# ---- fp16_mul_round ----
**fp16_mul_round: clock wiring as the flow saved it**

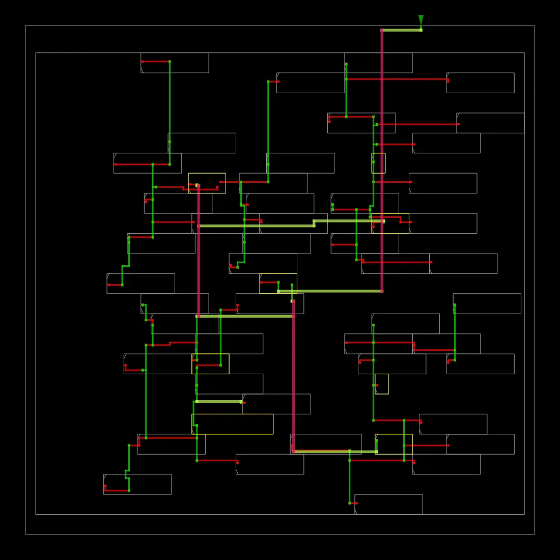

<file path="config.mk">
export PLATFORM = sky130hd
export DESIGN_NAME = fp16_mul_round
export DESIGN_NICKNAME = d
export VERILOG_FILES = /design/src/rtl/fp16_mul_round.sv
export SDC_FILE = /design/constraint.sdc
export NUM_CORES = 1
export LEC_CHECK = 0
export ABC_AREA = 1
export CAP_MARGIN = 20
export CORE_UTILIZATION = 48
export DETAILED_ROUTE_END_ITERATION = 7
export PLACE_DENSITY = 0.79
export RECOVER_POWER = 50
export SLEW_MARGIN = 15
export SYNTH_ARGS = -nofsm -noshare
export SYNTH_HDL_FRONTEND = slang
export SYNTH_SLANG_ARGS = --single-unit
</file>
<file path="constraint.sdc">
create_clock -name clk -period 1.55 [get_ports clk]
set_clock_uncertainty 0.2 [all_clocks]
set_input_delay 0.155 -clock clk [delete_from_list [all_inputs] [get_ports clk]]
set_output_delay 0.155 -clock clk [all_outputs]
set_load 0.01 [all_outputs]
</file>
<file path="src/rtl/fp16_mul_round.sv">
// fp16 multiplier normalize/round/pack: two-stage valid/ready pipeline
// producing a packed binary16 result and flags {invalid,overflow,underflow,inexact}.
// Ports: clk, rst_n (async low); in_valid/in_ready with in_sign, in_exp[6:0],
// in_prod[21:0], in_zero/in_inf/in_nan; out_valid/out_ready with
// out_result[15:0], out_flags[3:0].
// Build option: define FP16_MUL_RNE_EN for round-to-nearest-even
// (default build truncates; inexact is still reported).
module fp16_mul_round (
  input  logic        clk,
  input  logic        rst_n,
  input  logic        in_valid,
  output logic        in_ready,
  input  logic        in_sign,
  input  logic [6:0]  in_exp,
  input  logic [21:0] in_prod,
  input  logic        in_zero,
  input  logic        in_inf,
  input  logic        in_nan,
  output logic        out_valid,
  input  logic        out_ready,
  output logic [15:0] out_result,
  output logic [3:0]  out_flags
);

  typedef struct packed {
    logic       sign;
    logic [7:0] exp;
    logic [9:0] man;
    logic       g;
    logic       st;
    logic       zero;
    logic       inf;
    logic       nan;
  } s1_t;

  logic s1_valid;
  logic s2_valid;
  logic s1_load;
  logic s2_load;
  s1_t  s1;
  s1_t  n_s1;

  logic [7:0]  r_exp;
  logic [9:0]  r_man;
  logic        inexact;
  logic [15:0] res;
  logic [3:0]  flg;

  assign s2_load   = !s2_valid | out_ready;
  assign s1_load   = !s1_valid | s2_load;
  assign in_ready  = s1_load;
  assign out_valid = s2_valid;

  always_comb begin
    n_s1      = '0;
    n_s1.sign = in_sign;
    n_s1.zero = in_zero;
    n_s1.inf  = in_inf;
    n_s1.nan  = in_nan;
    n_s1.exp  = {in_exp[6], in_exp}
              + {7'b0, in_prod[21]};
    if (in_prod[21]) begin
      n_s1.man = in_prod[20:11];
      n_s1.g   = in_prod[10];
      n_s1.st  = |in_prod[9:0];
    end else begin
      n_s1.man = in_prod[19:10];
      n_s1.g   = in_prod[9];
      n_s1.st  = |in_prod[8:0];
    end
  end

`ifdef FP16_MUL_RNE_EN
  logic        inc;
  logic [10:0] sum;
  assign inc   = s1.g & (s1.st | s1.man[0]);
  assign sum   = {1'b0, s1.man} + {10'b0, inc};
  // carry-out leaves sum[9:0] at zero, so only the exponent moves
  assign r_man = sum[9:0];
  assign r_exp = s1.exp + {7'b0, sum[10]};
`else
  assign r_man = s1.man;
  assign r_exp = s1.exp;
`endif

  assign inexact = s1.g | s1.st;

  always_comb begin
    res = {s1.sign, r_exp[4:0], r_man};
    flg = {3'b000, inexact};
    if (s1.nan | (s1.inf & s1.zero)) begin
      res = 16'h7E00;
      flg = {s1.inf & s1.zero, 3'b000};
    end else if (s1.inf) begin
      res = {s1.sign, 15'h7C00};
      flg = 4'b0000;
    end else if (s1.zero) begin
      res = {s1.sign, 15'h0000};
      flg = 4'b0000;
    end else if ($signed(r_exp) >= 31) begin
      res = {s1.sign, 15'h7C00};
      flg = 4'b0101;
    end else if ($signed(r_exp) <= 0) begin
      res = {s1.sign, 15'h0000};
      flg = 4'b0011;
    end
  end

  always_ff @(posedge clk or negedge rst_n) begin
    if (!rst_n) begin
      s1_valid   <= 1'b0;
      s1         <= '0;
      s2_valid   <= 1'b0;
      out_result <= '0;
      out_flags  <= '0;
    end else begin
      if (s1_load) begin
        s1_valid <= in_valid;
        if (in_valid)
          s1 <= n_s1;
      end
      if (s2_load) begin
        s2_valid <= s1_valid;
        if (s1_valid) begin
          out_result <= res;
          out_flags  <= flg;
        end
      end
    end
  end

endmodule
</file>
# ---- apb_i2c_cmd_bridge ----
$ cat src/rtl/apb_i2c_cmd_bridge.sv
// APB3 register front-end that launches single-byte I2C master transactions.
// Ports: APB slave (psel..pslverr), master command/result (wdata..i2c_ready_busyBar), irq.
module apb_i2c_cmd_bridge #(
  parameter int DATA_WIDTH  = 8,
  parameter int ADDR_WIDTH  = 7,
  parameter int ACK_TIMEOUT = 1024
) (
  input  logic                  clk,
  input  logic                  reset,
  input  logic                  psel,
  input  logic                  penable,
  input  logic                  pwrite,
  input  logic [7:0]            paddr,
  input  logic [31:0]           pwdata,
  output logic [31:0]           prdata,
  output logic                  pready,
  output logic                  pslverr,
  output logic [DATA_WIDTH-1:0] wdata,
  output logic [ADDR_WIDTH-1:0] i2c_target_addr,
  output logic                  i2cwr_rdBar,
  output logic                  apb_data_valid,
  output logic                  req,
  input  logic [DATA_WIDTH-1:0] rdata,
  input  logic                  i2c_data_valid,
  input  logic                  i2c_ready_busyBar,
  output logic                  irq
);

  localparam int CW = $clog2(ACK_TIMEOUT + 1);

  typedef enum logic [2:0] {
    S_IDLE,
    S_WAIT_RDY,
    S_ISSUE,
    S_WAIT_BUSY,
    S_WAIT_DONE
  } state_t;

  state_t                state;
  logic [CW-1:0]         cnt;
  logic                  got_byte;

  logic [DATA_WIDTH-1:0] tx_data;
  logic [ADDR_WIDTH-1:0] taddr;
  logic                  wr_rd;
  logic                  irq_en;
  logic [DATA_WIDTH-1:0] rx_data;
  logic                  rx_valid;
  logic                  done;
  logic                  err_ovr;
  logic                  err_to;

  logic acc, wr_en, rd_en;
  logic sel_tx, sel_ta, sel_ctrl, sel_stat, sel_rx, mapped;
  logic busy, start_req, go;
  logic [3:0] w1c;
  logic rx_rd, cap, done_ev, to_ev, ovr_ev;
  logic unused_pwdata;

  assign acc      = psel & penable;
  assign wr_en    = acc & pwrite;
  assign rd_en    = acc & ~pwrite;
  assign sel_tx   = paddr == 8'h00;
  assign sel_ta   = paddr == 8'h04;
  assign sel_ctrl = paddr == 8'h08;
  assign sel_stat = paddr == 8'h0C;
  assign sel_rx   = paddr == 8'h10;
  assign mapped   = sel_tx | sel_ta | sel_ctrl
                  | sel_stat | sel_rx;

  assign pready  = 1'b1;
  assign pslverr = acc & ~mapped;
  assign irq     = done & irq_en;

  assign busy      = state != S_IDLE;
  assign start_req = wr_en & sel_ctrl & pwdata[0];
  assign go        = start_req & ~busy;
  assign ovr_ev    = start_req & busy;
  assign w1c       = (wr_en & sel_stat) ? pwdata[4:1] : 4'b0;
  assign rx_rd     = rd_en & sel_rx;

  // Direction comes from the shadow copy so mid-flight CTRL writes
  // cannot change how the running transaction completes.
  assign cap     = (state == S_WAIT_DONE) & ~i2cwr_rdBar
                 & i2c_data_valid;
  assign done_ev = (state == S_WAIT_DONE) & i2c_ready_busyBar
                 & (i2cwr_rdBar | got_byte | cap);
  assign to_ev   = (state == S_WAIT_BUSY) & i2c_ready_busyBar
                 & (cnt == CW'(ACK_TIMEOUT - 1));

  assign unused_pwdata = ^pwdata;

  always_comb begin
    prdata = '0;
    if (rd_en) begin
      unique case (1'b1)
        sel_tx:   prdata = 32'(tx_data);
        sel_ta:   prdata = 32'(taddr);
        sel_ctrl: prdata = {29'b0, irq_en, wr_rd, 1'b0};
        sel_stat: prdata = {27'b0, err_to, err_ovr,
                            done, rx_valid, busy};
        sel_rx:   prdata = 32'(rx_data);
        default:  prdata = '0;
      endcase
    end
  end

  always_ff @(posedge clk or posedge reset) begin
    if (reset) begin
      tx_data <= '0;
      taddr   <= '0;
      wr_rd   <= 1'b0;
      irq_en  <= 1'b0;
    end else if (wr_en) begin
      if (sel_tx)   tx_data <= pwdata[DATA_WIDTH-1:0];
      if (sel_ta)   taddr   <= pwdata[ADDR_WIDTH-1:0];
      if (sel_ctrl) begin
        wr_rd  <= pwdata[1];
        irq_en <= pwdata[2];
      end
    end
  end

  // Hardware sets win over a same-cycle W1C or RXDATA read.
  always_ff @(posedge clk or posedge reset) begin
    if (reset) begin
      rx_data  <= '0;
      rx_valid <= 1'b0;
      done     <= 1'b0;
      err_ovr  <= 1'b0;
      err_to   <= 1'b0;
    end else begin
      if (cap) rx_data <= rdata;
      rx_valid <= cap | (rx_valid & ~w1c[0] & ~rx_rd);
      done     <= done_ev | (done & ~w1c[1]);
      err_ovr  <= ovr_ev | (err_ovr & ~w1c[2]);
      err_to   <= to_ev | (err_to & ~w1c[3]);
    end
  end

  always_ff @(posedge clk or posedge reset) begin
    if (reset) begin
      state           <= S_IDLE;
      cnt             <= '0;
      got_byte        <= 1'b0;
      wdata           <= '0;
      i2c_target_addr <= '0;
      i2cwr_rdBar     <= 1'b0;
      apb_data_valid  <= 1'b0;
      req             <= 1'b0;
    end else begin
      unique case (state)
        S_IDLE: begin
          if (go) state <= S_WAIT_RDY;
        end
        S_WAIT_RDY: begin
          if (i2c_ready_busyBar) begin
            state           <= S_ISSUE;
            wdata           <= tx_data;
            i2c_target_addr <= taddr;
            i2cwr_rdBar     <= wr_rd;
            apb_data_valid  <= 1'b1;
            req             <= 1'b1;
          end
        end
        S_ISSUE: begin
          state          <= S_WAIT_BUSY;
          apb_data_valid <= 1'b0;
          cnt            <= '0;
          got_byte       <= 1'b0;
        end
        S_WAIT_BUSY: begin
          if (!i2c_ready_busyBar) begin
            state <= S_WAIT_DONE;
          end else if (to_ev) begin
            state <= S_IDLE;
            req   <= 1'b0;
          end else begin
            cnt <= cnt + 1'b1;
          end
        end
        S_WAIT_DONE: begin
          if (cap) got_byte <= 1'b1;
          if (done_ev) begin
            state <= S_IDLE;
            req   <= 1'b0;
          end
        end
        default: begin
          state <= S_IDLE;
          req   <= 1'b0;
        end
      endcase
    end
  end

endmodule

$ cat config.mk
export PLATFORM = sky130hd
export DESIGN_NAME = apb_i2c_cmd_bridge
export DESIGN_NICKNAME = d
export VERILOG_FILES = /design/src/rtl/apb_i2c_cmd_bridge.sv
export SDC_FILE = /design/constraint.sdc
export NUM_CORES = 1
export LEC_CHECK = 0
export CAP_MARGIN = 30
export CORE_MARGIN = 10
export CORE_UTILIZATION = 42
export CTS_CLUSTER_DIAMETER = 120
export DETAILED_ROUTE_END_ITERATION = 8
export GPL_TIMING_DRIVEN = 0
export PLACE_DENSITY_LB_ADDON = 0.05
export SLEW_MARGIN = 20
export SYNTH_ARGS = -nofsm -noshare
export SYNTH_HDL_FRONTEND = slang
export SYNTH_SLANG_ARGS = --single-unit
$ cat constraint.sdc
create_clock -name clk -period 2.3 [get_ports clk]
set_input_delay 0.575 -clock clk [delete_from_list [all_inputs] [get_ports clk]]
set_output_delay 0.575 -clock clk [all_outputs]
set_load 0.1 [all_outputs]
# ---- palette_bank_loader ----
[src/rtl/palette_bank_loader.sv]
// Double-buffered palette RAM: the video path reads the active bank every cycle
// while a byte-stream loader fills the shadow bank, swapped only at vblank start.
module palette_bank_loader #(
  parameter int    ENTRIES   = 64,
  parameter string INIT_FILE = "",
  localparam int   IW        = $clog2(ENTRIES)
) (
  input  logic          clk,
  input  logic          rst_n,
  input  logic [IW-1:0] color,
  input  logic          vblank,
  output logic [14:0]   pixel,
  input  logic          load_start,
  input  logic          load_abort,
  input  logic [7:0]    in_data,
  input  logic          in_valid,
  output logic          in_ready,
  output logic          busy,
  output logic          swap_pending,
  output logic          active_bank,
  output logic          load_done
);

  typedef enum logic [1:0] {IDLE, RECV_LO, RECV_HI, COMMIT} state_e;

  state_e        state_q, state_d;
  logic [IW-1:0] idx_q, idx_d;
  logic [7:0]    lo_q, lo_d;
  logic          active_bank_q, active_bank_d;
  logic          load_done_q, load_done_d;
  logic          vblank_q;
  logic [14:0]   pixel_q;

  logic          xfer;
  logic          vb_rise;
  logic          wr_en;
  logic [IW:0]   wr_addr;
  logic [14:0]   wr_data;
  logic          unused_in_data_msb;

  logic [14:0]   ram [2*ENTRIES];

  assign in_ready           = (state_q == RECV_LO) || (state_q == RECV_HI);
  assign busy               = (state_q != IDLE);
  assign swap_pending       = (state_q == COMMIT);
  assign active_bank        = active_bank_q;
  assign load_done          = load_done_q;
  assign pixel              = pixel_q;

  assign xfer               = in_valid & in_ready;
  assign vb_rise            = vblank & ~vblank_q;
  assign wr_addr            = {~active_bank_q, idx_q};
  assign wr_data            = {in_data[6:0], lo_q};
  assign unused_in_data_msb = in_data[7];

  // NOTE: every variable gets a default before the case so no path can infer a latch.
  always_comb begin
    state_d       = state_q;
    idx_d         = idx_q;
    lo_d          = lo_q;
    active_bank_d = active_bank_q;
    load_done_d   = 1'b0;
    wr_en         = 1'b0;

    case (state_q)
      IDLE: begin
        if (load_start && !load_abort) begin
          state_d = RECV_LO;
          idx_d   = '0;
        end
      end
      RECV_LO: begin
        if (load_abort) begin
          state_d = IDLE;
          idx_d   = '0;
        end else if (xfer) begin
          lo_d    = in_data;
          state_d = RECV_HI;
        end
      end
      RECV_HI: begin
        // Abort wins over a simultaneous transfer: the byte is neither consumed nor written.
        if (load_abort) begin
          state_d = IDLE;
          idx_d   = '0;
        end else if (xfer) begin
          wr_en = 1'b1;
          if (idx_q == IW'(ENTRIES - 1)) begin
            state_d = COMMIT;
          end else begin
            idx_d   = idx_q + IW'(1);
            state_d = RECV_LO;
          end
        end
      end
      COMMIT: begin
        if (load_abort) begin
          state_d = IDLE;
          idx_d   = '0;
        end else if (vb_rise) begin
          active_bank_d = ~active_bank_q;
          load_done_d   = 1'b1;
          state_d       = IDLE;
          idx_d         = '0;
        end
      end
      default: begin
        state_d = IDLE;
        idx_d   = '0;
      end
    endcase
  end

  // NOTE: state uses non-blocking assignments so every flop samples pre-edge values.
  always_ff @(posedge clk or negedge rst_n) begin
    if (!rst_n) begin
      state_q       <= IDLE;
      idx_q         <= '0;
      lo_q          <= '0;
      active_bank_q <= 1'b0;
      load_done_q   <= 1'b0;
      vblank_q      <= 1'b0;
      pixel_q       <= '0;
    end else begin
      state_q       <= state_d;
      idx_q         <= idx_d;
      lo_q          <= lo_d;
      active_bank_q <= active_bank_d;
      load_done_q   <= load_done_d;
      vblank_q      <= vblank;
      pixel_q       <= ram[{active_bank_q, color}];
    end
  end

  // NOTE: the RAM array has no reset so it maps onto block/distributed RAM.
  always_ff @(posedge clk) begin
    if (wr_en) begin
      ram[wr_addr] <= wr_data;
    end
  end

endmodule

[config.mk]
export PLATFORM = sky130hd
export DESIGN_NAME = palette_bank_loader
export DESIGN_NICKNAME = d
export VERILOG_FILES = /design/src/rtl/palette_bank_loader.sv
export SDC_FILE = /design/constraint.sdc
export NUM_CORES = 2
export LEC_CHECK = 0
export CORE_MARGIN = 5
export CORE_UTILIZATION = 55
export CTS_BUF_LIST = sky130_fd_sc_hd__clkbuf_8 sky130_fd_sc_hd__clkbuf_16
export CTS_CLUSTER_SIZE = 40
export DETAILED_ROUTE_END_ITERATION = 10
export GPL_ROUTABILITY_DRIVEN = 0
export PLACE_DENSITY = 0.71
export SKIP_LAST_GASP = 1
export SLEW_MARGIN = 20
export SYNTH_ARGS = -nofsm -noshare
export SYNTH_HDL_FRONTEND = slang
export SYNTH_SLANG_ARGS = --single-unit
[constraint.sdc]
create_clock -name clk -period 3 [get_ports clk]
set_input_delay 0.6 -clock clk [delete_from_list [all_inputs] [get_ports clk]]
set_output_delay 0.6 -clock clk [all_outputs]
set_load 0.02 [all_outputs]
# ---- scale_ctrl ----
File: config.mk
export PLATFORM = sky130hd
export DESIGN_NAME = scale_ctrl
export DESIGN_NICKNAME = d
export VERILOG_FILES = /design/src/rtl/scale_ctrl.sv
export SDC_FILE = /design/constraint.sdc
export NUM_CORES = 1
export LEC_CHECK = 0
export ABC_AREA = 0
export CORE_ASPECT_RATIO = 0.8
export CORE_MARGIN = 2
export CORE_UTILIZATION = 50
export CTS_BUF_LIST = sky130_fd_sc_hd__clkbuf_4
export CTS_CLUSTER_SIZE = 8
export DETAILED_ROUTE_END_ITERATION = 8
export PLACE_DENSITY = 0.74
export SLEW_MARGIN = 20
export SYNTH_ARGS = -nofsm -noshare
export SYNTH_HDL_FRONTEND = slang
export SYNTH_SLANG_ARGS = --single-unit
export TNS_END_PERCENT = 100
File: constraint.sdc
create_clock -name clk -period 2.8 [get_ports clk]
set_clock_uncertainty 0.15 [all_clocks]
set_input_delay 0.28 -clock clk [delete_from_list [all_inputs] [get_ports clk]]
set_output_delay 0.28 -clock clk [all_outputs]
set_load 0.1 [all_outputs]
File: src/rtl/scale_ctrl.sv
// scale_ctrl: sequencer for the image-scaling engine bank.
// Latches op/factor on start, validates the pair, holds the chosen engine in
// local reset, then runs it with frame-RAM writes gated on. It waits for the
// engine's done, keeps writes open for a short flush window, and then reports
// completion and status.
//
// A scale factor of 8 does not fit in the 3-bit fator field. It is carried as
// 3'b000, which is 8 truncated to three bits.
module scale_ctrl #(
    parameter int RST_CYC   = 2,      // eng_rst_n low cycles in CLEAR (1..15)
    parameter int FLUSH_CYC = 2,      // write-flush cycles after engine done (1..15)
    parameter int TIMEOUT   = 400000  // RUN-cycle limit before abort (< 2^19)
) (
    input  logic        clk,
    input  logic        rst,        // asynchronous, active-low
    input  logic        start,
    input  logic [1:0]  op,
    input  logic [2:0]  fator,
    input  logic [3:0]  eng_done,
    output logic        eng_rst_n,
    output logic [3:0]  eng_sel,
    output logic [2:0]  eng_fator,
    output logic        ram_wren,
    output logic        busy,
    output logic        done,
    output logic [1:0]  err,
    output logic [18:0] cycles
);

    typedef enum logic [2:0] {
        S_IDLE,
        S_CHECK,
        S_CLEAR,
        S_RUN,
        S_FLUSH,
        S_DONE,
        S_ERR
    } state_e;

    localparam logic [1:0]  ERR_OK      = 2'b00;
    localparam logic [1:0]  ERR_CFG     = 2'b01;
    localparam logic [1:0]  ERR_TIMEOUT = 2'b10;

    localparam logic [3:0]  RST_LAST    = 4'(RST_CYC - 1);
    localparam logic [3:0]  FLUSH_LAST  = 4'(FLUSH_CYC - 1);
    localparam logic [18:0] TIMEOUT_C   = 19'(TIMEOUT);

    state_e      state_q,     state_d;
    logic [1:0]  op_q,        op_d;
    logic [2:0]  fator_q,     fator_d;
    logic [3:0]  eng_sel_q,   eng_sel_d;
    logic [2:0]  eng_fator_q, eng_fator_d;
    logic [1:0]  err_q,       err_d;
    logic [18:0] cycles_q,    cycles_d;
    logic [18:0] run_cnt_q,   run_cnt_d;
    logic [3:0]  phase_cnt_q, phase_cnt_d;

    logic [18:0] run_cnt_inc;

    // Legal pairs: 1/2/4 for any op, 8 (3'b000) for decimate/average only,
    // and passthrough only at factor 1.
    function automatic logic cfg_ok(input logic [1:0] o, input logic [2:0] f);
        logic ok;
        ok = 1'b0;
        case (f)
            3'd1:       ok = 1'b1;
            3'd2, 3'd4: ok = (o != 2'b11);
            3'd0:       ok = (o == 2'b00) || (o == 2'b10);
            default:    ok = 1'b0;
        endcase
        return ok;
    endfunction

    assign run_cnt_inc = run_cnt_q + 19'd1;

    // Next-state and Moore output decode.
    always_comb begin
        // NOTE: every signal written here gets a default first, so no path
        // leaves one unassigned and no latch is inferred.
        state_d     = state_q;
        op_d        = op_q;
        fator_d     = fator_q;
        eng_sel_d   = eng_sel_q;
        eng_fator_d = eng_fator_q;
        err_d       = err_q;
        cycles_d    = cycles_q;
        run_cnt_d   = run_cnt_q;
        phase_cnt_d = phase_cnt_q;
        eng_rst_n   = 1'b0;
        ram_wren    = 1'b0;
        done        = 1'b0;

        case (state_q)
            S_IDLE: begin
                if (start) begin
                    op_d    = op;
                    fator_d = fator;
                    err_d   = ERR_OK;
                    state_d = S_CHECK;
                end
            end

            S_CHECK: begin
                if (cfg_ok(op_q, fator_q)) begin
                    eng_sel_d   = 4'b0001 << op_q;
                    eng_fator_d = fator_q;
                    phase_cnt_d = 4'd0;
                    state_d     = S_CLEAR;
                end else begin
                    err_d   = ERR_CFG;
                    state_d = S_ERR;
                end
            end

            S_CLEAR: begin
                run_cnt_d = 19'd0;
                if (phase_cnt_q == RST_LAST) begin
                    state_d = S_RUN;
                end else begin
                    phase_cnt_d = phase_cnt_q + 4'd1;
                end
            end

            S_RUN: begin
                eng_rst_n = 1'b1;
                ram_wren  = 1'b1;
                run_cnt_d = run_cnt_inc;
                // Only the selected engine's done bit matters; the count
                // reported includes the cycle in which done was seen.
                if (eng_done[op_q]) begin
                    cycles_d    = run_cnt_inc;
                    phase_cnt_d = 4'd0;
                    state_d     = S_FLUSH;
                end else if (run_cnt_inc == TIMEOUT_C) begin
                    err_d   = ERR_TIMEOUT;
                    state_d = S_ERR;
                end
            end

            S_FLUSH: begin
                // Keep writes open so the engine's final registered write lands.
                eng_rst_n = 1'b1;
                ram_wren  = 1'b1;
                if (phase_cnt_q == FLUSH_LAST) begin
                    state_d = S_DONE;
                end else begin
                    phase_cnt_d = phase_cnt_q + 4'd1;
                end
            end

            S_DONE: begin
                done    = 1'b1;
                state_d = S_IDLE;
            end

            S_ERR: begin
                done    = 1'b1;
                state_d = S_IDLE;
            end

            default: begin
                state_d = S_IDLE;
            end
        endcase
    end

    // State and datapath registers; reset aborts any operation at once.
    always_ff @(posedge clk or negedge rst) begin
        if (!rst) begin
            state_q     <= S_IDLE;
            op_q        <= 2'd0;
            fator_q     <= 3'd0;
            eng_sel_q   <= 4'd0;
            eng_fator_q <= 3'd0;
            err_q       <= ERR_OK;
            cycles_q    <= 19'd0;
            run_cnt_q   <= 19'd0;
            phase_cnt_q <= 4'd0;
        end else begin
            // NOTE: non-blocking assignments here so every register samples
            // the values from before this edge, independent of statement order.
            state_q     <= state_d;
            op_q        <= op_d;
            fator_q     <= fator_d;
            eng_sel_q   <= eng_sel_d;
            eng_fator_q <= eng_fator_d;
            err_q       <= err_d;
            cycles_q    <= cycles_d;
            run_cnt_q   <= run_cnt_d;
            phase_cnt_q <= phase_cnt_d;
        end
    end

    assign busy      = (state_q != S_IDLE);
    assign eng_sel   = eng_sel_q;
    assign eng_fator = eng_fator_q;
    assign err       = err_q;
    assign cycles    = cycles_q;

endmodule

**fp16_mul_round: wiring by layer**

Drawn at 6 px/µm.
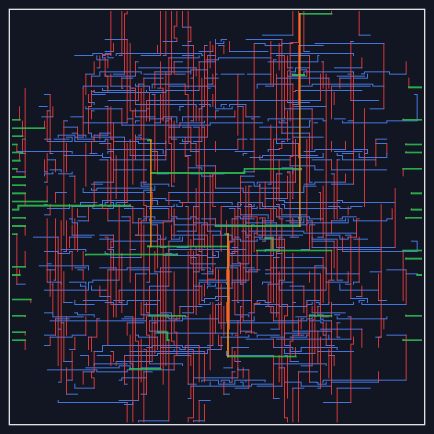
[red] M2 | wire length: 2470 µm
[blue] M1 | wire length: 2230 µm
[orange] M4 | wire length: 73.4 µm
[green] M3 | wire length: 213 µm

## Picture notes: 'clock wiring as the flow saved it' of fp16_mul_round
Num CTS Buffers: 5
# clk buffers: 5
Clock Power: 879 µW
clk latency of the worst-skew pair: 300 ps

==> GITHUB_STEP_SUMMARY, fp16_mul_round <==
### Flow metrics

| Metric | Value |
|---|---|
| CTS tree | `built` |
| Final #Nets | `371` |
| Via density | `5.06` |
| Startpoint types | `register` |
| Setup TNS | `0 ps` |
| Unrepaired setup endpoints after global routing | `no` |
| Most common reg cell | `dfrtp_1` |
| Most numerous logic cell after layout | `nand2_1` |
| Global routing's busiest layer | `met2` |
| Tcrit/Tclk final | `95.3%` |
| Internal | `2.29 mW` |
| Initial antenna violation count | `0` |
| Top Consumer | `registers` |
| Status | `complete, no violations` |
| Hold crit path type | `input port to register` |
| Crit path time final | `1480 ps` |
| Clock Sinks | `46` |
-- fp16_mul_round: worst min-delay path by stage --
stage | startpoint | to | slack (ps) | cells after the start
finish | in_prod[21] | r_exp[0] | 100 | 4
detailed placement | rst_n | r_exp[3] | -50 | 2
global placement | rst_n | r_exp[3] | -50 | 2
CTS | rst_n | s1[3] | 160 | 3
global route | in_prod[21] | r_exp[0] | 130 | 4
floorplan | rst_n | out_flags[0] | -340 | 0
-- fp16_mul_round: critical path, delay by kind of cell, from the launching register on --
kind,cells,cell delay [ps]
and+or+nand+nor,3,390
AOI/OAI and AO/OA,2,380
DFF,1,430
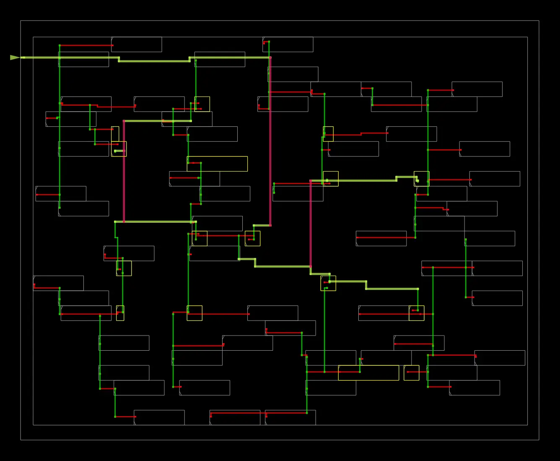
**Above:** scale_ctrl (clock wiring as the flow saved it).
Clock Power: 675 µW
seq_cells: 59
Clock Sinks: 59
clk latency of the worst-skew pair: 400 ps

==> GITHUB_STEP_SUMMARY, scale_ctrl <==
### Flow metrics

| Metric | Value |
|---|---|
| Flop share of the area | `38.2%` |
| Placed Area | `0.00370 mm²` |
| Slew Viols, Final | `0` |
| Non-CTS inverters | `9` |
| Core Area | `0.00638 mm²` |
| Top cells by area | `dfrtp_1 (45%), o21ai_0 (7.2%), nand2_1 (7.1%)` |
| Avg Inst Size Synth | `9.32 µm²` |
| Critical R2R Launch | `run_cnt_q[0]` |
| Cts repair resizes | `0` |
| Status | `complete, no violations` |
| Ant. Diodes | `0` |
| WL per Instance | `14.0 µm` |
| Comb_multi_in | `259` |
| Row count | `26` |
| Util after Layout | `60.7%` |
## scale_ctrl: state kept, by name, indices dropped and copies added, names as in the netlist
| signal | cells |
|---|---|
| cycles | 19 |
| run_cnt_q | 19 |
| eng_sel | 4 |
| phase_cnt_q | 4 |
| eng_fator | 3 |
| fator_q | 3 |
| state_q | 3 |
| err | 2 |
| op_q | 2 |
## scale_ctrl: where the power goes
group	total, mW	internal, mW	leakage [nW]	switching, mW
registers	1.20	1.01	0.793	0.197
clock network	0.675	0.365	0.0815	0.310
logic	1.65	0.505	0.872	1.14
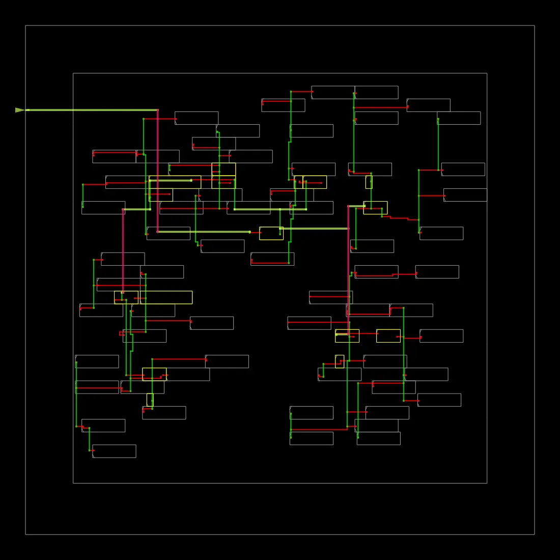
**Above:** apb_i2c_cmd_bridge (clock wiring as the flow saved it).
Num CTS Buffers: 9
Setup Skew: 8.62 ps
seq_cells: 62

==> GITHUB_STEP_SUMMARY, apb_i2c_cmd_bridge <==
### Flow metrics

| Metric | Value |
|---|---|
| Core Area | `0.00765 mm²` |
| Setup violators final | `8` |
| Crit end category | `output port` |
| Top cells excl fill/tap | `dfrtp_1 (62), mux2_2 (47), buf_4 (37)` |
| Top cell area share | `47.6%` |
| Input/output buffers | `55` |
| Chip area | `0.0117 mm²` |
| Pre-antenna DRT Iters | `4` |
| Seq share, synth | `47.6%` |
| CTS tree | `built` |
| CP Cell Sequence | `buf_6 > or4_4 > nor3_4 > buf_6 > o2111ai_4 > a21oi_4 > buf_12` |
| Util after Layout | `61.0%` |
| Setup WS post-layout | `-327 ps` |
| Crit path time final | `2630 ps` |
| Comb_multi_in | `205` |
| Comb area share | `36.4%` |
| Async set-reset flop share out of synthesis | `100%` |
| DRC viols | `0` |
| Met2 Track Usage GR | `23.5%` |
| Top Consumer | `registers` |
| Final Hold Violation Tally | `0` |
| Routing usage on met1 | `18.3%` |
| Worst-margin pin slew | `974 ps` |
| Simple Share, Synth | `16.4%` |
| Status | `finished, violations left` |
| Pwr Total | `3.64 mW` |
| FF-to-FF path depth | `4` |
| GR Util All Layers | `14.7%` |
| Mapped cell area | `0.00326 mm²` |
| R2R Setup Slk | `200 ps` |
| Final #Nets | `445` |
| Number of nets with antenna violations after routing | `0` |
| Layout cells sized above 1 | `40.4%` |
| Failing checks | `setup timing` |
| Yosys warns | `0` |
| Hold wc startpoint | `apb_data_valid` |
## apb_i2c_cmd_bridge: how the worst min path moves through the flow
stage                                 to  slack (ps)  depth (start not counted)
after floorplan                 got_byte         450                          2
after global placement          got_byte         460                          2
after CTS                 apb_data_valid         480                          1
after global routing      apb_data_valid         490                          1
final                     apb_data_valid         470                          1
after detailed placement  apb_data_valid         470                          1
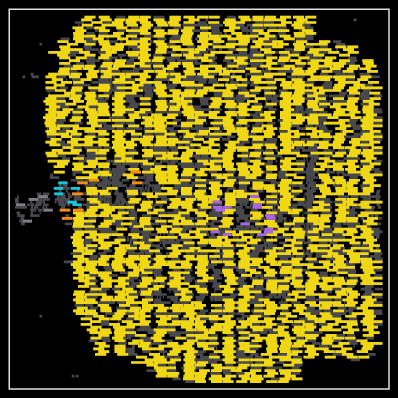
**Above:** palette_bank_loader (register map, names as in the netlist).
Drawn at 1 px/µm.
[purple] pixel | placed flops: 15
[cyan] idx_q | placed flops: 6 | where: left middle
[orange] lo_q | placed flops: 8 | where: left middle
[yellow] ram | placed flops: 1920 | where: widely spread
not coloured: 5

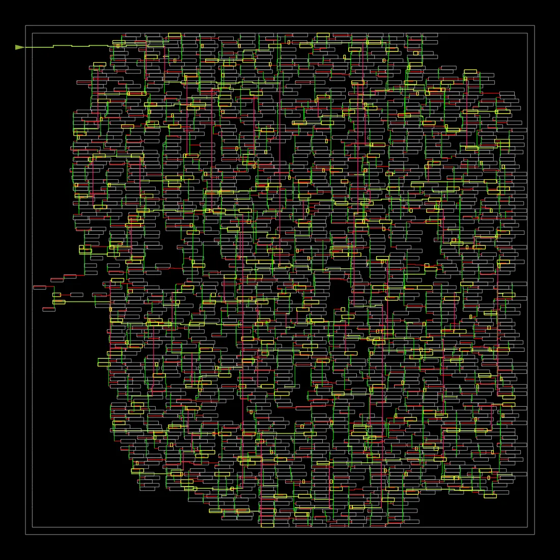
**Above:** palette_bank_loader (clock wiring as the flow saved it).
Num CTS Buffers: 186
Clock Power: 24.0 mW
clk latency of the worst-skew pair: 820 ps

==> GITHUB_STEP_SUMMARY, palette_bank_loader <==
### Flow metrics

| Metric | Value |
|---|---|
| Status | `complete, no violations` |
| Chip area | `0.143 mm²` |
| Max reg flops | `1920` |
| Chip width | `378 µm` |
| Filler instances | `8312` |
| Pleak | `27.8 nW` |
| Reg-to-Reg End | `ram[12][11]` |
| Hold wc startpoint | `in_data[4]` |
| YS chip area | `0.0746 mm²` |
| Stages on worst setup path | `4` |
| GR Util met3 | `6.77%` |
| Worst-margin pin slew | `959 ps` |
| Comb_multi_in | `863` |
| Via density | `6.56` |
| Non-CTS inverters | `6` |
| Seq cells post-synth | `1954` |
| Yosys cell count | `2977` |
| Number of global-route vias before repair | `35486` |
| CP required | `2400 ps` |
| Mapped cell area | `0.0746 mm²` |
| Setup Fix Bufs, Post-CTS | `0` |
| Post-synth EDFFs | `1920` |
| Slew margin rel. | `36.1%` |
| Non-clock buffer share | `5.81%` |
| Top cells by area | `edfxtp_1 (77%), mux4_2 (19%), dfrtp_1 (1.1%)` |
| Number of nets with antenna violations after routing | `0` |
| Critical Path Slowest Stage Cell | `clkdlybuf4s50_1` |
| GRT Residual Overflow | `0` |
| Yosys warns | `0` |
| Startpoint types | `register` |
| Met2 routed WL | `87400 µm` |
| FF-to-FF path depth | `4` |
| Max-cap check violation count | `0` |
| P_seq | `33.4 mW` |
| Layout cells sized above 1 | `36.5%` |
| DP Wirelength | `109000 µm` |
| Crit path time final | `2830 ps` |
| Critical path class | `register to output port` |
| Internal | `48.0 mW` |
| Via count | `34944` |
| Core Area | `0.135 mm²` |
| Achievable Freq | `353 MHz` |
| Clock buf/inv share | `7.19%` |
| CP peak stage delay | `610 ps` |
| CP top delay family | `buffers and inverters` |
| Fp util | `55.2%` |
| Area grow syn2layout | `17.4%` |
| Crit end category | `output port` |
| Stage-log warning count | `33` |
| Logic area | `0.0154 mm²` |
| Unrepaired setup endpoints after global routing | `no` |
| Comb. pwr | `5.04 mW` |
| Top cells excl fill/tap | `edfxtp_1 (1920), mux4_2 (630), clkbuf_16 (192)` |
-- palette_bank_loader: per-stage QoR --
| step | power [mW] | cells | hold WS (ps) | util [%] | cell area [µm²] |
|---|---|---|---|---|---|
| final | 62.4 | 5326 | 266 | 64.8 | 87600 |
| after global routing | 64.3 | 5323 | 240 | 64.8 | 87600 |
| after CTS | 62.8 | 5323 | 201 | 64.8 | 87600 |
| after detailed placement | 39.1 | 4976 | 552 | 60.2 | 81300 |
| after global placement | 38.7 | 4976 | 517 | 60.2 | 81300 |
| after floorplan | 36.0 | 2977 | 304 | - | 74800 |

# ---- sdmf_triple_accum ----
**sdmf_triple_accum: I/O nets highlighted**

Drawn at 4 px/µm.
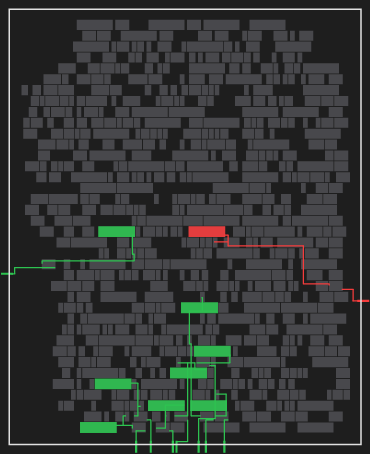

==> config.mk <==
export PLATFORM = sky130hd
export DESIGN_NAME = sdmf_triple_accum
export DESIGN_NICKNAME = d
export VERILOG_FILES = /design/src/rtl/sdmf_triple_pkg.sv /design/src/rtl/sdmf_triple_accum_sat_add.sv /design/src/rtl/sdmf_triple_accum.sv
export SDC_FILE = /design/constraint.sdc
export NUM_CORES = 1
export LEC_CHECK = 0
export CORE_ASPECT_RATIO = 1.25
export CORE_MARGIN = 2
export CORE_UTILIZATION = 55
export CTS_CLUSTER_DIAMETER = 100
export DETAILED_ROUTE_END_ITERATION = 12
export PLACE_DENSITY = 0.78
export SLEW_MARGIN = 20
export SYNTH_ARGS = -nofsm -noshare
export SYNTH_HDL_FRONTEND = slang
export SYNTH_HIERARCHICAL = 1
export SYNTH_SLANG_ARGS = --single-unit
==> constraint.sdc <==
create_clock -name clk -period 6.76 [get_ports clk]
set_input_delay 1.69 -clock clk [delete_from_list [all_inputs] [get_ports clk]]
set_output_delay 1.69 -clock clk [all_outputs]
set_load 0.01 [all_outputs]
==> src/rtl/sdmf_triple_pkg.sv <==
`default_nettype none
// ============================================================================
//  Module      : sdmf_triple_pkg
//  Description : Shared field layout, key helper and FSM encoding for the
//                triple accumulator.
//  Revision    : 1.0 - initial release
// ============================================================================
package sdmf_triple_pkg;

   // Triple layout {ch, t, v}
   localparam int DW     = 24;
   localparam int SW     = 8;
   localparam int TW     = 8;
   localparam int CW     = 8;
   localparam int VW     = DW - SW - TW;
   localparam int KW     = SW + TW;
   localparam int CH_MSB = DW - 1;
   localparam int T_MSB  = DW - SW - 1;
   localparam int V_MSB  = VW - 1;

   typedef enum logic [1:0] {
      ST_EMPTY = 2'd0,
      ST_ACC   = 2'd1,
      ST_DRAIN = 2'd2
   } state_t;

   // Merge key {ch, t}: everything above the value field
   function automatic logic [KW-1:0] key_of(input logic [DW-1:0] d);
      return KW'(d >> VW);
   endfunction

endpackage
`default_nettype wire

==> src/rtl/sdmf_triple_accum_sat_add.sv <==
`default_nettype none
// ============================================================================
//  Module      : sdmf_triple_accum_sat_add
//  Description : Unsigned W-bit adder that clamps at all-ones and flags the
//                clamp.
//  Revision    : 1.0 - initial release
// ============================================================================
module sdmf_triple_accum_sat_add #(
   parameter int W = 8
) (
   input  logic [W-1:0] i_a,
   input  logic [W-1:0] i_b,
   output logic [W-1:0] o_sum,
   output logic         o_ovf
);

   logic [W:0] w_full;

   // One extra bit catches the carry; clamp to max when it is set
   always_comb begin
      w_full = {1'b0, i_a} + {1'b0, i_b};
      o_ovf  = w_full[W];
      o_sum  = w_full[W] ? {W{1'b1}} : w_full[W-1:0];
   end

endmodule
`default_nettype wire

==> src/rtl/sdmf_triple_accum.sv <==
`default_nettype none
// ============================================================================
//  Module      : sdmf_triple_accum
//  Description : Collapses adjacent triples with equal {ch, t} into one,
//                summing values with saturation; frames end on last.
//  Revision    : 1.0 - initial release
// ============================================================================
module sdmf_triple_accum
   import sdmf_triple_pkg::*;
(
   input  logic          clk,
   input  logic          reset_n,
   input  logic          i_valid,
   output logic          i_ready,
   input  logic          i_last,
   input  logic [DW-1:0] i_data,
   output logic          o_valid,
   input  logic          o_ready,
   output logic          o_last,
   output logic [DW-1:0] o_data,
   output logic [CW-1:0] o_hits,
   output logic          o_sat
);

   state_t        r_state;
   state_t        w_state_nxt;
   logic          r_live;
   logic [KW-1:0] r_acc_key;
   logic [VW-1:0] r_acc_sum;
   logic [CW-1:0] r_acc_hits;
   logic          r_acc_sat;
   logic          r_o_valid;
   logic          r_o_last;
   logic [DW-1:0] r_o_data;
   logic [CW-1:0] r_o_hits;
   logic          r_o_sat;

   logic          w_out_free;
   logic          w_accept;
   logic          w_key_eq;
   logic          w_load;
   logic          w_merge;
   logic          w_emit;
   logic          w_emit_last;
   logic [VW-1:0] w_sum_add;
   logic          w_sum_ovf;
   logic [CW-1:0] w_hits_add;
   logic          w_hits_ovf;

   // i_ready depends only on registered state and o_ready, never on i_valid
   assign w_out_free = !r_o_valid || o_ready;
   assign i_ready    = r_live && (r_state != ST_DRAIN) && w_out_free;
   assign w_accept   = i_valid && i_ready;
   assign w_key_eq   = (key_of(i_data) == r_acc_key);

   sdmf_triple_accum_sat_add #(.W(VW)) u_sum_add (
      .i_a   (r_acc_sum),
      .i_b   (i_data[V_MSB:0]),
      .o_sum (w_sum_add),
      .o_ovf (w_sum_ovf)
   );

   sdmf_triple_accum_sat_add #(.W(CW)) u_hits_add (
      .i_a   (r_acc_hits),
      .i_b   ({{(CW-1){1'b0}}, 1'b1}),
      .o_sum (w_hits_add),
      .o_ovf (w_hits_ovf)
   );

   // State register plus a flag that holds i_ready low until the first edge out of reset
   always_ff @(posedge clk or negedge reset_n) begin
      if (!reset_n) begin
         r_state <= ST_EMPTY;
         r_live  <= 1'b0;
      end else begin
         r_state <= w_state_nxt;
         r_live  <= 1'b1;
      end
   end

   // Next state and per-cycle actions: load, merge, emit (with or without last)
   always_comb begin
      w_state_nxt = r_state;
      w_load      = 1'b0;
      w_merge     = 1'b0;
      w_emit      = 1'b0;
      w_emit_last = 1'b0;
      case (r_state)
         ST_EMPTY: begin
            if (w_accept) begin
               w_load      = 1'b1;
               w_state_nxt = i_last ? ST_DRAIN : ST_ACC;
            end
         end
         ST_ACC: begin
            if (w_accept) begin
               if (w_key_eq) begin
                  w_merge = 1'b1;
               end else begin
                  w_emit = 1'b1;
                  w_load = 1'b1;
               end
               w_state_nxt = i_last ? ST_DRAIN : ST_ACC;
            end
         end
         ST_DRAIN: begin
            if (w_out_free) begin
               w_emit      = 1'b1;
               w_emit_last = 1'b1;
               w_state_nxt = ST_EMPTY;
            end
         end
         default: w_state_nxt = ST_EMPTY;
      endcase
   end

   // Accumulator: a fresh triple starts at hits=1; an equal key sums in saturating
   always_ff @(posedge clk or negedge reset_n) begin
      if (!reset_n) begin
         r_acc_key  <= '0;
         r_acc_sum  <= '0;
         r_acc_hits <= '0;
         r_acc_sat  <= 1'b0;
      end else if (w_load) begin
         r_acc_key  <= key_of(i_data);
         r_acc_sum  <= i_data[V_MSB:0];
         r_acc_hits <= {{(CW-1){1'b0}}, 1'b1};
         r_acc_sat  <= 1'b0;
      end else if (w_merge) begin
         r_acc_sum  <= w_sum_add;
         r_acc_sat  <= r_acc_sat | w_sum_ovf;
         // The count stays pinned at max once it has reached it
         if (!w_hits_ovf) begin
            r_acc_hits <= w_hits_add;
         end
      end
   end

   // Output register: loaded on emit, otherwise held until downstream accepts
   always_ff @(posedge clk or negedge reset_n) begin
      if (!reset_n) begin
         r_o_valid <= 1'b0;
         r_o_last  <= 1'b0;
         r_o_data  <= '0;
         r_o_hits  <= '0;
         r_o_sat   <= 1'b0;
      end else if (w_emit) begin
         r_o_valid <= 1'b1;
         r_o_last  <= w_emit_last;
         r_o_data  <= {r_acc_key, r_acc_sum};
         r_o_hits  <= r_acc_hits;
         r_o_sat   <= r_acc_sat;
      end else if (o_ready) begin
         r_o_valid <= 1'b0;
      end
   end

   assign o_valid = r_o_valid;
   assign o_last  = r_o_last;
   assign o_data  = r_o_data;
   assign o_hits  = r_o_hits;
   assign o_sat   = r_o_sat;

endmodule
`default_nettype wire

# ---- addsub_arbiter_flat ----
### config.mk
export PLATFORM = sky130hd
export DESIGN_NAME = addsub_arbiter_flat
export DESIGN_NICKNAME = d
export VERILOG_FILES = /design/src/rtl/addsub_arbiter_if.sv /design/src/rtl/addsub_arbiter.sv /design/src/flat_wrapper.sv
export SDC_FILE = /design/constraint.sdc
export NUM_CORES = 1
export LEC_CHECK = 0
export CORE_ASPECT_RATIO = 0.8
export CORE_MARGIN = 8
export CORE_UTILIZATION = 41
export DETAILED_ROUTE_END_ITERATION = 6
export GPL_TIMING_DRIVEN = 0
export PLACE_DENSITY = 0.8
export SYNTH_ARGS = -nofsm -noshare
export SYNTH_HDL_FRONTEND = slang
export SYNTH_SLANG_ARGS = --single-unit
### constraint.sdc
create_clock -name i_clk -period 2.05 [get_ports i_clk]
set_clock_uncertainty 0.05 [all_clocks]
set_input_delay 0.3075 -clock i_clk [delete_from_list [all_inputs] [get_ports i_clk]]
set_output_delay 0.3075 -clock i_clk [all_outputs]
set_load 0.05 [all_outputs]
### src/rtl/addsub_arbiter_if.sv
// Handshake bundle for addsub_arbiter: two requesters, the external add/sub
// datapath and the response channel. slave = arbiter side, master = environment.
interface addsub_arbiter_if;
    logic        req0_valid;
    logic        req0_ready;
    logic [14:0] req0_a;
    logic [14:0] req0_b;
    logic        req0_sub;

    logic        req1_valid;
    logic        req1_ready;
    logic [14:0] req1_a;
    logic [14:0] req1_b;
    logic        req1_sub;

    logic [14:0] dp_a;
    logic [14:0] dp_b;
    logic        dp_c0;
    logic [14:0] dp_s;
    logic        dp_c;
    logic        dp_v;

    logic        rsp_valid;
    logic        rsp_ready;
    logic        rsp_id;
    logic [14:0] rsp_s;
    logic        rsp_c;
    logic        rsp_v;
    logic        busy;

    modport slave (
        input  req0_valid, req0_a, req0_b, req0_sub,
        output req0_ready,
        input  req1_valid, req1_a, req1_b, req1_sub,
        output req1_ready,
        output dp_a, dp_b, dp_c0,
        input  dp_s, dp_c, dp_v,
        output rsp_valid, rsp_id, rsp_s, rsp_c, rsp_v, busy,
        input  rsp_ready
    );

    modport master (
        output req0_valid, req0_a, req0_b, req0_sub,
        input  req0_ready,
        output req1_valid, req1_a, req1_b, req1_sub,
        input  req1_ready,
        input  dp_a, dp_b, dp_c0,
        output dp_s, dp_c, dp_v,
        input  rsp_valid, rsp_id, rsp_s, rsp_c, rsp_v, busy,
        output rsp_ready
    );
endinterface

### src/rtl/addsub_arbiter.sv
// Two-requester arbiter in front of an external 15-bit add/sub datapath.
// Optional macro ADDSUB_ARB_SAT_EN saturates the captured sum on overflow.
module addsub_arbiter #(
    parameter int SETTLE_CYC = 1
) (
    input  logic            i_clk,
    input  logic            i_rst,
    addsub_arbiter_if.slave bus
);

    typedef enum logic [1:0] {
        ST_IDLE   = 2'd0,
        ST_SETTLE = 2'd1,
        ST_RESP   = 2'd2
    } state_t;

    localparam logic [1:0] CNT_LOAD = 2'(SETTLE_CYC - 1);

    state_t      r_state;
    state_t      w_state_nxt;
    logic        r_busy;
    logic        r_prio;
    logic [1:0]  r_cnt;
    logic        r_gnt_id;

    logic [14:0] r_dp_a;
    logic [14:0] r_dp_b;
    logic        r_dp_c0;

    logic        r_rsp_valid;
    logic        r_rsp_id;
    logic [14:0] r_rsp_s;
    logic        r_rsp_c;
    logic        r_rsp_v;

    logic        w_grant0;
    logic        w_grant1;
    logic        w_accept;
    logic        w_capture;
    logic [14:0] w_cap_s;

`ifdef ADDSUB_ARB_SAT_EN
    function automatic logic [14:0] sat_sum(input logic [14:0] s, input logic v);
        logic [14:0] res;
        if (v) begin
            res = s[14] ? 15'h3FFF : 15'h4000;
        end else begin
            res = s;
        end
        return res;
    endfunction
`endif

    // Grant logic: only in IDLE and never while reset is held; PRIO breaks ties.
    always_comb begin
        w_grant0 = 1'b0;
        w_grant1 = 1'b0;
        if (!i_rst && (r_state == ST_IDLE)) begin
            if (bus.req0_valid && bus.req1_valid) begin
                w_grant0 = ~r_prio;
                w_grant1 = r_prio;
            end else begin
                w_grant0 = bus.req0_valid;
                w_grant1 = bus.req1_valid;
            end
        end else begin
            w_grant0 = 1'b0;
            w_grant1 = 1'b0;
        end
    end

    assign w_accept = w_grant0 | w_grant1;

    // Next-state decode; capture happens on the SETTLE edge where the counter is spent.
    always_comb begin
        w_state_nxt = r_state;
        w_capture   = 1'b0;
        case (r_state)
            ST_IDLE: begin
                if (w_accept) begin
                    w_state_nxt = ST_SETTLE;
                end else begin
                    w_state_nxt = ST_IDLE;
                end
            end
            ST_SETTLE: begin
                if (r_cnt == 2'd0) begin
                    w_capture   = 1'b1;
                    w_state_nxt = ST_RESP;
                end else begin
                    w_state_nxt = ST_SETTLE;
                end
            end
            ST_RESP: begin
                if (r_rsp_valid && bus.rsp_ready) begin
                    w_state_nxt = ST_IDLE;
                end else begin
                    w_state_nxt = ST_RESP;
                end
            end
            default: begin
                w_state_nxt = ST_IDLE;
            end
        endcase
    end

    // Captured sum, saturated on overflow when the feature is built in.
    always_comb begin
`ifdef ADDSUB_ARB_SAT_EN
        w_cap_s = sat_sum(bus.dp_s, bus.dp_v);
`else
        w_cap_s = bus.dp_s;
`endif
    end

    // State register with BUSY tracked alongside it.
    always_ff @(posedge i_clk or posedge i_rst) begin
        if (i_rst) begin
            r_state <= ST_IDLE;
            r_busy  <= 1'b0;
        end else begin
            r_state <= w_state_nxt;
            r_busy  <= (w_state_nxt != ST_IDLE);
        end
    end

    // Priority, settle counter and grant index; the index reaches RSP_ID only at
    // capture so a consumed response keeps its ID.
    always_ff @(posedge i_clk or posedge i_rst) begin
        if (i_rst) begin
            r_prio   <= 1'b0;
            r_cnt    <= 2'd0;
            r_gnt_id <= 1'b0;
        end else if (w_accept) begin
            r_prio   <= w_grant0;
            r_cnt    <= CNT_LOAD;
            r_gnt_id <= w_grant1;
        end else if ((r_state == ST_SETTLE) && (r_cnt != 2'd0)) begin
            r_cnt <= r_cnt - 2'd1;
        end
    end

    // Operand registers driving the external datapath.
    always_ff @(posedge i_clk or posedge i_rst) begin
        if (i_rst) begin
            r_dp_a  <= 15'd0;
            r_dp_b  <= 15'd0;
            r_dp_c0 <= 1'b0;
        end else if (w_accept) begin
            r_dp_a  <= w_grant1 ? bus.req1_a   : bus.req0_a;
            r_dp_b  <= w_grant1 ? bus.req1_b   : bus.req0_b;
            r_dp_c0 <= w_grant1 ? bus.req1_sub : bus.req0_sub;
        end
    end

    // Response registers: loaded on capture, held until and after consumption.
    always_ff @(posedge i_clk or posedge i_rst) begin
        if (i_rst) begin
            r_rsp_valid <= 1'b0;
            r_rsp_id    <= 1'b0;
            r_rsp_s     <= 15'd0;
            r_rsp_c     <= 1'b0;
            r_rsp_v     <= 1'b0;
        end else if (w_capture) begin
            r_rsp_valid <= 1'b1;
            r_rsp_id    <= r_gnt_id;
            r_rsp_s     <= w_cap_s;
            r_rsp_c     <= bus.dp_c;
            r_rsp_v     <= bus.dp_v;
        end else if ((r_state == ST_RESP) && r_rsp_valid && bus.rsp_ready) begin
            r_rsp_valid <= 1'b0;
        end
    end

    assign bus.req0_ready = w_grant0;
    assign bus.req1_ready = w_grant1;
    assign bus.dp_a       = r_dp_a;
    assign bus.dp_b       = r_dp_b;
    assign bus.dp_c0      = r_dp_c0;
    assign bus.rsp_valid  = r_rsp_valid;
    assign bus.rsp_id     = r_rsp_id;
    assign bus.rsp_s      = r_rsp_s;
    assign bus.rsp_c      = r_rsp_c;
    assign bus.rsp_v      = r_rsp_v;
    assign bus.busy       = r_busy;

endmodule
### src/flat_wrapper.sv
// flat-port wrapper written by rule: the top's interface ports become plain ports
module addsub_arbiter_flat 
#(
    parameter int SETTLE_CYC = 1
)
  (i_clk, i_rst, bus_req0_valid, bus_req0_a, bus_req0_b, bus_req0_sub, bus_req0_ready, bus_req1_valid, bus_req1_a, bus_req1_b, bus_req1_sub, bus_req1_ready, bus_dp_a, bus_dp_b, bus_dp_c0, bus_dp_s, bus_dp_c, bus_dp_v, bus_rsp_valid, bus_rsp_id, bus_rsp_s, bus_rsp_c, bus_rsp_v, bus_busy, bus_rsp_ready);
  addsub_arbiter_if bus_i ();
  input  logic i_clk;
  input  logic i_rst;
  input wire logic [$bits(bus_i.req0_valid)-1:0] bus_req0_valid;
  input wire logic [$bits(bus_i.req0_a)-1:0] bus_req0_a;
  input wire logic [$bits(bus_i.req0_b)-1:0] bus_req0_b;
  input wire logic [$bits(bus_i.req0_sub)-1:0] bus_req0_sub;
  output wire logic [$bits(bus_i.req0_ready)-1:0] bus_req0_ready;
  input wire logic [$bits(bus_i.req1_valid)-1:0] bus_req1_valid;
  input wire logic [$bits(bus_i.req1_a)-1:0] bus_req1_a;
  input wire logic [$bits(bus_i.req1_b)-1:0] bus_req1_b;
  input wire logic [$bits(bus_i.req1_sub)-1:0] bus_req1_sub;
  output wire logic [$bits(bus_i.req1_ready)-1:0] bus_req1_ready;
  output wire logic [$bits(bus_i.dp_a)-1:0] bus_dp_a;
  output wire logic [$bits(bus_i.dp_b)-1:0] bus_dp_b;
  output wire logic [$bits(bus_i.dp_c0)-1:0] bus_dp_c0;
  input wire logic [$bits(bus_i.dp_s)-1:0] bus_dp_s;
  input wire logic [$bits(bus_i.dp_c)-1:0] bus_dp_c;
  input wire logic [$bits(bus_i.dp_v)-1:0] bus_dp_v;
  output wire logic [$bits(bus_i.rsp_valid)-1:0] bus_rsp_valid;
  output wire logic [$bits(bus_i.rsp_id)-1:0] bus_rsp_id;
  output wire logic [$bits(bus_i.rsp_s)-1:0] bus_rsp_s;
  output wire logic [$bits(bus_i.rsp_c)-1:0] bus_rsp_c;
  output wire logic [$bits(bus_i.rsp_v)-1:0] bus_rsp_v;
  output wire logic [$bits(bus_i.busy)-1:0] bus_busy;
  input wire logic [$bits(bus_i.rsp_ready)-1:0] bus_rsp_ready;
  assign bus_i.req0_valid = bus_req0_valid;
  assign bus_i.req0_a = bus_req0_a;
  assign bus_i.req0_b = bus_req0_b;
  assign bus_i.req0_sub = bus_req0_sub;
  assign bus_req0_ready = bus_i.req0_ready;
  assign bus_i.req1_valid = bus_req1_valid;
  assign bus_i.req1_a = bus_req1_a;
  assign bus_i.req1_b = bus_req1_b;
  assign bus_i.req1_sub = bus_req1_sub;
  assign bus_req1_ready = bus_i.req1_ready;
  assign bus_dp_a = bus_i.dp_a;
  assign bus_dp_b = bus_i.dp_b;
  assign bus_dp_c0 = bus_i.dp_c0;
  assign bus_i.dp_s = bus_dp_s;
  assign bus_i.dp_c = bus_dp_c;
  assign bus_i.dp_v = bus_dp_v;
  assign bus_rsp_valid = bus_i.rsp_valid;
  assign bus_rsp_id = bus_i.rsp_id;
  assign bus_rsp_s = bus_i.rsp_s;
  assign bus_rsp_c = bus_i.rsp_c;
  assign bus_rsp_v = bus_i.rsp_v;
  assign bus_busy = bus_i.busy;
  assign bus_i.rsp_ready = bus_rsp_ready;
  addsub_arbiter #(.SETTLE_CYC(SETTLE_CYC)) u_core (.i_clk(i_clk), .i_rst(i_rst), .bus(bus_i));
endmodule
# ---- fll_wordcnt_monitor ----
$ cat src/rtl/fll_wordcnt_monitor.sv
// Per-channel master/local bitclk word-count difference monitor for FLL control.
// Raises speedup/slowdown level interrupts with hysteresis around a shared threshold.
module fll_wordcnt_monitor #(
  parameter int unsigned N_CH          = 2,
  parameter int unsigned BITS_PER_WORD = 32,
  parameter int unsigned CNT_W         = 8,
  parameter int unsigned SYNC_STAGES   = 2
) (
  input  logic                  CLK_IP_i,
  input  logic                  RST_IP_n_i,
  input  logic [N_CH-1:0]       bitclk_master_i,
  input  logic [N_CH-1:0]       bitclk_local_i,
  input  logic [N_CH-1:0]       enable_i,
  input  logic [CNT_W-2:0]      thresh_i,
  input  logic [N_CH-1:0]       clr_i,
  output logic [N_CH-1:0]       speedup_o,
  output logic [N_CH-1:0]       slowdown_o,
  output logic [N_CH*CNT_W-1:0] diff_o,
  output logic [N_CH-1:0]       overflow_o
);

  localparam int unsigned BitW = $clog2(BITS_PER_WORD);
  localparam logic [BitW-1:0] BitMax = BitW'(BITS_PER_WORD - 1);
  localparam logic signed [CNT_W-1:0] DiffMax = {1'b0, {(CNT_W-1){1'b1}}};
  localparam logic signed [CNT_W-1:0] DiffMin = {1'b1, {(CNT_W-1){1'b0}}};

  typedef enum logic [1:0] {StIdle, StTrack, StSpeedup, StSlowdown} state_e;

  // A zero threshold would make TRACK unreachable, so it behaves as 1.
  logic signed [CNT_W-1:0] thr_pos, thr_neg;
  always_comb begin
    thr_pos = (thresh_i == '0) ? CNT_W'(1) : {1'b0, thresh_i};
    thr_neg = -thr_pos;
  end

  for (genvar k = 0; k < N_CH; k++) begin : g_ch
    logic [SYNC_STAGES-1:0]  m_sync_q, l_sync_q;
    logic                    m_prev_q, l_prev_q;
    logic                    m_edge, l_edge;
    logic [BitW-1:0]         m_cnt_q, m_cnt_d, l_cnt_q, l_cnt_d;
    logic                    m_tick_q, m_tick_d, l_tick_q, l_tick_d;
    logic signed [CNT_W-1:0] diff_q, diff_d;
    logic                    ovf_q, ovf_d;
    state_e                  state_q, state_d;
    logic                    speedup_q, slowdown_q;

    assign m_edge = m_sync_q[SYNC_STAGES-1] & ~m_prev_q;
    assign l_edge = l_sync_q[SYNC_STAGES-1] & ~l_prev_q;

    always_comb begin
      state_d  = state_q;
      m_cnt_d  = m_cnt_q;
      l_cnt_d  = l_cnt_q;
      m_tick_d = 1'b0;
      l_tick_d = 1'b0;
      diff_d   = diff_q;
      ovf_d    = ovf_q;
      if (!enable_i[k]) begin
        state_d = StIdle;
        m_cnt_d = '0;
        l_cnt_d = '0;
        diff_d  = '0;
        ovf_d   = 1'b0;
      end else if (state_q == StIdle) begin
        state_d = StTrack;
      end else if (clr_i[k]) begin
        state_d = StTrack;
        m_cnt_d = '0;
        l_cnt_d = '0;
        diff_d  = '0;
        ovf_d   = 1'b0;
      end else begin
        if (m_edge) begin
          m_tick_d = (m_cnt_q == BitMax);
          m_cnt_d  = (m_cnt_q == BitMax) ? '0 : m_cnt_q + BitW'(1);
        end
        if (l_edge) begin
          l_tick_d = (l_cnt_q == BitMax);
          l_cnt_d  = (l_cnt_q == BitMax) ? '0 : l_cnt_q + BitW'(1);
        end
        // Simultaneous word ticks cancel out.
        if (m_tick_q && !l_tick_q) begin
          if (diff_q == DiffMax) ovf_d = 1'b1;
          else                   diff_d = diff_q + CNT_W'(1);
        end else if (l_tick_q && !m_tick_q) begin
          if (diff_q == DiffMin) ovf_d = 1'b1;
          else                   diff_d = diff_q - CNT_W'(1);
        end
        case (state_q)
          StTrack: begin
            if (diff_q >= thr_pos)      state_d = StSpeedup;
            else if (diff_q <= thr_neg) state_d = StSlowdown;
          end
          StSpeedup:  if (diff_q[CNT_W-1] || diff_q == '0) state_d = StTrack;
          StSlowdown: if (!diff_q[CNT_W-1]) state_d = StTrack;
          default:    state_d = StTrack;
        endcase
      end
    end

    always_ff @(posedge CLK_IP_i or negedge RST_IP_n_i) begin
      if (!RST_IP_n_i) begin
        m_sync_q   <= '0;
        l_sync_q   <= '0;
        m_prev_q   <= 1'b0;
        l_prev_q   <= 1'b0;
        m_cnt_q    <= '0;
        l_cnt_q    <= '0;
        m_tick_q   <= 1'b0;
        l_tick_q   <= 1'b0;
        diff_q     <= '0;
        ovf_q      <= 1'b0;
        state_q    <= StIdle;
        speedup_q  <= 1'b0;
        slowdown_q <= 1'b0;
      end else begin
        m_sync_q   <= {m_sync_q[SYNC_STAGES-2:0], bitclk_master_i[k]};
        l_sync_q   <= {l_sync_q[SYNC_STAGES-2:0], bitclk_local_i[k]};
        m_prev_q   <= m_sync_q[SYNC_STAGES-1];
        l_prev_q   <= l_sync_q[SYNC_STAGES-1];
        m_cnt_q    <= m_cnt_d;
        l_cnt_q    <= l_cnt_d;
        m_tick_q   <= m_tick_d;
        l_tick_q   <= l_tick_d;
        diff_q     <= diff_d;
        ovf_q      <= ovf_d;
        state_q    <= state_d;
        speedup_q  <= (state_d == StSpeedup);
        slowdown_q <= (state_d == StSlowdown);
      end
    end

    assign speedup_o[k]                 = speedup_q;
    assign slowdown_o[k]                = slowdown_q;
    assign overflow_o[k]                = ovf_q;
    assign diff_o[k*CNT_W +: CNT_W]     = diff_q;
  end

endmodule

$ cat config.mk
export PLATFORM = sky130hd
export DESIGN_NAME = fll_wordcnt_monitor
export DESIGN_NICKNAME = d
export VERILOG_FILES = /design/src/rtl/fll_wordcnt_monitor.sv
export SDC_FILE = /design/constraint.sdc
export NUM_CORES = 1
export LEC_CHECK = 0
export CAP_MARGIN = 30
export CORE_ASPECT_RATIO = 0.7
export CORE_MARGIN = 5
export CORE_UTILIZATION = 45
export DETAILED_ROUTE_END_ITERATION = 10
export GPL_TIMING_DRIVEN = 0
export PLACE_DENSITY_LB_ADDON = 0.08
export SKIP_LAST_GASP = 1
export SYNTH_ARGS = -nofsm -noshare
export SYNTH_HDL_FRONTEND = slang
export SYNTH_SLANG_ARGS = --single-unit
$ cat constraint.sdc
create_clock -name CLK_IP_i -period 2.1 [get_ports CLK_IP_i]
set_input_delay 0.315 -clock CLK_IP_i [delete_from_list [all_inputs] [get_ports CLK_IP_i]]
set_output_delay 0.315 -clock CLK_IP_i [all_outputs]
set_load 0.05 [all_outputs]
# ---- vga_fb_controller ----
## src/rtl/vga_pkg.sv

```systemverilog
// vga_pkg: shared FSM encoding and default timing/polarity constants
// for the framebuffer controller and its position tracker.
package vga_pkg;
    localparam int H_ACTIVE_DEF = 640;
    localparam int V_ACTIVE_DEF = 480;
    localparam int SYNC_ACTIVE_LOW = 0;
    typedef logic [1:0] state_t;
    localparam state_t WAIT_FRAME = 2'd0;
    localparam state_t BLANK = 2'd1;
    localparam state_t ACTIVE = 2'd2;
endpackage

```

## src/rtl/vga_pos_tracker.sv

```systemverilog
// vga_pos_tracker: rebuilds the scan position from blank_n/v_sync and
// flags display reads that land outside the active frame.
module vga_pos_tracker
    import vga_pkg::*;
#(
    parameter int H_ACTIVE = H_ACTIVE_DEF,
    parameter int V_ACTIVE = V_ACTIVE_DEF,
    parameter int ADDR_W = 19,
    parameter int SYNC_POL = SYNC_ACTIVE_LOW
) (
    input  logic              clk,
    input  logic              rst_n,
    input  logic              v_sync,
    input  logic              px,
    input  logic              line_end,
    output logic [ADDR_W-1:0] x,
    output logic [ADDR_W-1:0] line_base,
    output logic              vs_edge,
    output logic              oob
);
    logic [ADDR_W-1:0] y;
    logic vs_act, vs_prev;

    assign vs_act = v_sync == (SYNC_POL != 0);
    assign vs_edge = vs_act && !vs_prev;
    assign oob = px && (x >= ADDR_W'(H_ACTIVE) || y >= ADDR_W'(V_ACTIVE));

    // vs_prev resets as if v_sync were already active, so only a fresh edge starts a frame
    always_ff @(posedge clk or negedge rst_n) begin
        if (!rst_n) begin
            vs_prev <= 1'b1;
            x <= '0;
            y <= '0;
            line_base <= '0;
        end else begin
            vs_prev <= vs_act;
            if (vs_edge) begin
                x <= '0;
                y <= '0;
                line_base <= '0;
            end else begin
                x <= px ? x + ADDR_W'(1) : '0;
                if (line_end) begin
                    y <= y + ADDR_W'(1);
                    line_base <= line_base + ADDR_W'(H_ACTIVE);
                end
            end
        end
    end
endmodule

```

## src/rtl/vga_fb_controller.sv

```systemverilog
// vga_fb_controller: shares a single-port framebuffer between VGA scan-out
// (active video) and a host writer (blanking), with a 2-cycle display pipe.
module vga_fb_controller
    import vga_pkg::*;
#(
    parameter int H_ACTIVE = H_ACTIVE_DEF,
    parameter int V_ACTIVE = V_ACTIVE_DEF,
    parameter int PIXEL_W = 24,
    parameter int ADDR_W = 19,
    parameter int SYNC_POL = SYNC_ACTIVE_LOW
) (
    input  logic               vga_clk_in,
    input  logic               reset_n_in,
    input  logic               blank_n_in,
    input  logic               h_sync_in,
    input  logic               v_sync_in,
    input  logic [ADDR_W-1:0]  host_addr_in,
    input  logic [PIXEL_W-1:0] host_data_in,
    input  logic               host_valid_in,
    output logic               host_ready_out,
    output logic [ADDR_W-1:0]  mem_addr_out,
    output logic               mem_we_out,
    output logic [PIXEL_W-1:0] mem_wdata_out,
    input  logic [PIXEL_W-1:0] mem_rdata_in,
    output logic [PIXEL_W-1:0] rgb_out,
    output logic               blank_n_out,
    output logic               h_sync_out,
    output logic               v_sync_out,
    output logic               frame_err_out
);
    localparam logic [ADDR_W-1:0] LAST_PIX = ADDR_W'(H_ACTIVE * V_ACTIVE - 1);
    localparam logic SYNC_IDLE = (SYNC_POL == 0);

    state_t state, state_nxt;
    logic [ADDR_W-1:0] x, line_base;
    logic vs_edge, oob, px, line_end;
    logic blank_d, hs_d, vs_d, rd_d, err;

    vga_pos_tracker #(
        .H_ACTIVE(H_ACTIVE),
        .V_ACTIVE(V_ACTIVE),
        .ADDR_W(ADDR_W),
        .SYNC_POL(SYNC_POL)
    ) u_pos (
        .clk(vga_clk_in),
        .rst_n(reset_n_in),
        .v_sync(v_sync_in),
        .px(px),
        .line_end(line_end),
        .x(x),
        .line_base(line_base),
        .vs_edge(vs_edge),
        .oob(oob)
    );

    assign px = blank_n_in && state != WAIT_FRAME;
    assign line_end = state == ACTIVE && !blank_n_in;

    always_comb begin
        state_nxt = state == WAIT_FRAME ? (vs_edge ? BLANK : WAIT_FRAME)
                                        : (blank_n_in ? ACTIVE : BLANK);
    end

    // The display owns the RAM whenever blank_n is high; the host only gets blanking cycles
    assign host_ready_out = reset_n_in && !blank_n_in;
    assign mem_we_out = host_ready_out && host_valid_in;
    assign mem_addr_out = px ? (oob ? LAST_PIX : line_base + x)
                             : (mem_we_out ? host_addr_in : '0);
    assign mem_wdata_out = mem_we_out ? host_data_in : '0;
    assign frame_err_out = err;

    always_ff @(posedge vga_clk_in or negedge reset_n_in) begin
        if (!reset_n_in) begin
            state <= WAIT_FRAME;
            blank_d <= 1'b0;
            blank_n_out <= 1'b0;
            hs_d <= SYNC_IDLE;
            h_sync_out <= SYNC_IDLE;
            vs_d <= SYNC_IDLE;
            v_sync_out <= SYNC_IDLE;
            rd_d <= 1'b0;
            rgb_out <= '0;
            err <= 1'b0;
        end else begin
            state <= state_nxt;
            blank_d <= blank_n_in;
            blank_n_out <= blank_d;
            hs_d <= h_sync_in;
            h_sync_out <= hs_d;
            vs_d <= v_sync_in;
            v_sync_out <= vs_d;
            rd_d <= px;
            rgb_out <= rd_d ? mem_rdata_in : '0;
            err <= err || oob;
        end
    end
endmodule

```

## config.mk

```make
export PLATFORM = sky130hd
export DESIGN_NAME = vga_fb_controller
export DESIGN_NICKNAME = d
export VERILOG_FILES = /design/src/rtl/vga_pkg.sv /design/src/rtl/vga_pos_tracker.sv /design/src/rtl/vga_fb_controller.sv
export SDC_FILE = /design/constraint.sdc
export NUM_CORES = 1
export LEC_CHECK = 0
export ABC_CLOCK_PERIOD_IN_PS = 6550
export CAP_MARGIN = 20
export CORE_UTILIZATION = 30
export DETAILED_ROUTE_END_ITERATION = 6
export HOLD_SLACK_MARGIN = 0.12
export PLACE_DENSITY_LB_ADDON = 0.25
export SLEW_MARGIN = 5
export SYNTH_ARGS = -nofsm -noshare
export SYNTH_HDL_FRONTEND = slang
export SYNTH_SLANG_ARGS = --single-unit
```

## constraint.sdc

```tcl
create_clock -name vga_clk_in -period 6.55 [get_ports vga_clk_in]
set_input_delay 1.31 -clock vga_clk_in [delete_from_list [all_inputs] [get_ports vga_clk_in]]
set_output_delay 1.31 -clock vga_clk_in [all_outputs]
set_load 0.03 [all_outputs]
```


==> gallery <==
Gate-type map.
Drawn at 3 px/µm.
panel A
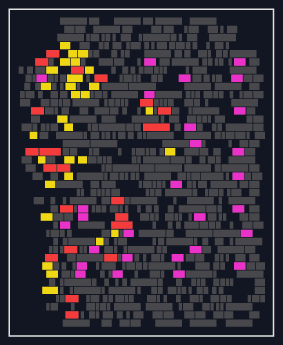
panel B
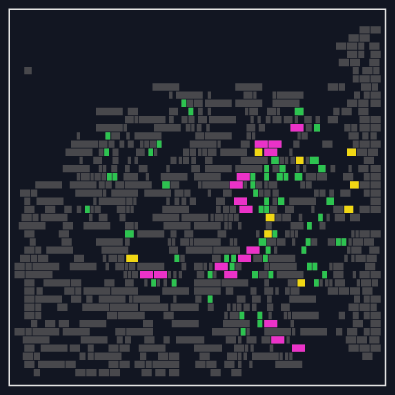
panel C
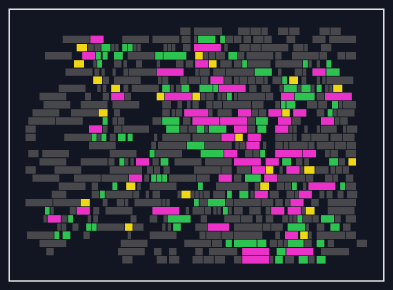
panel D
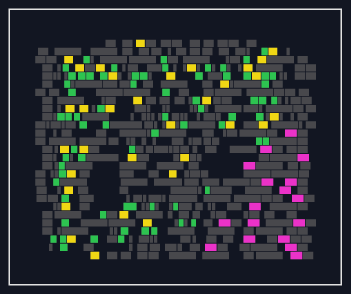
- sdmf_triple_accum = panel A
- fll_wordcnt_monitor = panel C
- vga_fb_controller = panel B
- addsub_arbiter_flat = panel D
Of these, most cells: panel B
Of these, fewest cells: panel D

**sdmf_triple_accum: wiring by layer**

Drawn at 3 px/µm.
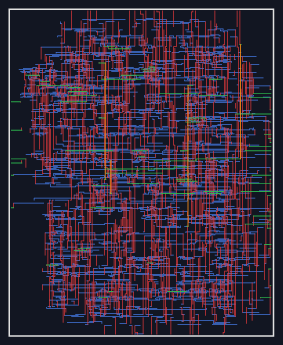
[orange] M4 | wire length: 135 µm
[red] M2 | wire length: 6090 µm
[green] M3 | wire length: 425 µm
[blue] M1 | wire length: 5320 µm

Notes on 'I/O nets highlighted' of sdmf_triple_accum above:
[red] o_sat | direction: output | edge: right | end cells: 1 | buffers: 1 | wire: 49.0 µm
[green] o_hits | direction: output | edge: 7 bottom, 1 left | end cells: 8 | buffers: 8 | wire: 224 µm

==> GITHUB_STEP_SUMMARY, sdmf_triple_accum <==
### Flow metrics

| Metric | Value |
|---|---|
| Unrepaired setup endpoints after global routing | `no` |
| Slew margin rel. | `39.7%` |
| Async set-reset flop share out of synthesis | `100%` |
| Main kind of combinational logic by area | `AND-OR/OR-AND gates` |
| Status | `complete, no violations` |
| Slew Viols, Final | `0` |
| Total wire length | `12000 µm` |
| Worst path bufs/invs | `2` |
| Simple Share, Synth | `14.4%` |
| CP Cell Sequence | `clkdlybuf4s50_1 > nand2b_1 > and2_1 > clkdlybuf4s50_1` |
| CP startpoint | `o_ready` |
| Yosys warns | `6` |
| Filler instances | `688` |
| Hold_buf cts | `0` |
| Crit path time final | `4680 ps` |
| Ant. Diodes | `0` |
| Critical R2R Launch | `r_acc_hits[0]` |
| Setup Fix Bufs, Post-CTS | `0` |
| Hold EP | `o_last` |
| Seq cells post-synth | `71` |
| Pre-antenna DRT Iters | `5` |
| Achievable Freq | `214 MHz` |
| Critical path class | `input port to output port` |
| Commonest cells in the netlist | `nand2_1 (82), a21oi_1 (77), dfrtp_1 (71)` |
| DRC viols | `0` |
| Via count | `4409` |
| Number of global-route vias before repair | `4157` |
| Max-cap check violation count | `0` |
| Util after Layout | `66.7%` |
| Worst hold path stage count | `1` |
| Clock Power | `318 µW` |
| Worst-margin pin slew | `905 ps` |
| Area grow syn2layout | `18.8%` |
| WHS | `531 ps` |
| Maximum VDD drop | `0.000290 V` |
| Num CTS Buffers | `9` |
| Final Wtd Congestion | `0.811` |
| FF-to-FF path depth | `9` |
| Stages on worst setup path | `4` |
| Final Hold Violation Tally | `0` |
| First-pass GRT wire length | `19300 µm` |
| Flop pwr share | `27.4%` |
| Crit end category | `output port` |
| Worst-case clock buffer depth | `2` |
| Seq share, synth | `37.0%` |
| Pre-CTS setup slack | `2070 ps` |
| Combinational Power Share | `60.9%` |
| XOR-XNOR Cells, Area Fraction | `4.38%` |
| Mapped cell area | `0.00480 mm²` |
| Most numerous cell in the Yosys netlist | `nand2_1` |
| Critical Path Slowest Stage Cell | `clkdlybuf4s50_1` |
| Top cells by area | `dfrtp_1 (37%), a21oi_1 (8.0%), nand2_1 (6.4%)` |
sdmf_triple_accum: metal layers:
layer | global-route usage [%] | part of all wire, %
met4 | 7.47 | 1.1
met3 | 3.05 | 3.5
met5 | 0 | 0
met1 | 32.6 | 44
met2 | 44.6 | 51
sdmf_triple_accum: layout make-up:
cell class / count / area [µm²] / area share [%]
flip-flops and latches: 71 / 1780 / 31.1
well taps: 100 / 125 / 2.19
repair buffers: 72 / 696 / 12.2
clock inverters: 4 / 20.0 / 0.351
clock buffers: 12 / 155 / 2.72
multi-input cells: 410 / 2770 / 48.6
inverters: 42 / 158 / 2.76
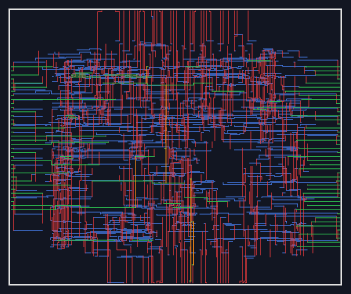
**Above:** addsub_arbiter_flat (wiring by layer).
Drawn at 3 px/µm.
[green] M3 | wire length: 975 µm
[orange] M4 | wire length: 103 µm
[red] M2 | wire length: 4560 µm
[blue] M1 | wire length: 3920 µm

==> GITHUB_STEP_SUMMARY, addsub_arbiter_flat <==
### Flow metrics

| Metric | Value |
|---|---|
| CP Cell Sequence | `nor3_4 > buf_6 > buf_6 > nand3_2 > inv_1 > buf_6` |
| Switching Share | `46.9%` |
| Seq cells post-synth | `57` |
| Most frequent CP cell | `buf_6` |
| Avg Inst Size Synth | `9.93 µm²` |
| Achievable Freq | `512 MHz` |
| Stage-log warning count | `26` |
| Chip area | `0.0101 mm²` |
| Crit path time final | `1950 ps` |
| Most numerous logic cell after layout | `clkdlybuf4s50_1` |
| Tcrit/Tclk final | `95.3%` |
| Pleak | `1.98 nW` |
| Clock Sinks | `57` |
| Yosys warns | `0` |
| Number of nets with antenna violations after routing | `0` |
| Worst-case clock buffer depth | `2` |
| CP startpoint | `u_core.r_state[0]` |
| I/O pins | `137` |
| Top cells by area | `dfrtp_1 (49%), o22a_1 (9.3%), o211ai_1 (8.0%)` |
| Critical R2R Launch | `u_core.r_state[0]` |
| Non-CTS inverters | `38` |
| Clock-pin slew on the worst setup and hold paths | `70 ps` |
| Top cells excl fill/tap | `clkdlybuf4s50_1 (133), dfrtp_1 (55), inv_1 (37)` |
| Num CTS Buffers | `9` |
| Final Cell Area | `0.00469 mm²` |
| Pin count of the biggest net entering global routing | `34` |
| Well-Tap Cells | `87` |
| Flop pwr share | `25.5%` |
| Root buf cell | `clkbuf_8` |
| Status | `complete, no violations` |
| Top cell area share | `49.0%` |
| Filler instances | `556` |
| Net Switching | `3.63 mW` |
| Non-clock buffer share | `33.9%` |
| Setup Fix Bufs, Post-CTS | `4` |
| Most common reg cell | `dfrtp_1` |
| Seq share, synth | `49.0%` |
| Clock Power | `1.21 mW` |
| Clk latency of the worst-skew pair | `340 ps` |
| CP required | `1690 ps` |
| Post-synth EDFFs | `0` |
| Final Wtd Congestion | `0.771` |
| Worst-margin pin slew | `536 ps` |
| Area-dominant class | `non-clock buffers` |
| Power Density | `1650 mW/mm²` |
| Hold crit path type | `input port to asynchronous set/reset pin` |
| Setup TNS | `0 ps` |
| Die height | `91.4 µm` |
[addsub_arbiter_flat: logic make-up (layout without fill, tap and decap cells)]
kind of cell	after synthesis	count (layout)	synth area share (%)
and+or+nand+nor	48	48	7.44
xor gates and xnor gates	1	1	0.301
DFF	57	57	49.0
buffers and inverters	68	226	10.4
adders and majority gates	1	1	0.430
AOI/OAI and AO/OA	101	101	25.8
muxes	17	17	6.58
[addsub_arbiter_flat: routing by layer]
metal,GRT usage (%),vias to the layer above,share of wire (%)
met4,5.65,0,1.1
met1,22.5,1389,41
met2,32.1,135,48
li1,-,1351,-
met5,0,-,0
met3,7.84,11,10
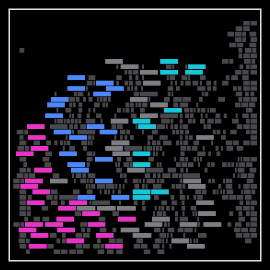
**Above:** vga_fb_controller (register map, names as in the netlist).
Drawn at 2 px/µm.
[cyan] u_pos.line_base | placed flops: 12
[magenta] rgb_out | placed flops: 24 | where: bottom left
[blue] u_pos.y | placed flops: 19 | where: left middle

==> GITHUB_STEP_SUMMARY, vga_fb_controller <==
### Flow metrics

| Metric | Value |
|---|---|
| DRC viols | `42` |
| Maximum VDD drop | `0.000147 V` |
| Clock Power | `471 µW` |
| Met2 Track Usage GR | `27.1%` |
| Hold_buf cts | `0` |
| Critical Path Slowest Stage Cell | `clkdlybuf4s50_1` |
| Status | `finished, violations left` |
| Stages on worst setup path | `5` |
| Setup violators final | `0` |
| Met2 routed WL | `5460 µm` |
| XOR-XNOR Cells, Area Fraction | `9.46%` |
| Main kind of combinational logic by area | `simple AND/OR/NAND/NOR gates` |
| Pwr Total | `1.29 mW` |
| Max-cap check violation count | `0` |
| Yosys warns | `0` |
| CP arrival | `3840 ps` |
| Final #Nets | `726` |
| Crit path time final | `5150 ps` |
| Chip area | `0.0156 mm²` |
| Hold EP | `v_sync_out` |
| Most numerous logic cell after layout | `clkdlybuf4s50_1` |
| Commonest cells in the netlist | `dfrtp_1 (79), nor2_1 (54), nand2_1 (51)` |
| Slew Viols, Final | `0` |
| Power Density | `201 mW/mm²` |
| Hold crit path type | `register to register` |
| Via count | `3971` |
| GR Util All Layers | `15.6%` |
| Crit end category | `output port` |
| Max reg flops | `24` |
| Seq share, synth | `46.5%` |
| Worst path bufs/invs | `2` |
| Reg-to-Reg End | `u_pos.y[16]` |
| WHS | `356 ps` |
| Setup Skew | `5.22 ps` |
| Pin count of the biggest net entering global routing | `51` |
| CP startpoint | `host_valid_in` |
| Crit path capture | `mem_addr_out[0]` |
| P_seq | `571 µW` |
| Achievable Freq | `194 MHz` |
| Top cells by area | `dfrtp_1 (44%), xor2_1 (6.4%), and3_1 (5.5%)` |
| Failing checks | `DRC` |
==> vga_fb_controller: logic make-up after synthesis <==
group,Yosys count
simple gates,245
mux,1
fa+ha+maj,17
compound gates,67
buf+inv,31
flops,84
xor+xnor,49
other cells,1
==> vga_fb_controller: layout make-up <==
type                    instances  area share (%)
inverters                      12           0.699
multi-input cells             380            35.7
well taps                     184            3.57
clock inverters                 6           0.738
flip-flops and latches         84            32.7
repair buffers                149            23.0
clock buffers                  10            3.55
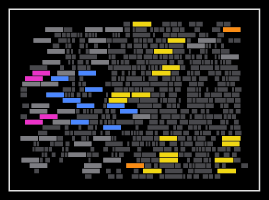
**Above:** fll_wordcnt_monitor (register map, names as in the netlist).
Drawn at 2 px/µm.
[blue] g_ch.l_cnt_q | placed flops: 10
[yellow] g_ch.diff_q | placed flops: 16
[magenta] g_ch.m_sync_q | placed flops: 4 | where: left middle
[orange] g_ch.slowdown_q | placed flops: 2
not coloured: 30

==> GITHUB_STEP_SUMMARY, fll_wordcnt_monitor <==
### Flow metrics

| Metric | Value |
|---|---|
| Comb. pwr | `2.09 mW` |
| Die height | `90.0 µm` |
| Number of nets with antenna violations after routing | `0` |
| Pre-CTS setup slack | `-1470 ps` |
| Reg-to-Reg End | `g_ch[0].diff_q[7]` |
| Setup WS post-layout | `-569 ps` |
| Clock Power | `1.64 mW` |
| CTS tree | `built` |
| Hold_buf cts | `0` |
| Seq_cells | `62` |
| FF-to-FF path depth | `10` |
| Clock network fraction of total power | `31.7%` |
| Internal | `3.34 mW` |
| Util after Layout | `65.6%` |
| Failing checks | `setup timing` |
| DP Wirelength | `6900 µm` |
| Flop pwr share | `27.9%` |
| Placed Area | `0.00473 mm²` |
| Worst path bufs/invs | `1` |
| Ant. Diodes | `0` |
| Status | `finished, violations left` |
| Commonest cells in the netlist | `dfrtp_1 (62), ha_1 (49), nand2_1 (37)` |
| Setup violators final | `14` |
| DR top layer | `met4` |
| Critical path fanouts, max | `4` |
| CP Cell Sequence | `buf_8 > or4_4 > nor3_4 > nor2_4 > ha_4 > nand3_4 > nor3_4 > xnor2_2 > ha_4 > nand4_1 > a21oi_2 > nor4_1 > nor3_1 > nand4_1 > and3_1` |
| Critical R2R Launch | `g_ch[0].l_tick_q` |
| YS chip area | `0.00412 mm²` |
| Chip width | `124 µm` |
| Clock Sinks | `62` |
| Most numerous logic cell after layout | `dfrtp_1` |
| Final Wtd Congestion | `0.796` |
| Storage cell area | `0.00157 mm²` |
[fll_wordcnt_monitor: cells by family after synthesis]
logic type	Yosys count	synth area share [%]
and+or+nand+nor	169	21.5
buffers and inverters	39	4.34
other	1	0.0910
AOI/OAI and AO/OA	108	18.0
adders and majority gates	51	15.9
muxes	1	0.364
xor gates and xnor gates	10	2.13
DFF	62	37.7
[fll_wordcnt_monitor: repair_timing]
| item | in CTS | in global routing |
|---|---|---|
| pin swaps | 41 | 25 |
| setup endpoints to repair | 24 | 26 |
| gates cloned | 1 | 1 |
| buffers inserted | 31 | 12 |
| resized | 91 | 28 |


==> screenshots <==
I/O nets highlighted.
(a)
Drawn at 4 px/µm.
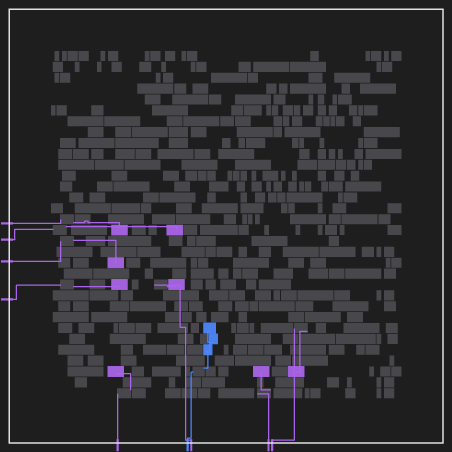
(b)
Drawn at 6 px/µm.
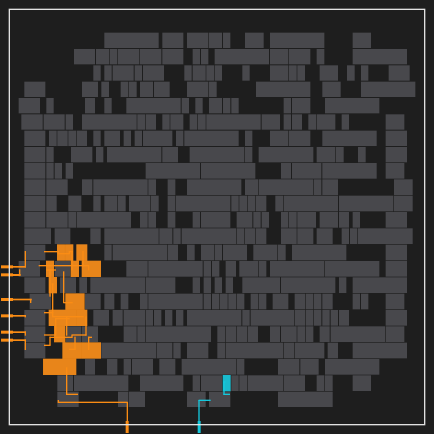
(c)
Drawn at 1 px/µm.
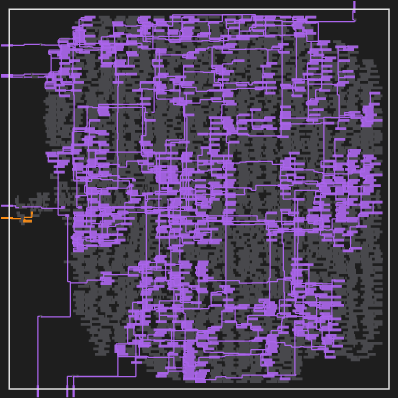
(d)
Drawn at 4 px/µm.
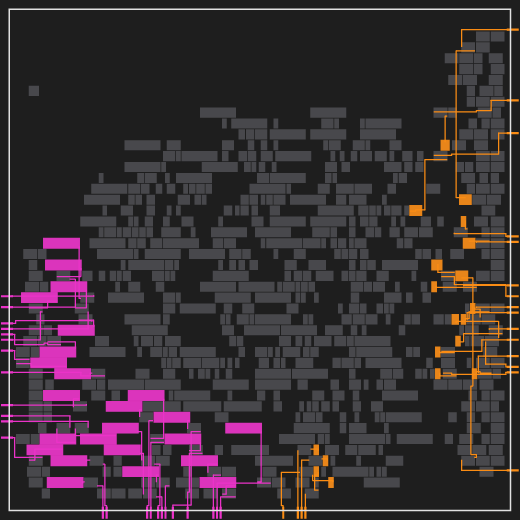
(e)
Drawn at 4 px/µm.
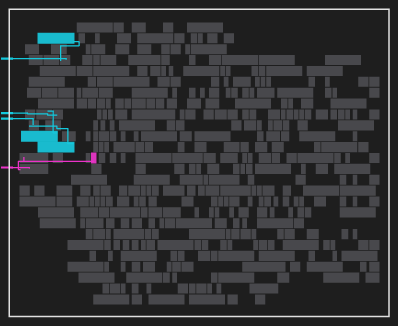
(f)
Drawn at 4 px/µm.
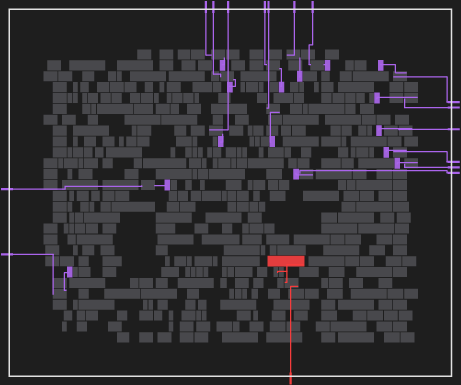
(a) is apb_i2c_cmd_bridge.
(f) is addsub_arbiter_flat.
(c) is palette_bank_loader.
(b) is fp16_mul_round.
(d) is vga_fb_controller.
(e) is scale_ctrl.


==> screenshots <==
Register map, names as in the netlist.
image #1
Drawn at 3 px/µm.
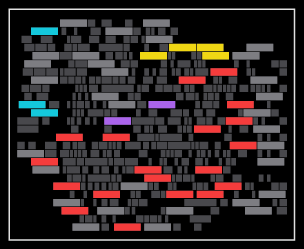
image #2
Drawn at 2 px/µm.
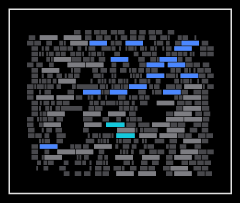
image #3
Drawn at 4 px/µm.
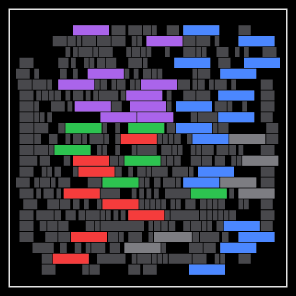
image #4
Drawn at 2 px/µm.
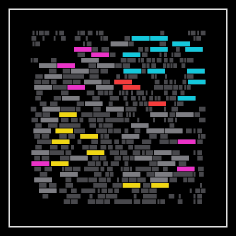
image #5
Drawn at 2 px/µm.
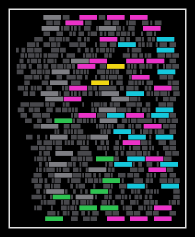
image #1: scale_ctrl
image #4: apb_i2c_cmd_bridge
image #5: sdmf_triple_accum
image #2: addsub_arbiter_flat
image #3: fp16_mul_round

Power and IR drop assume default switching activity.
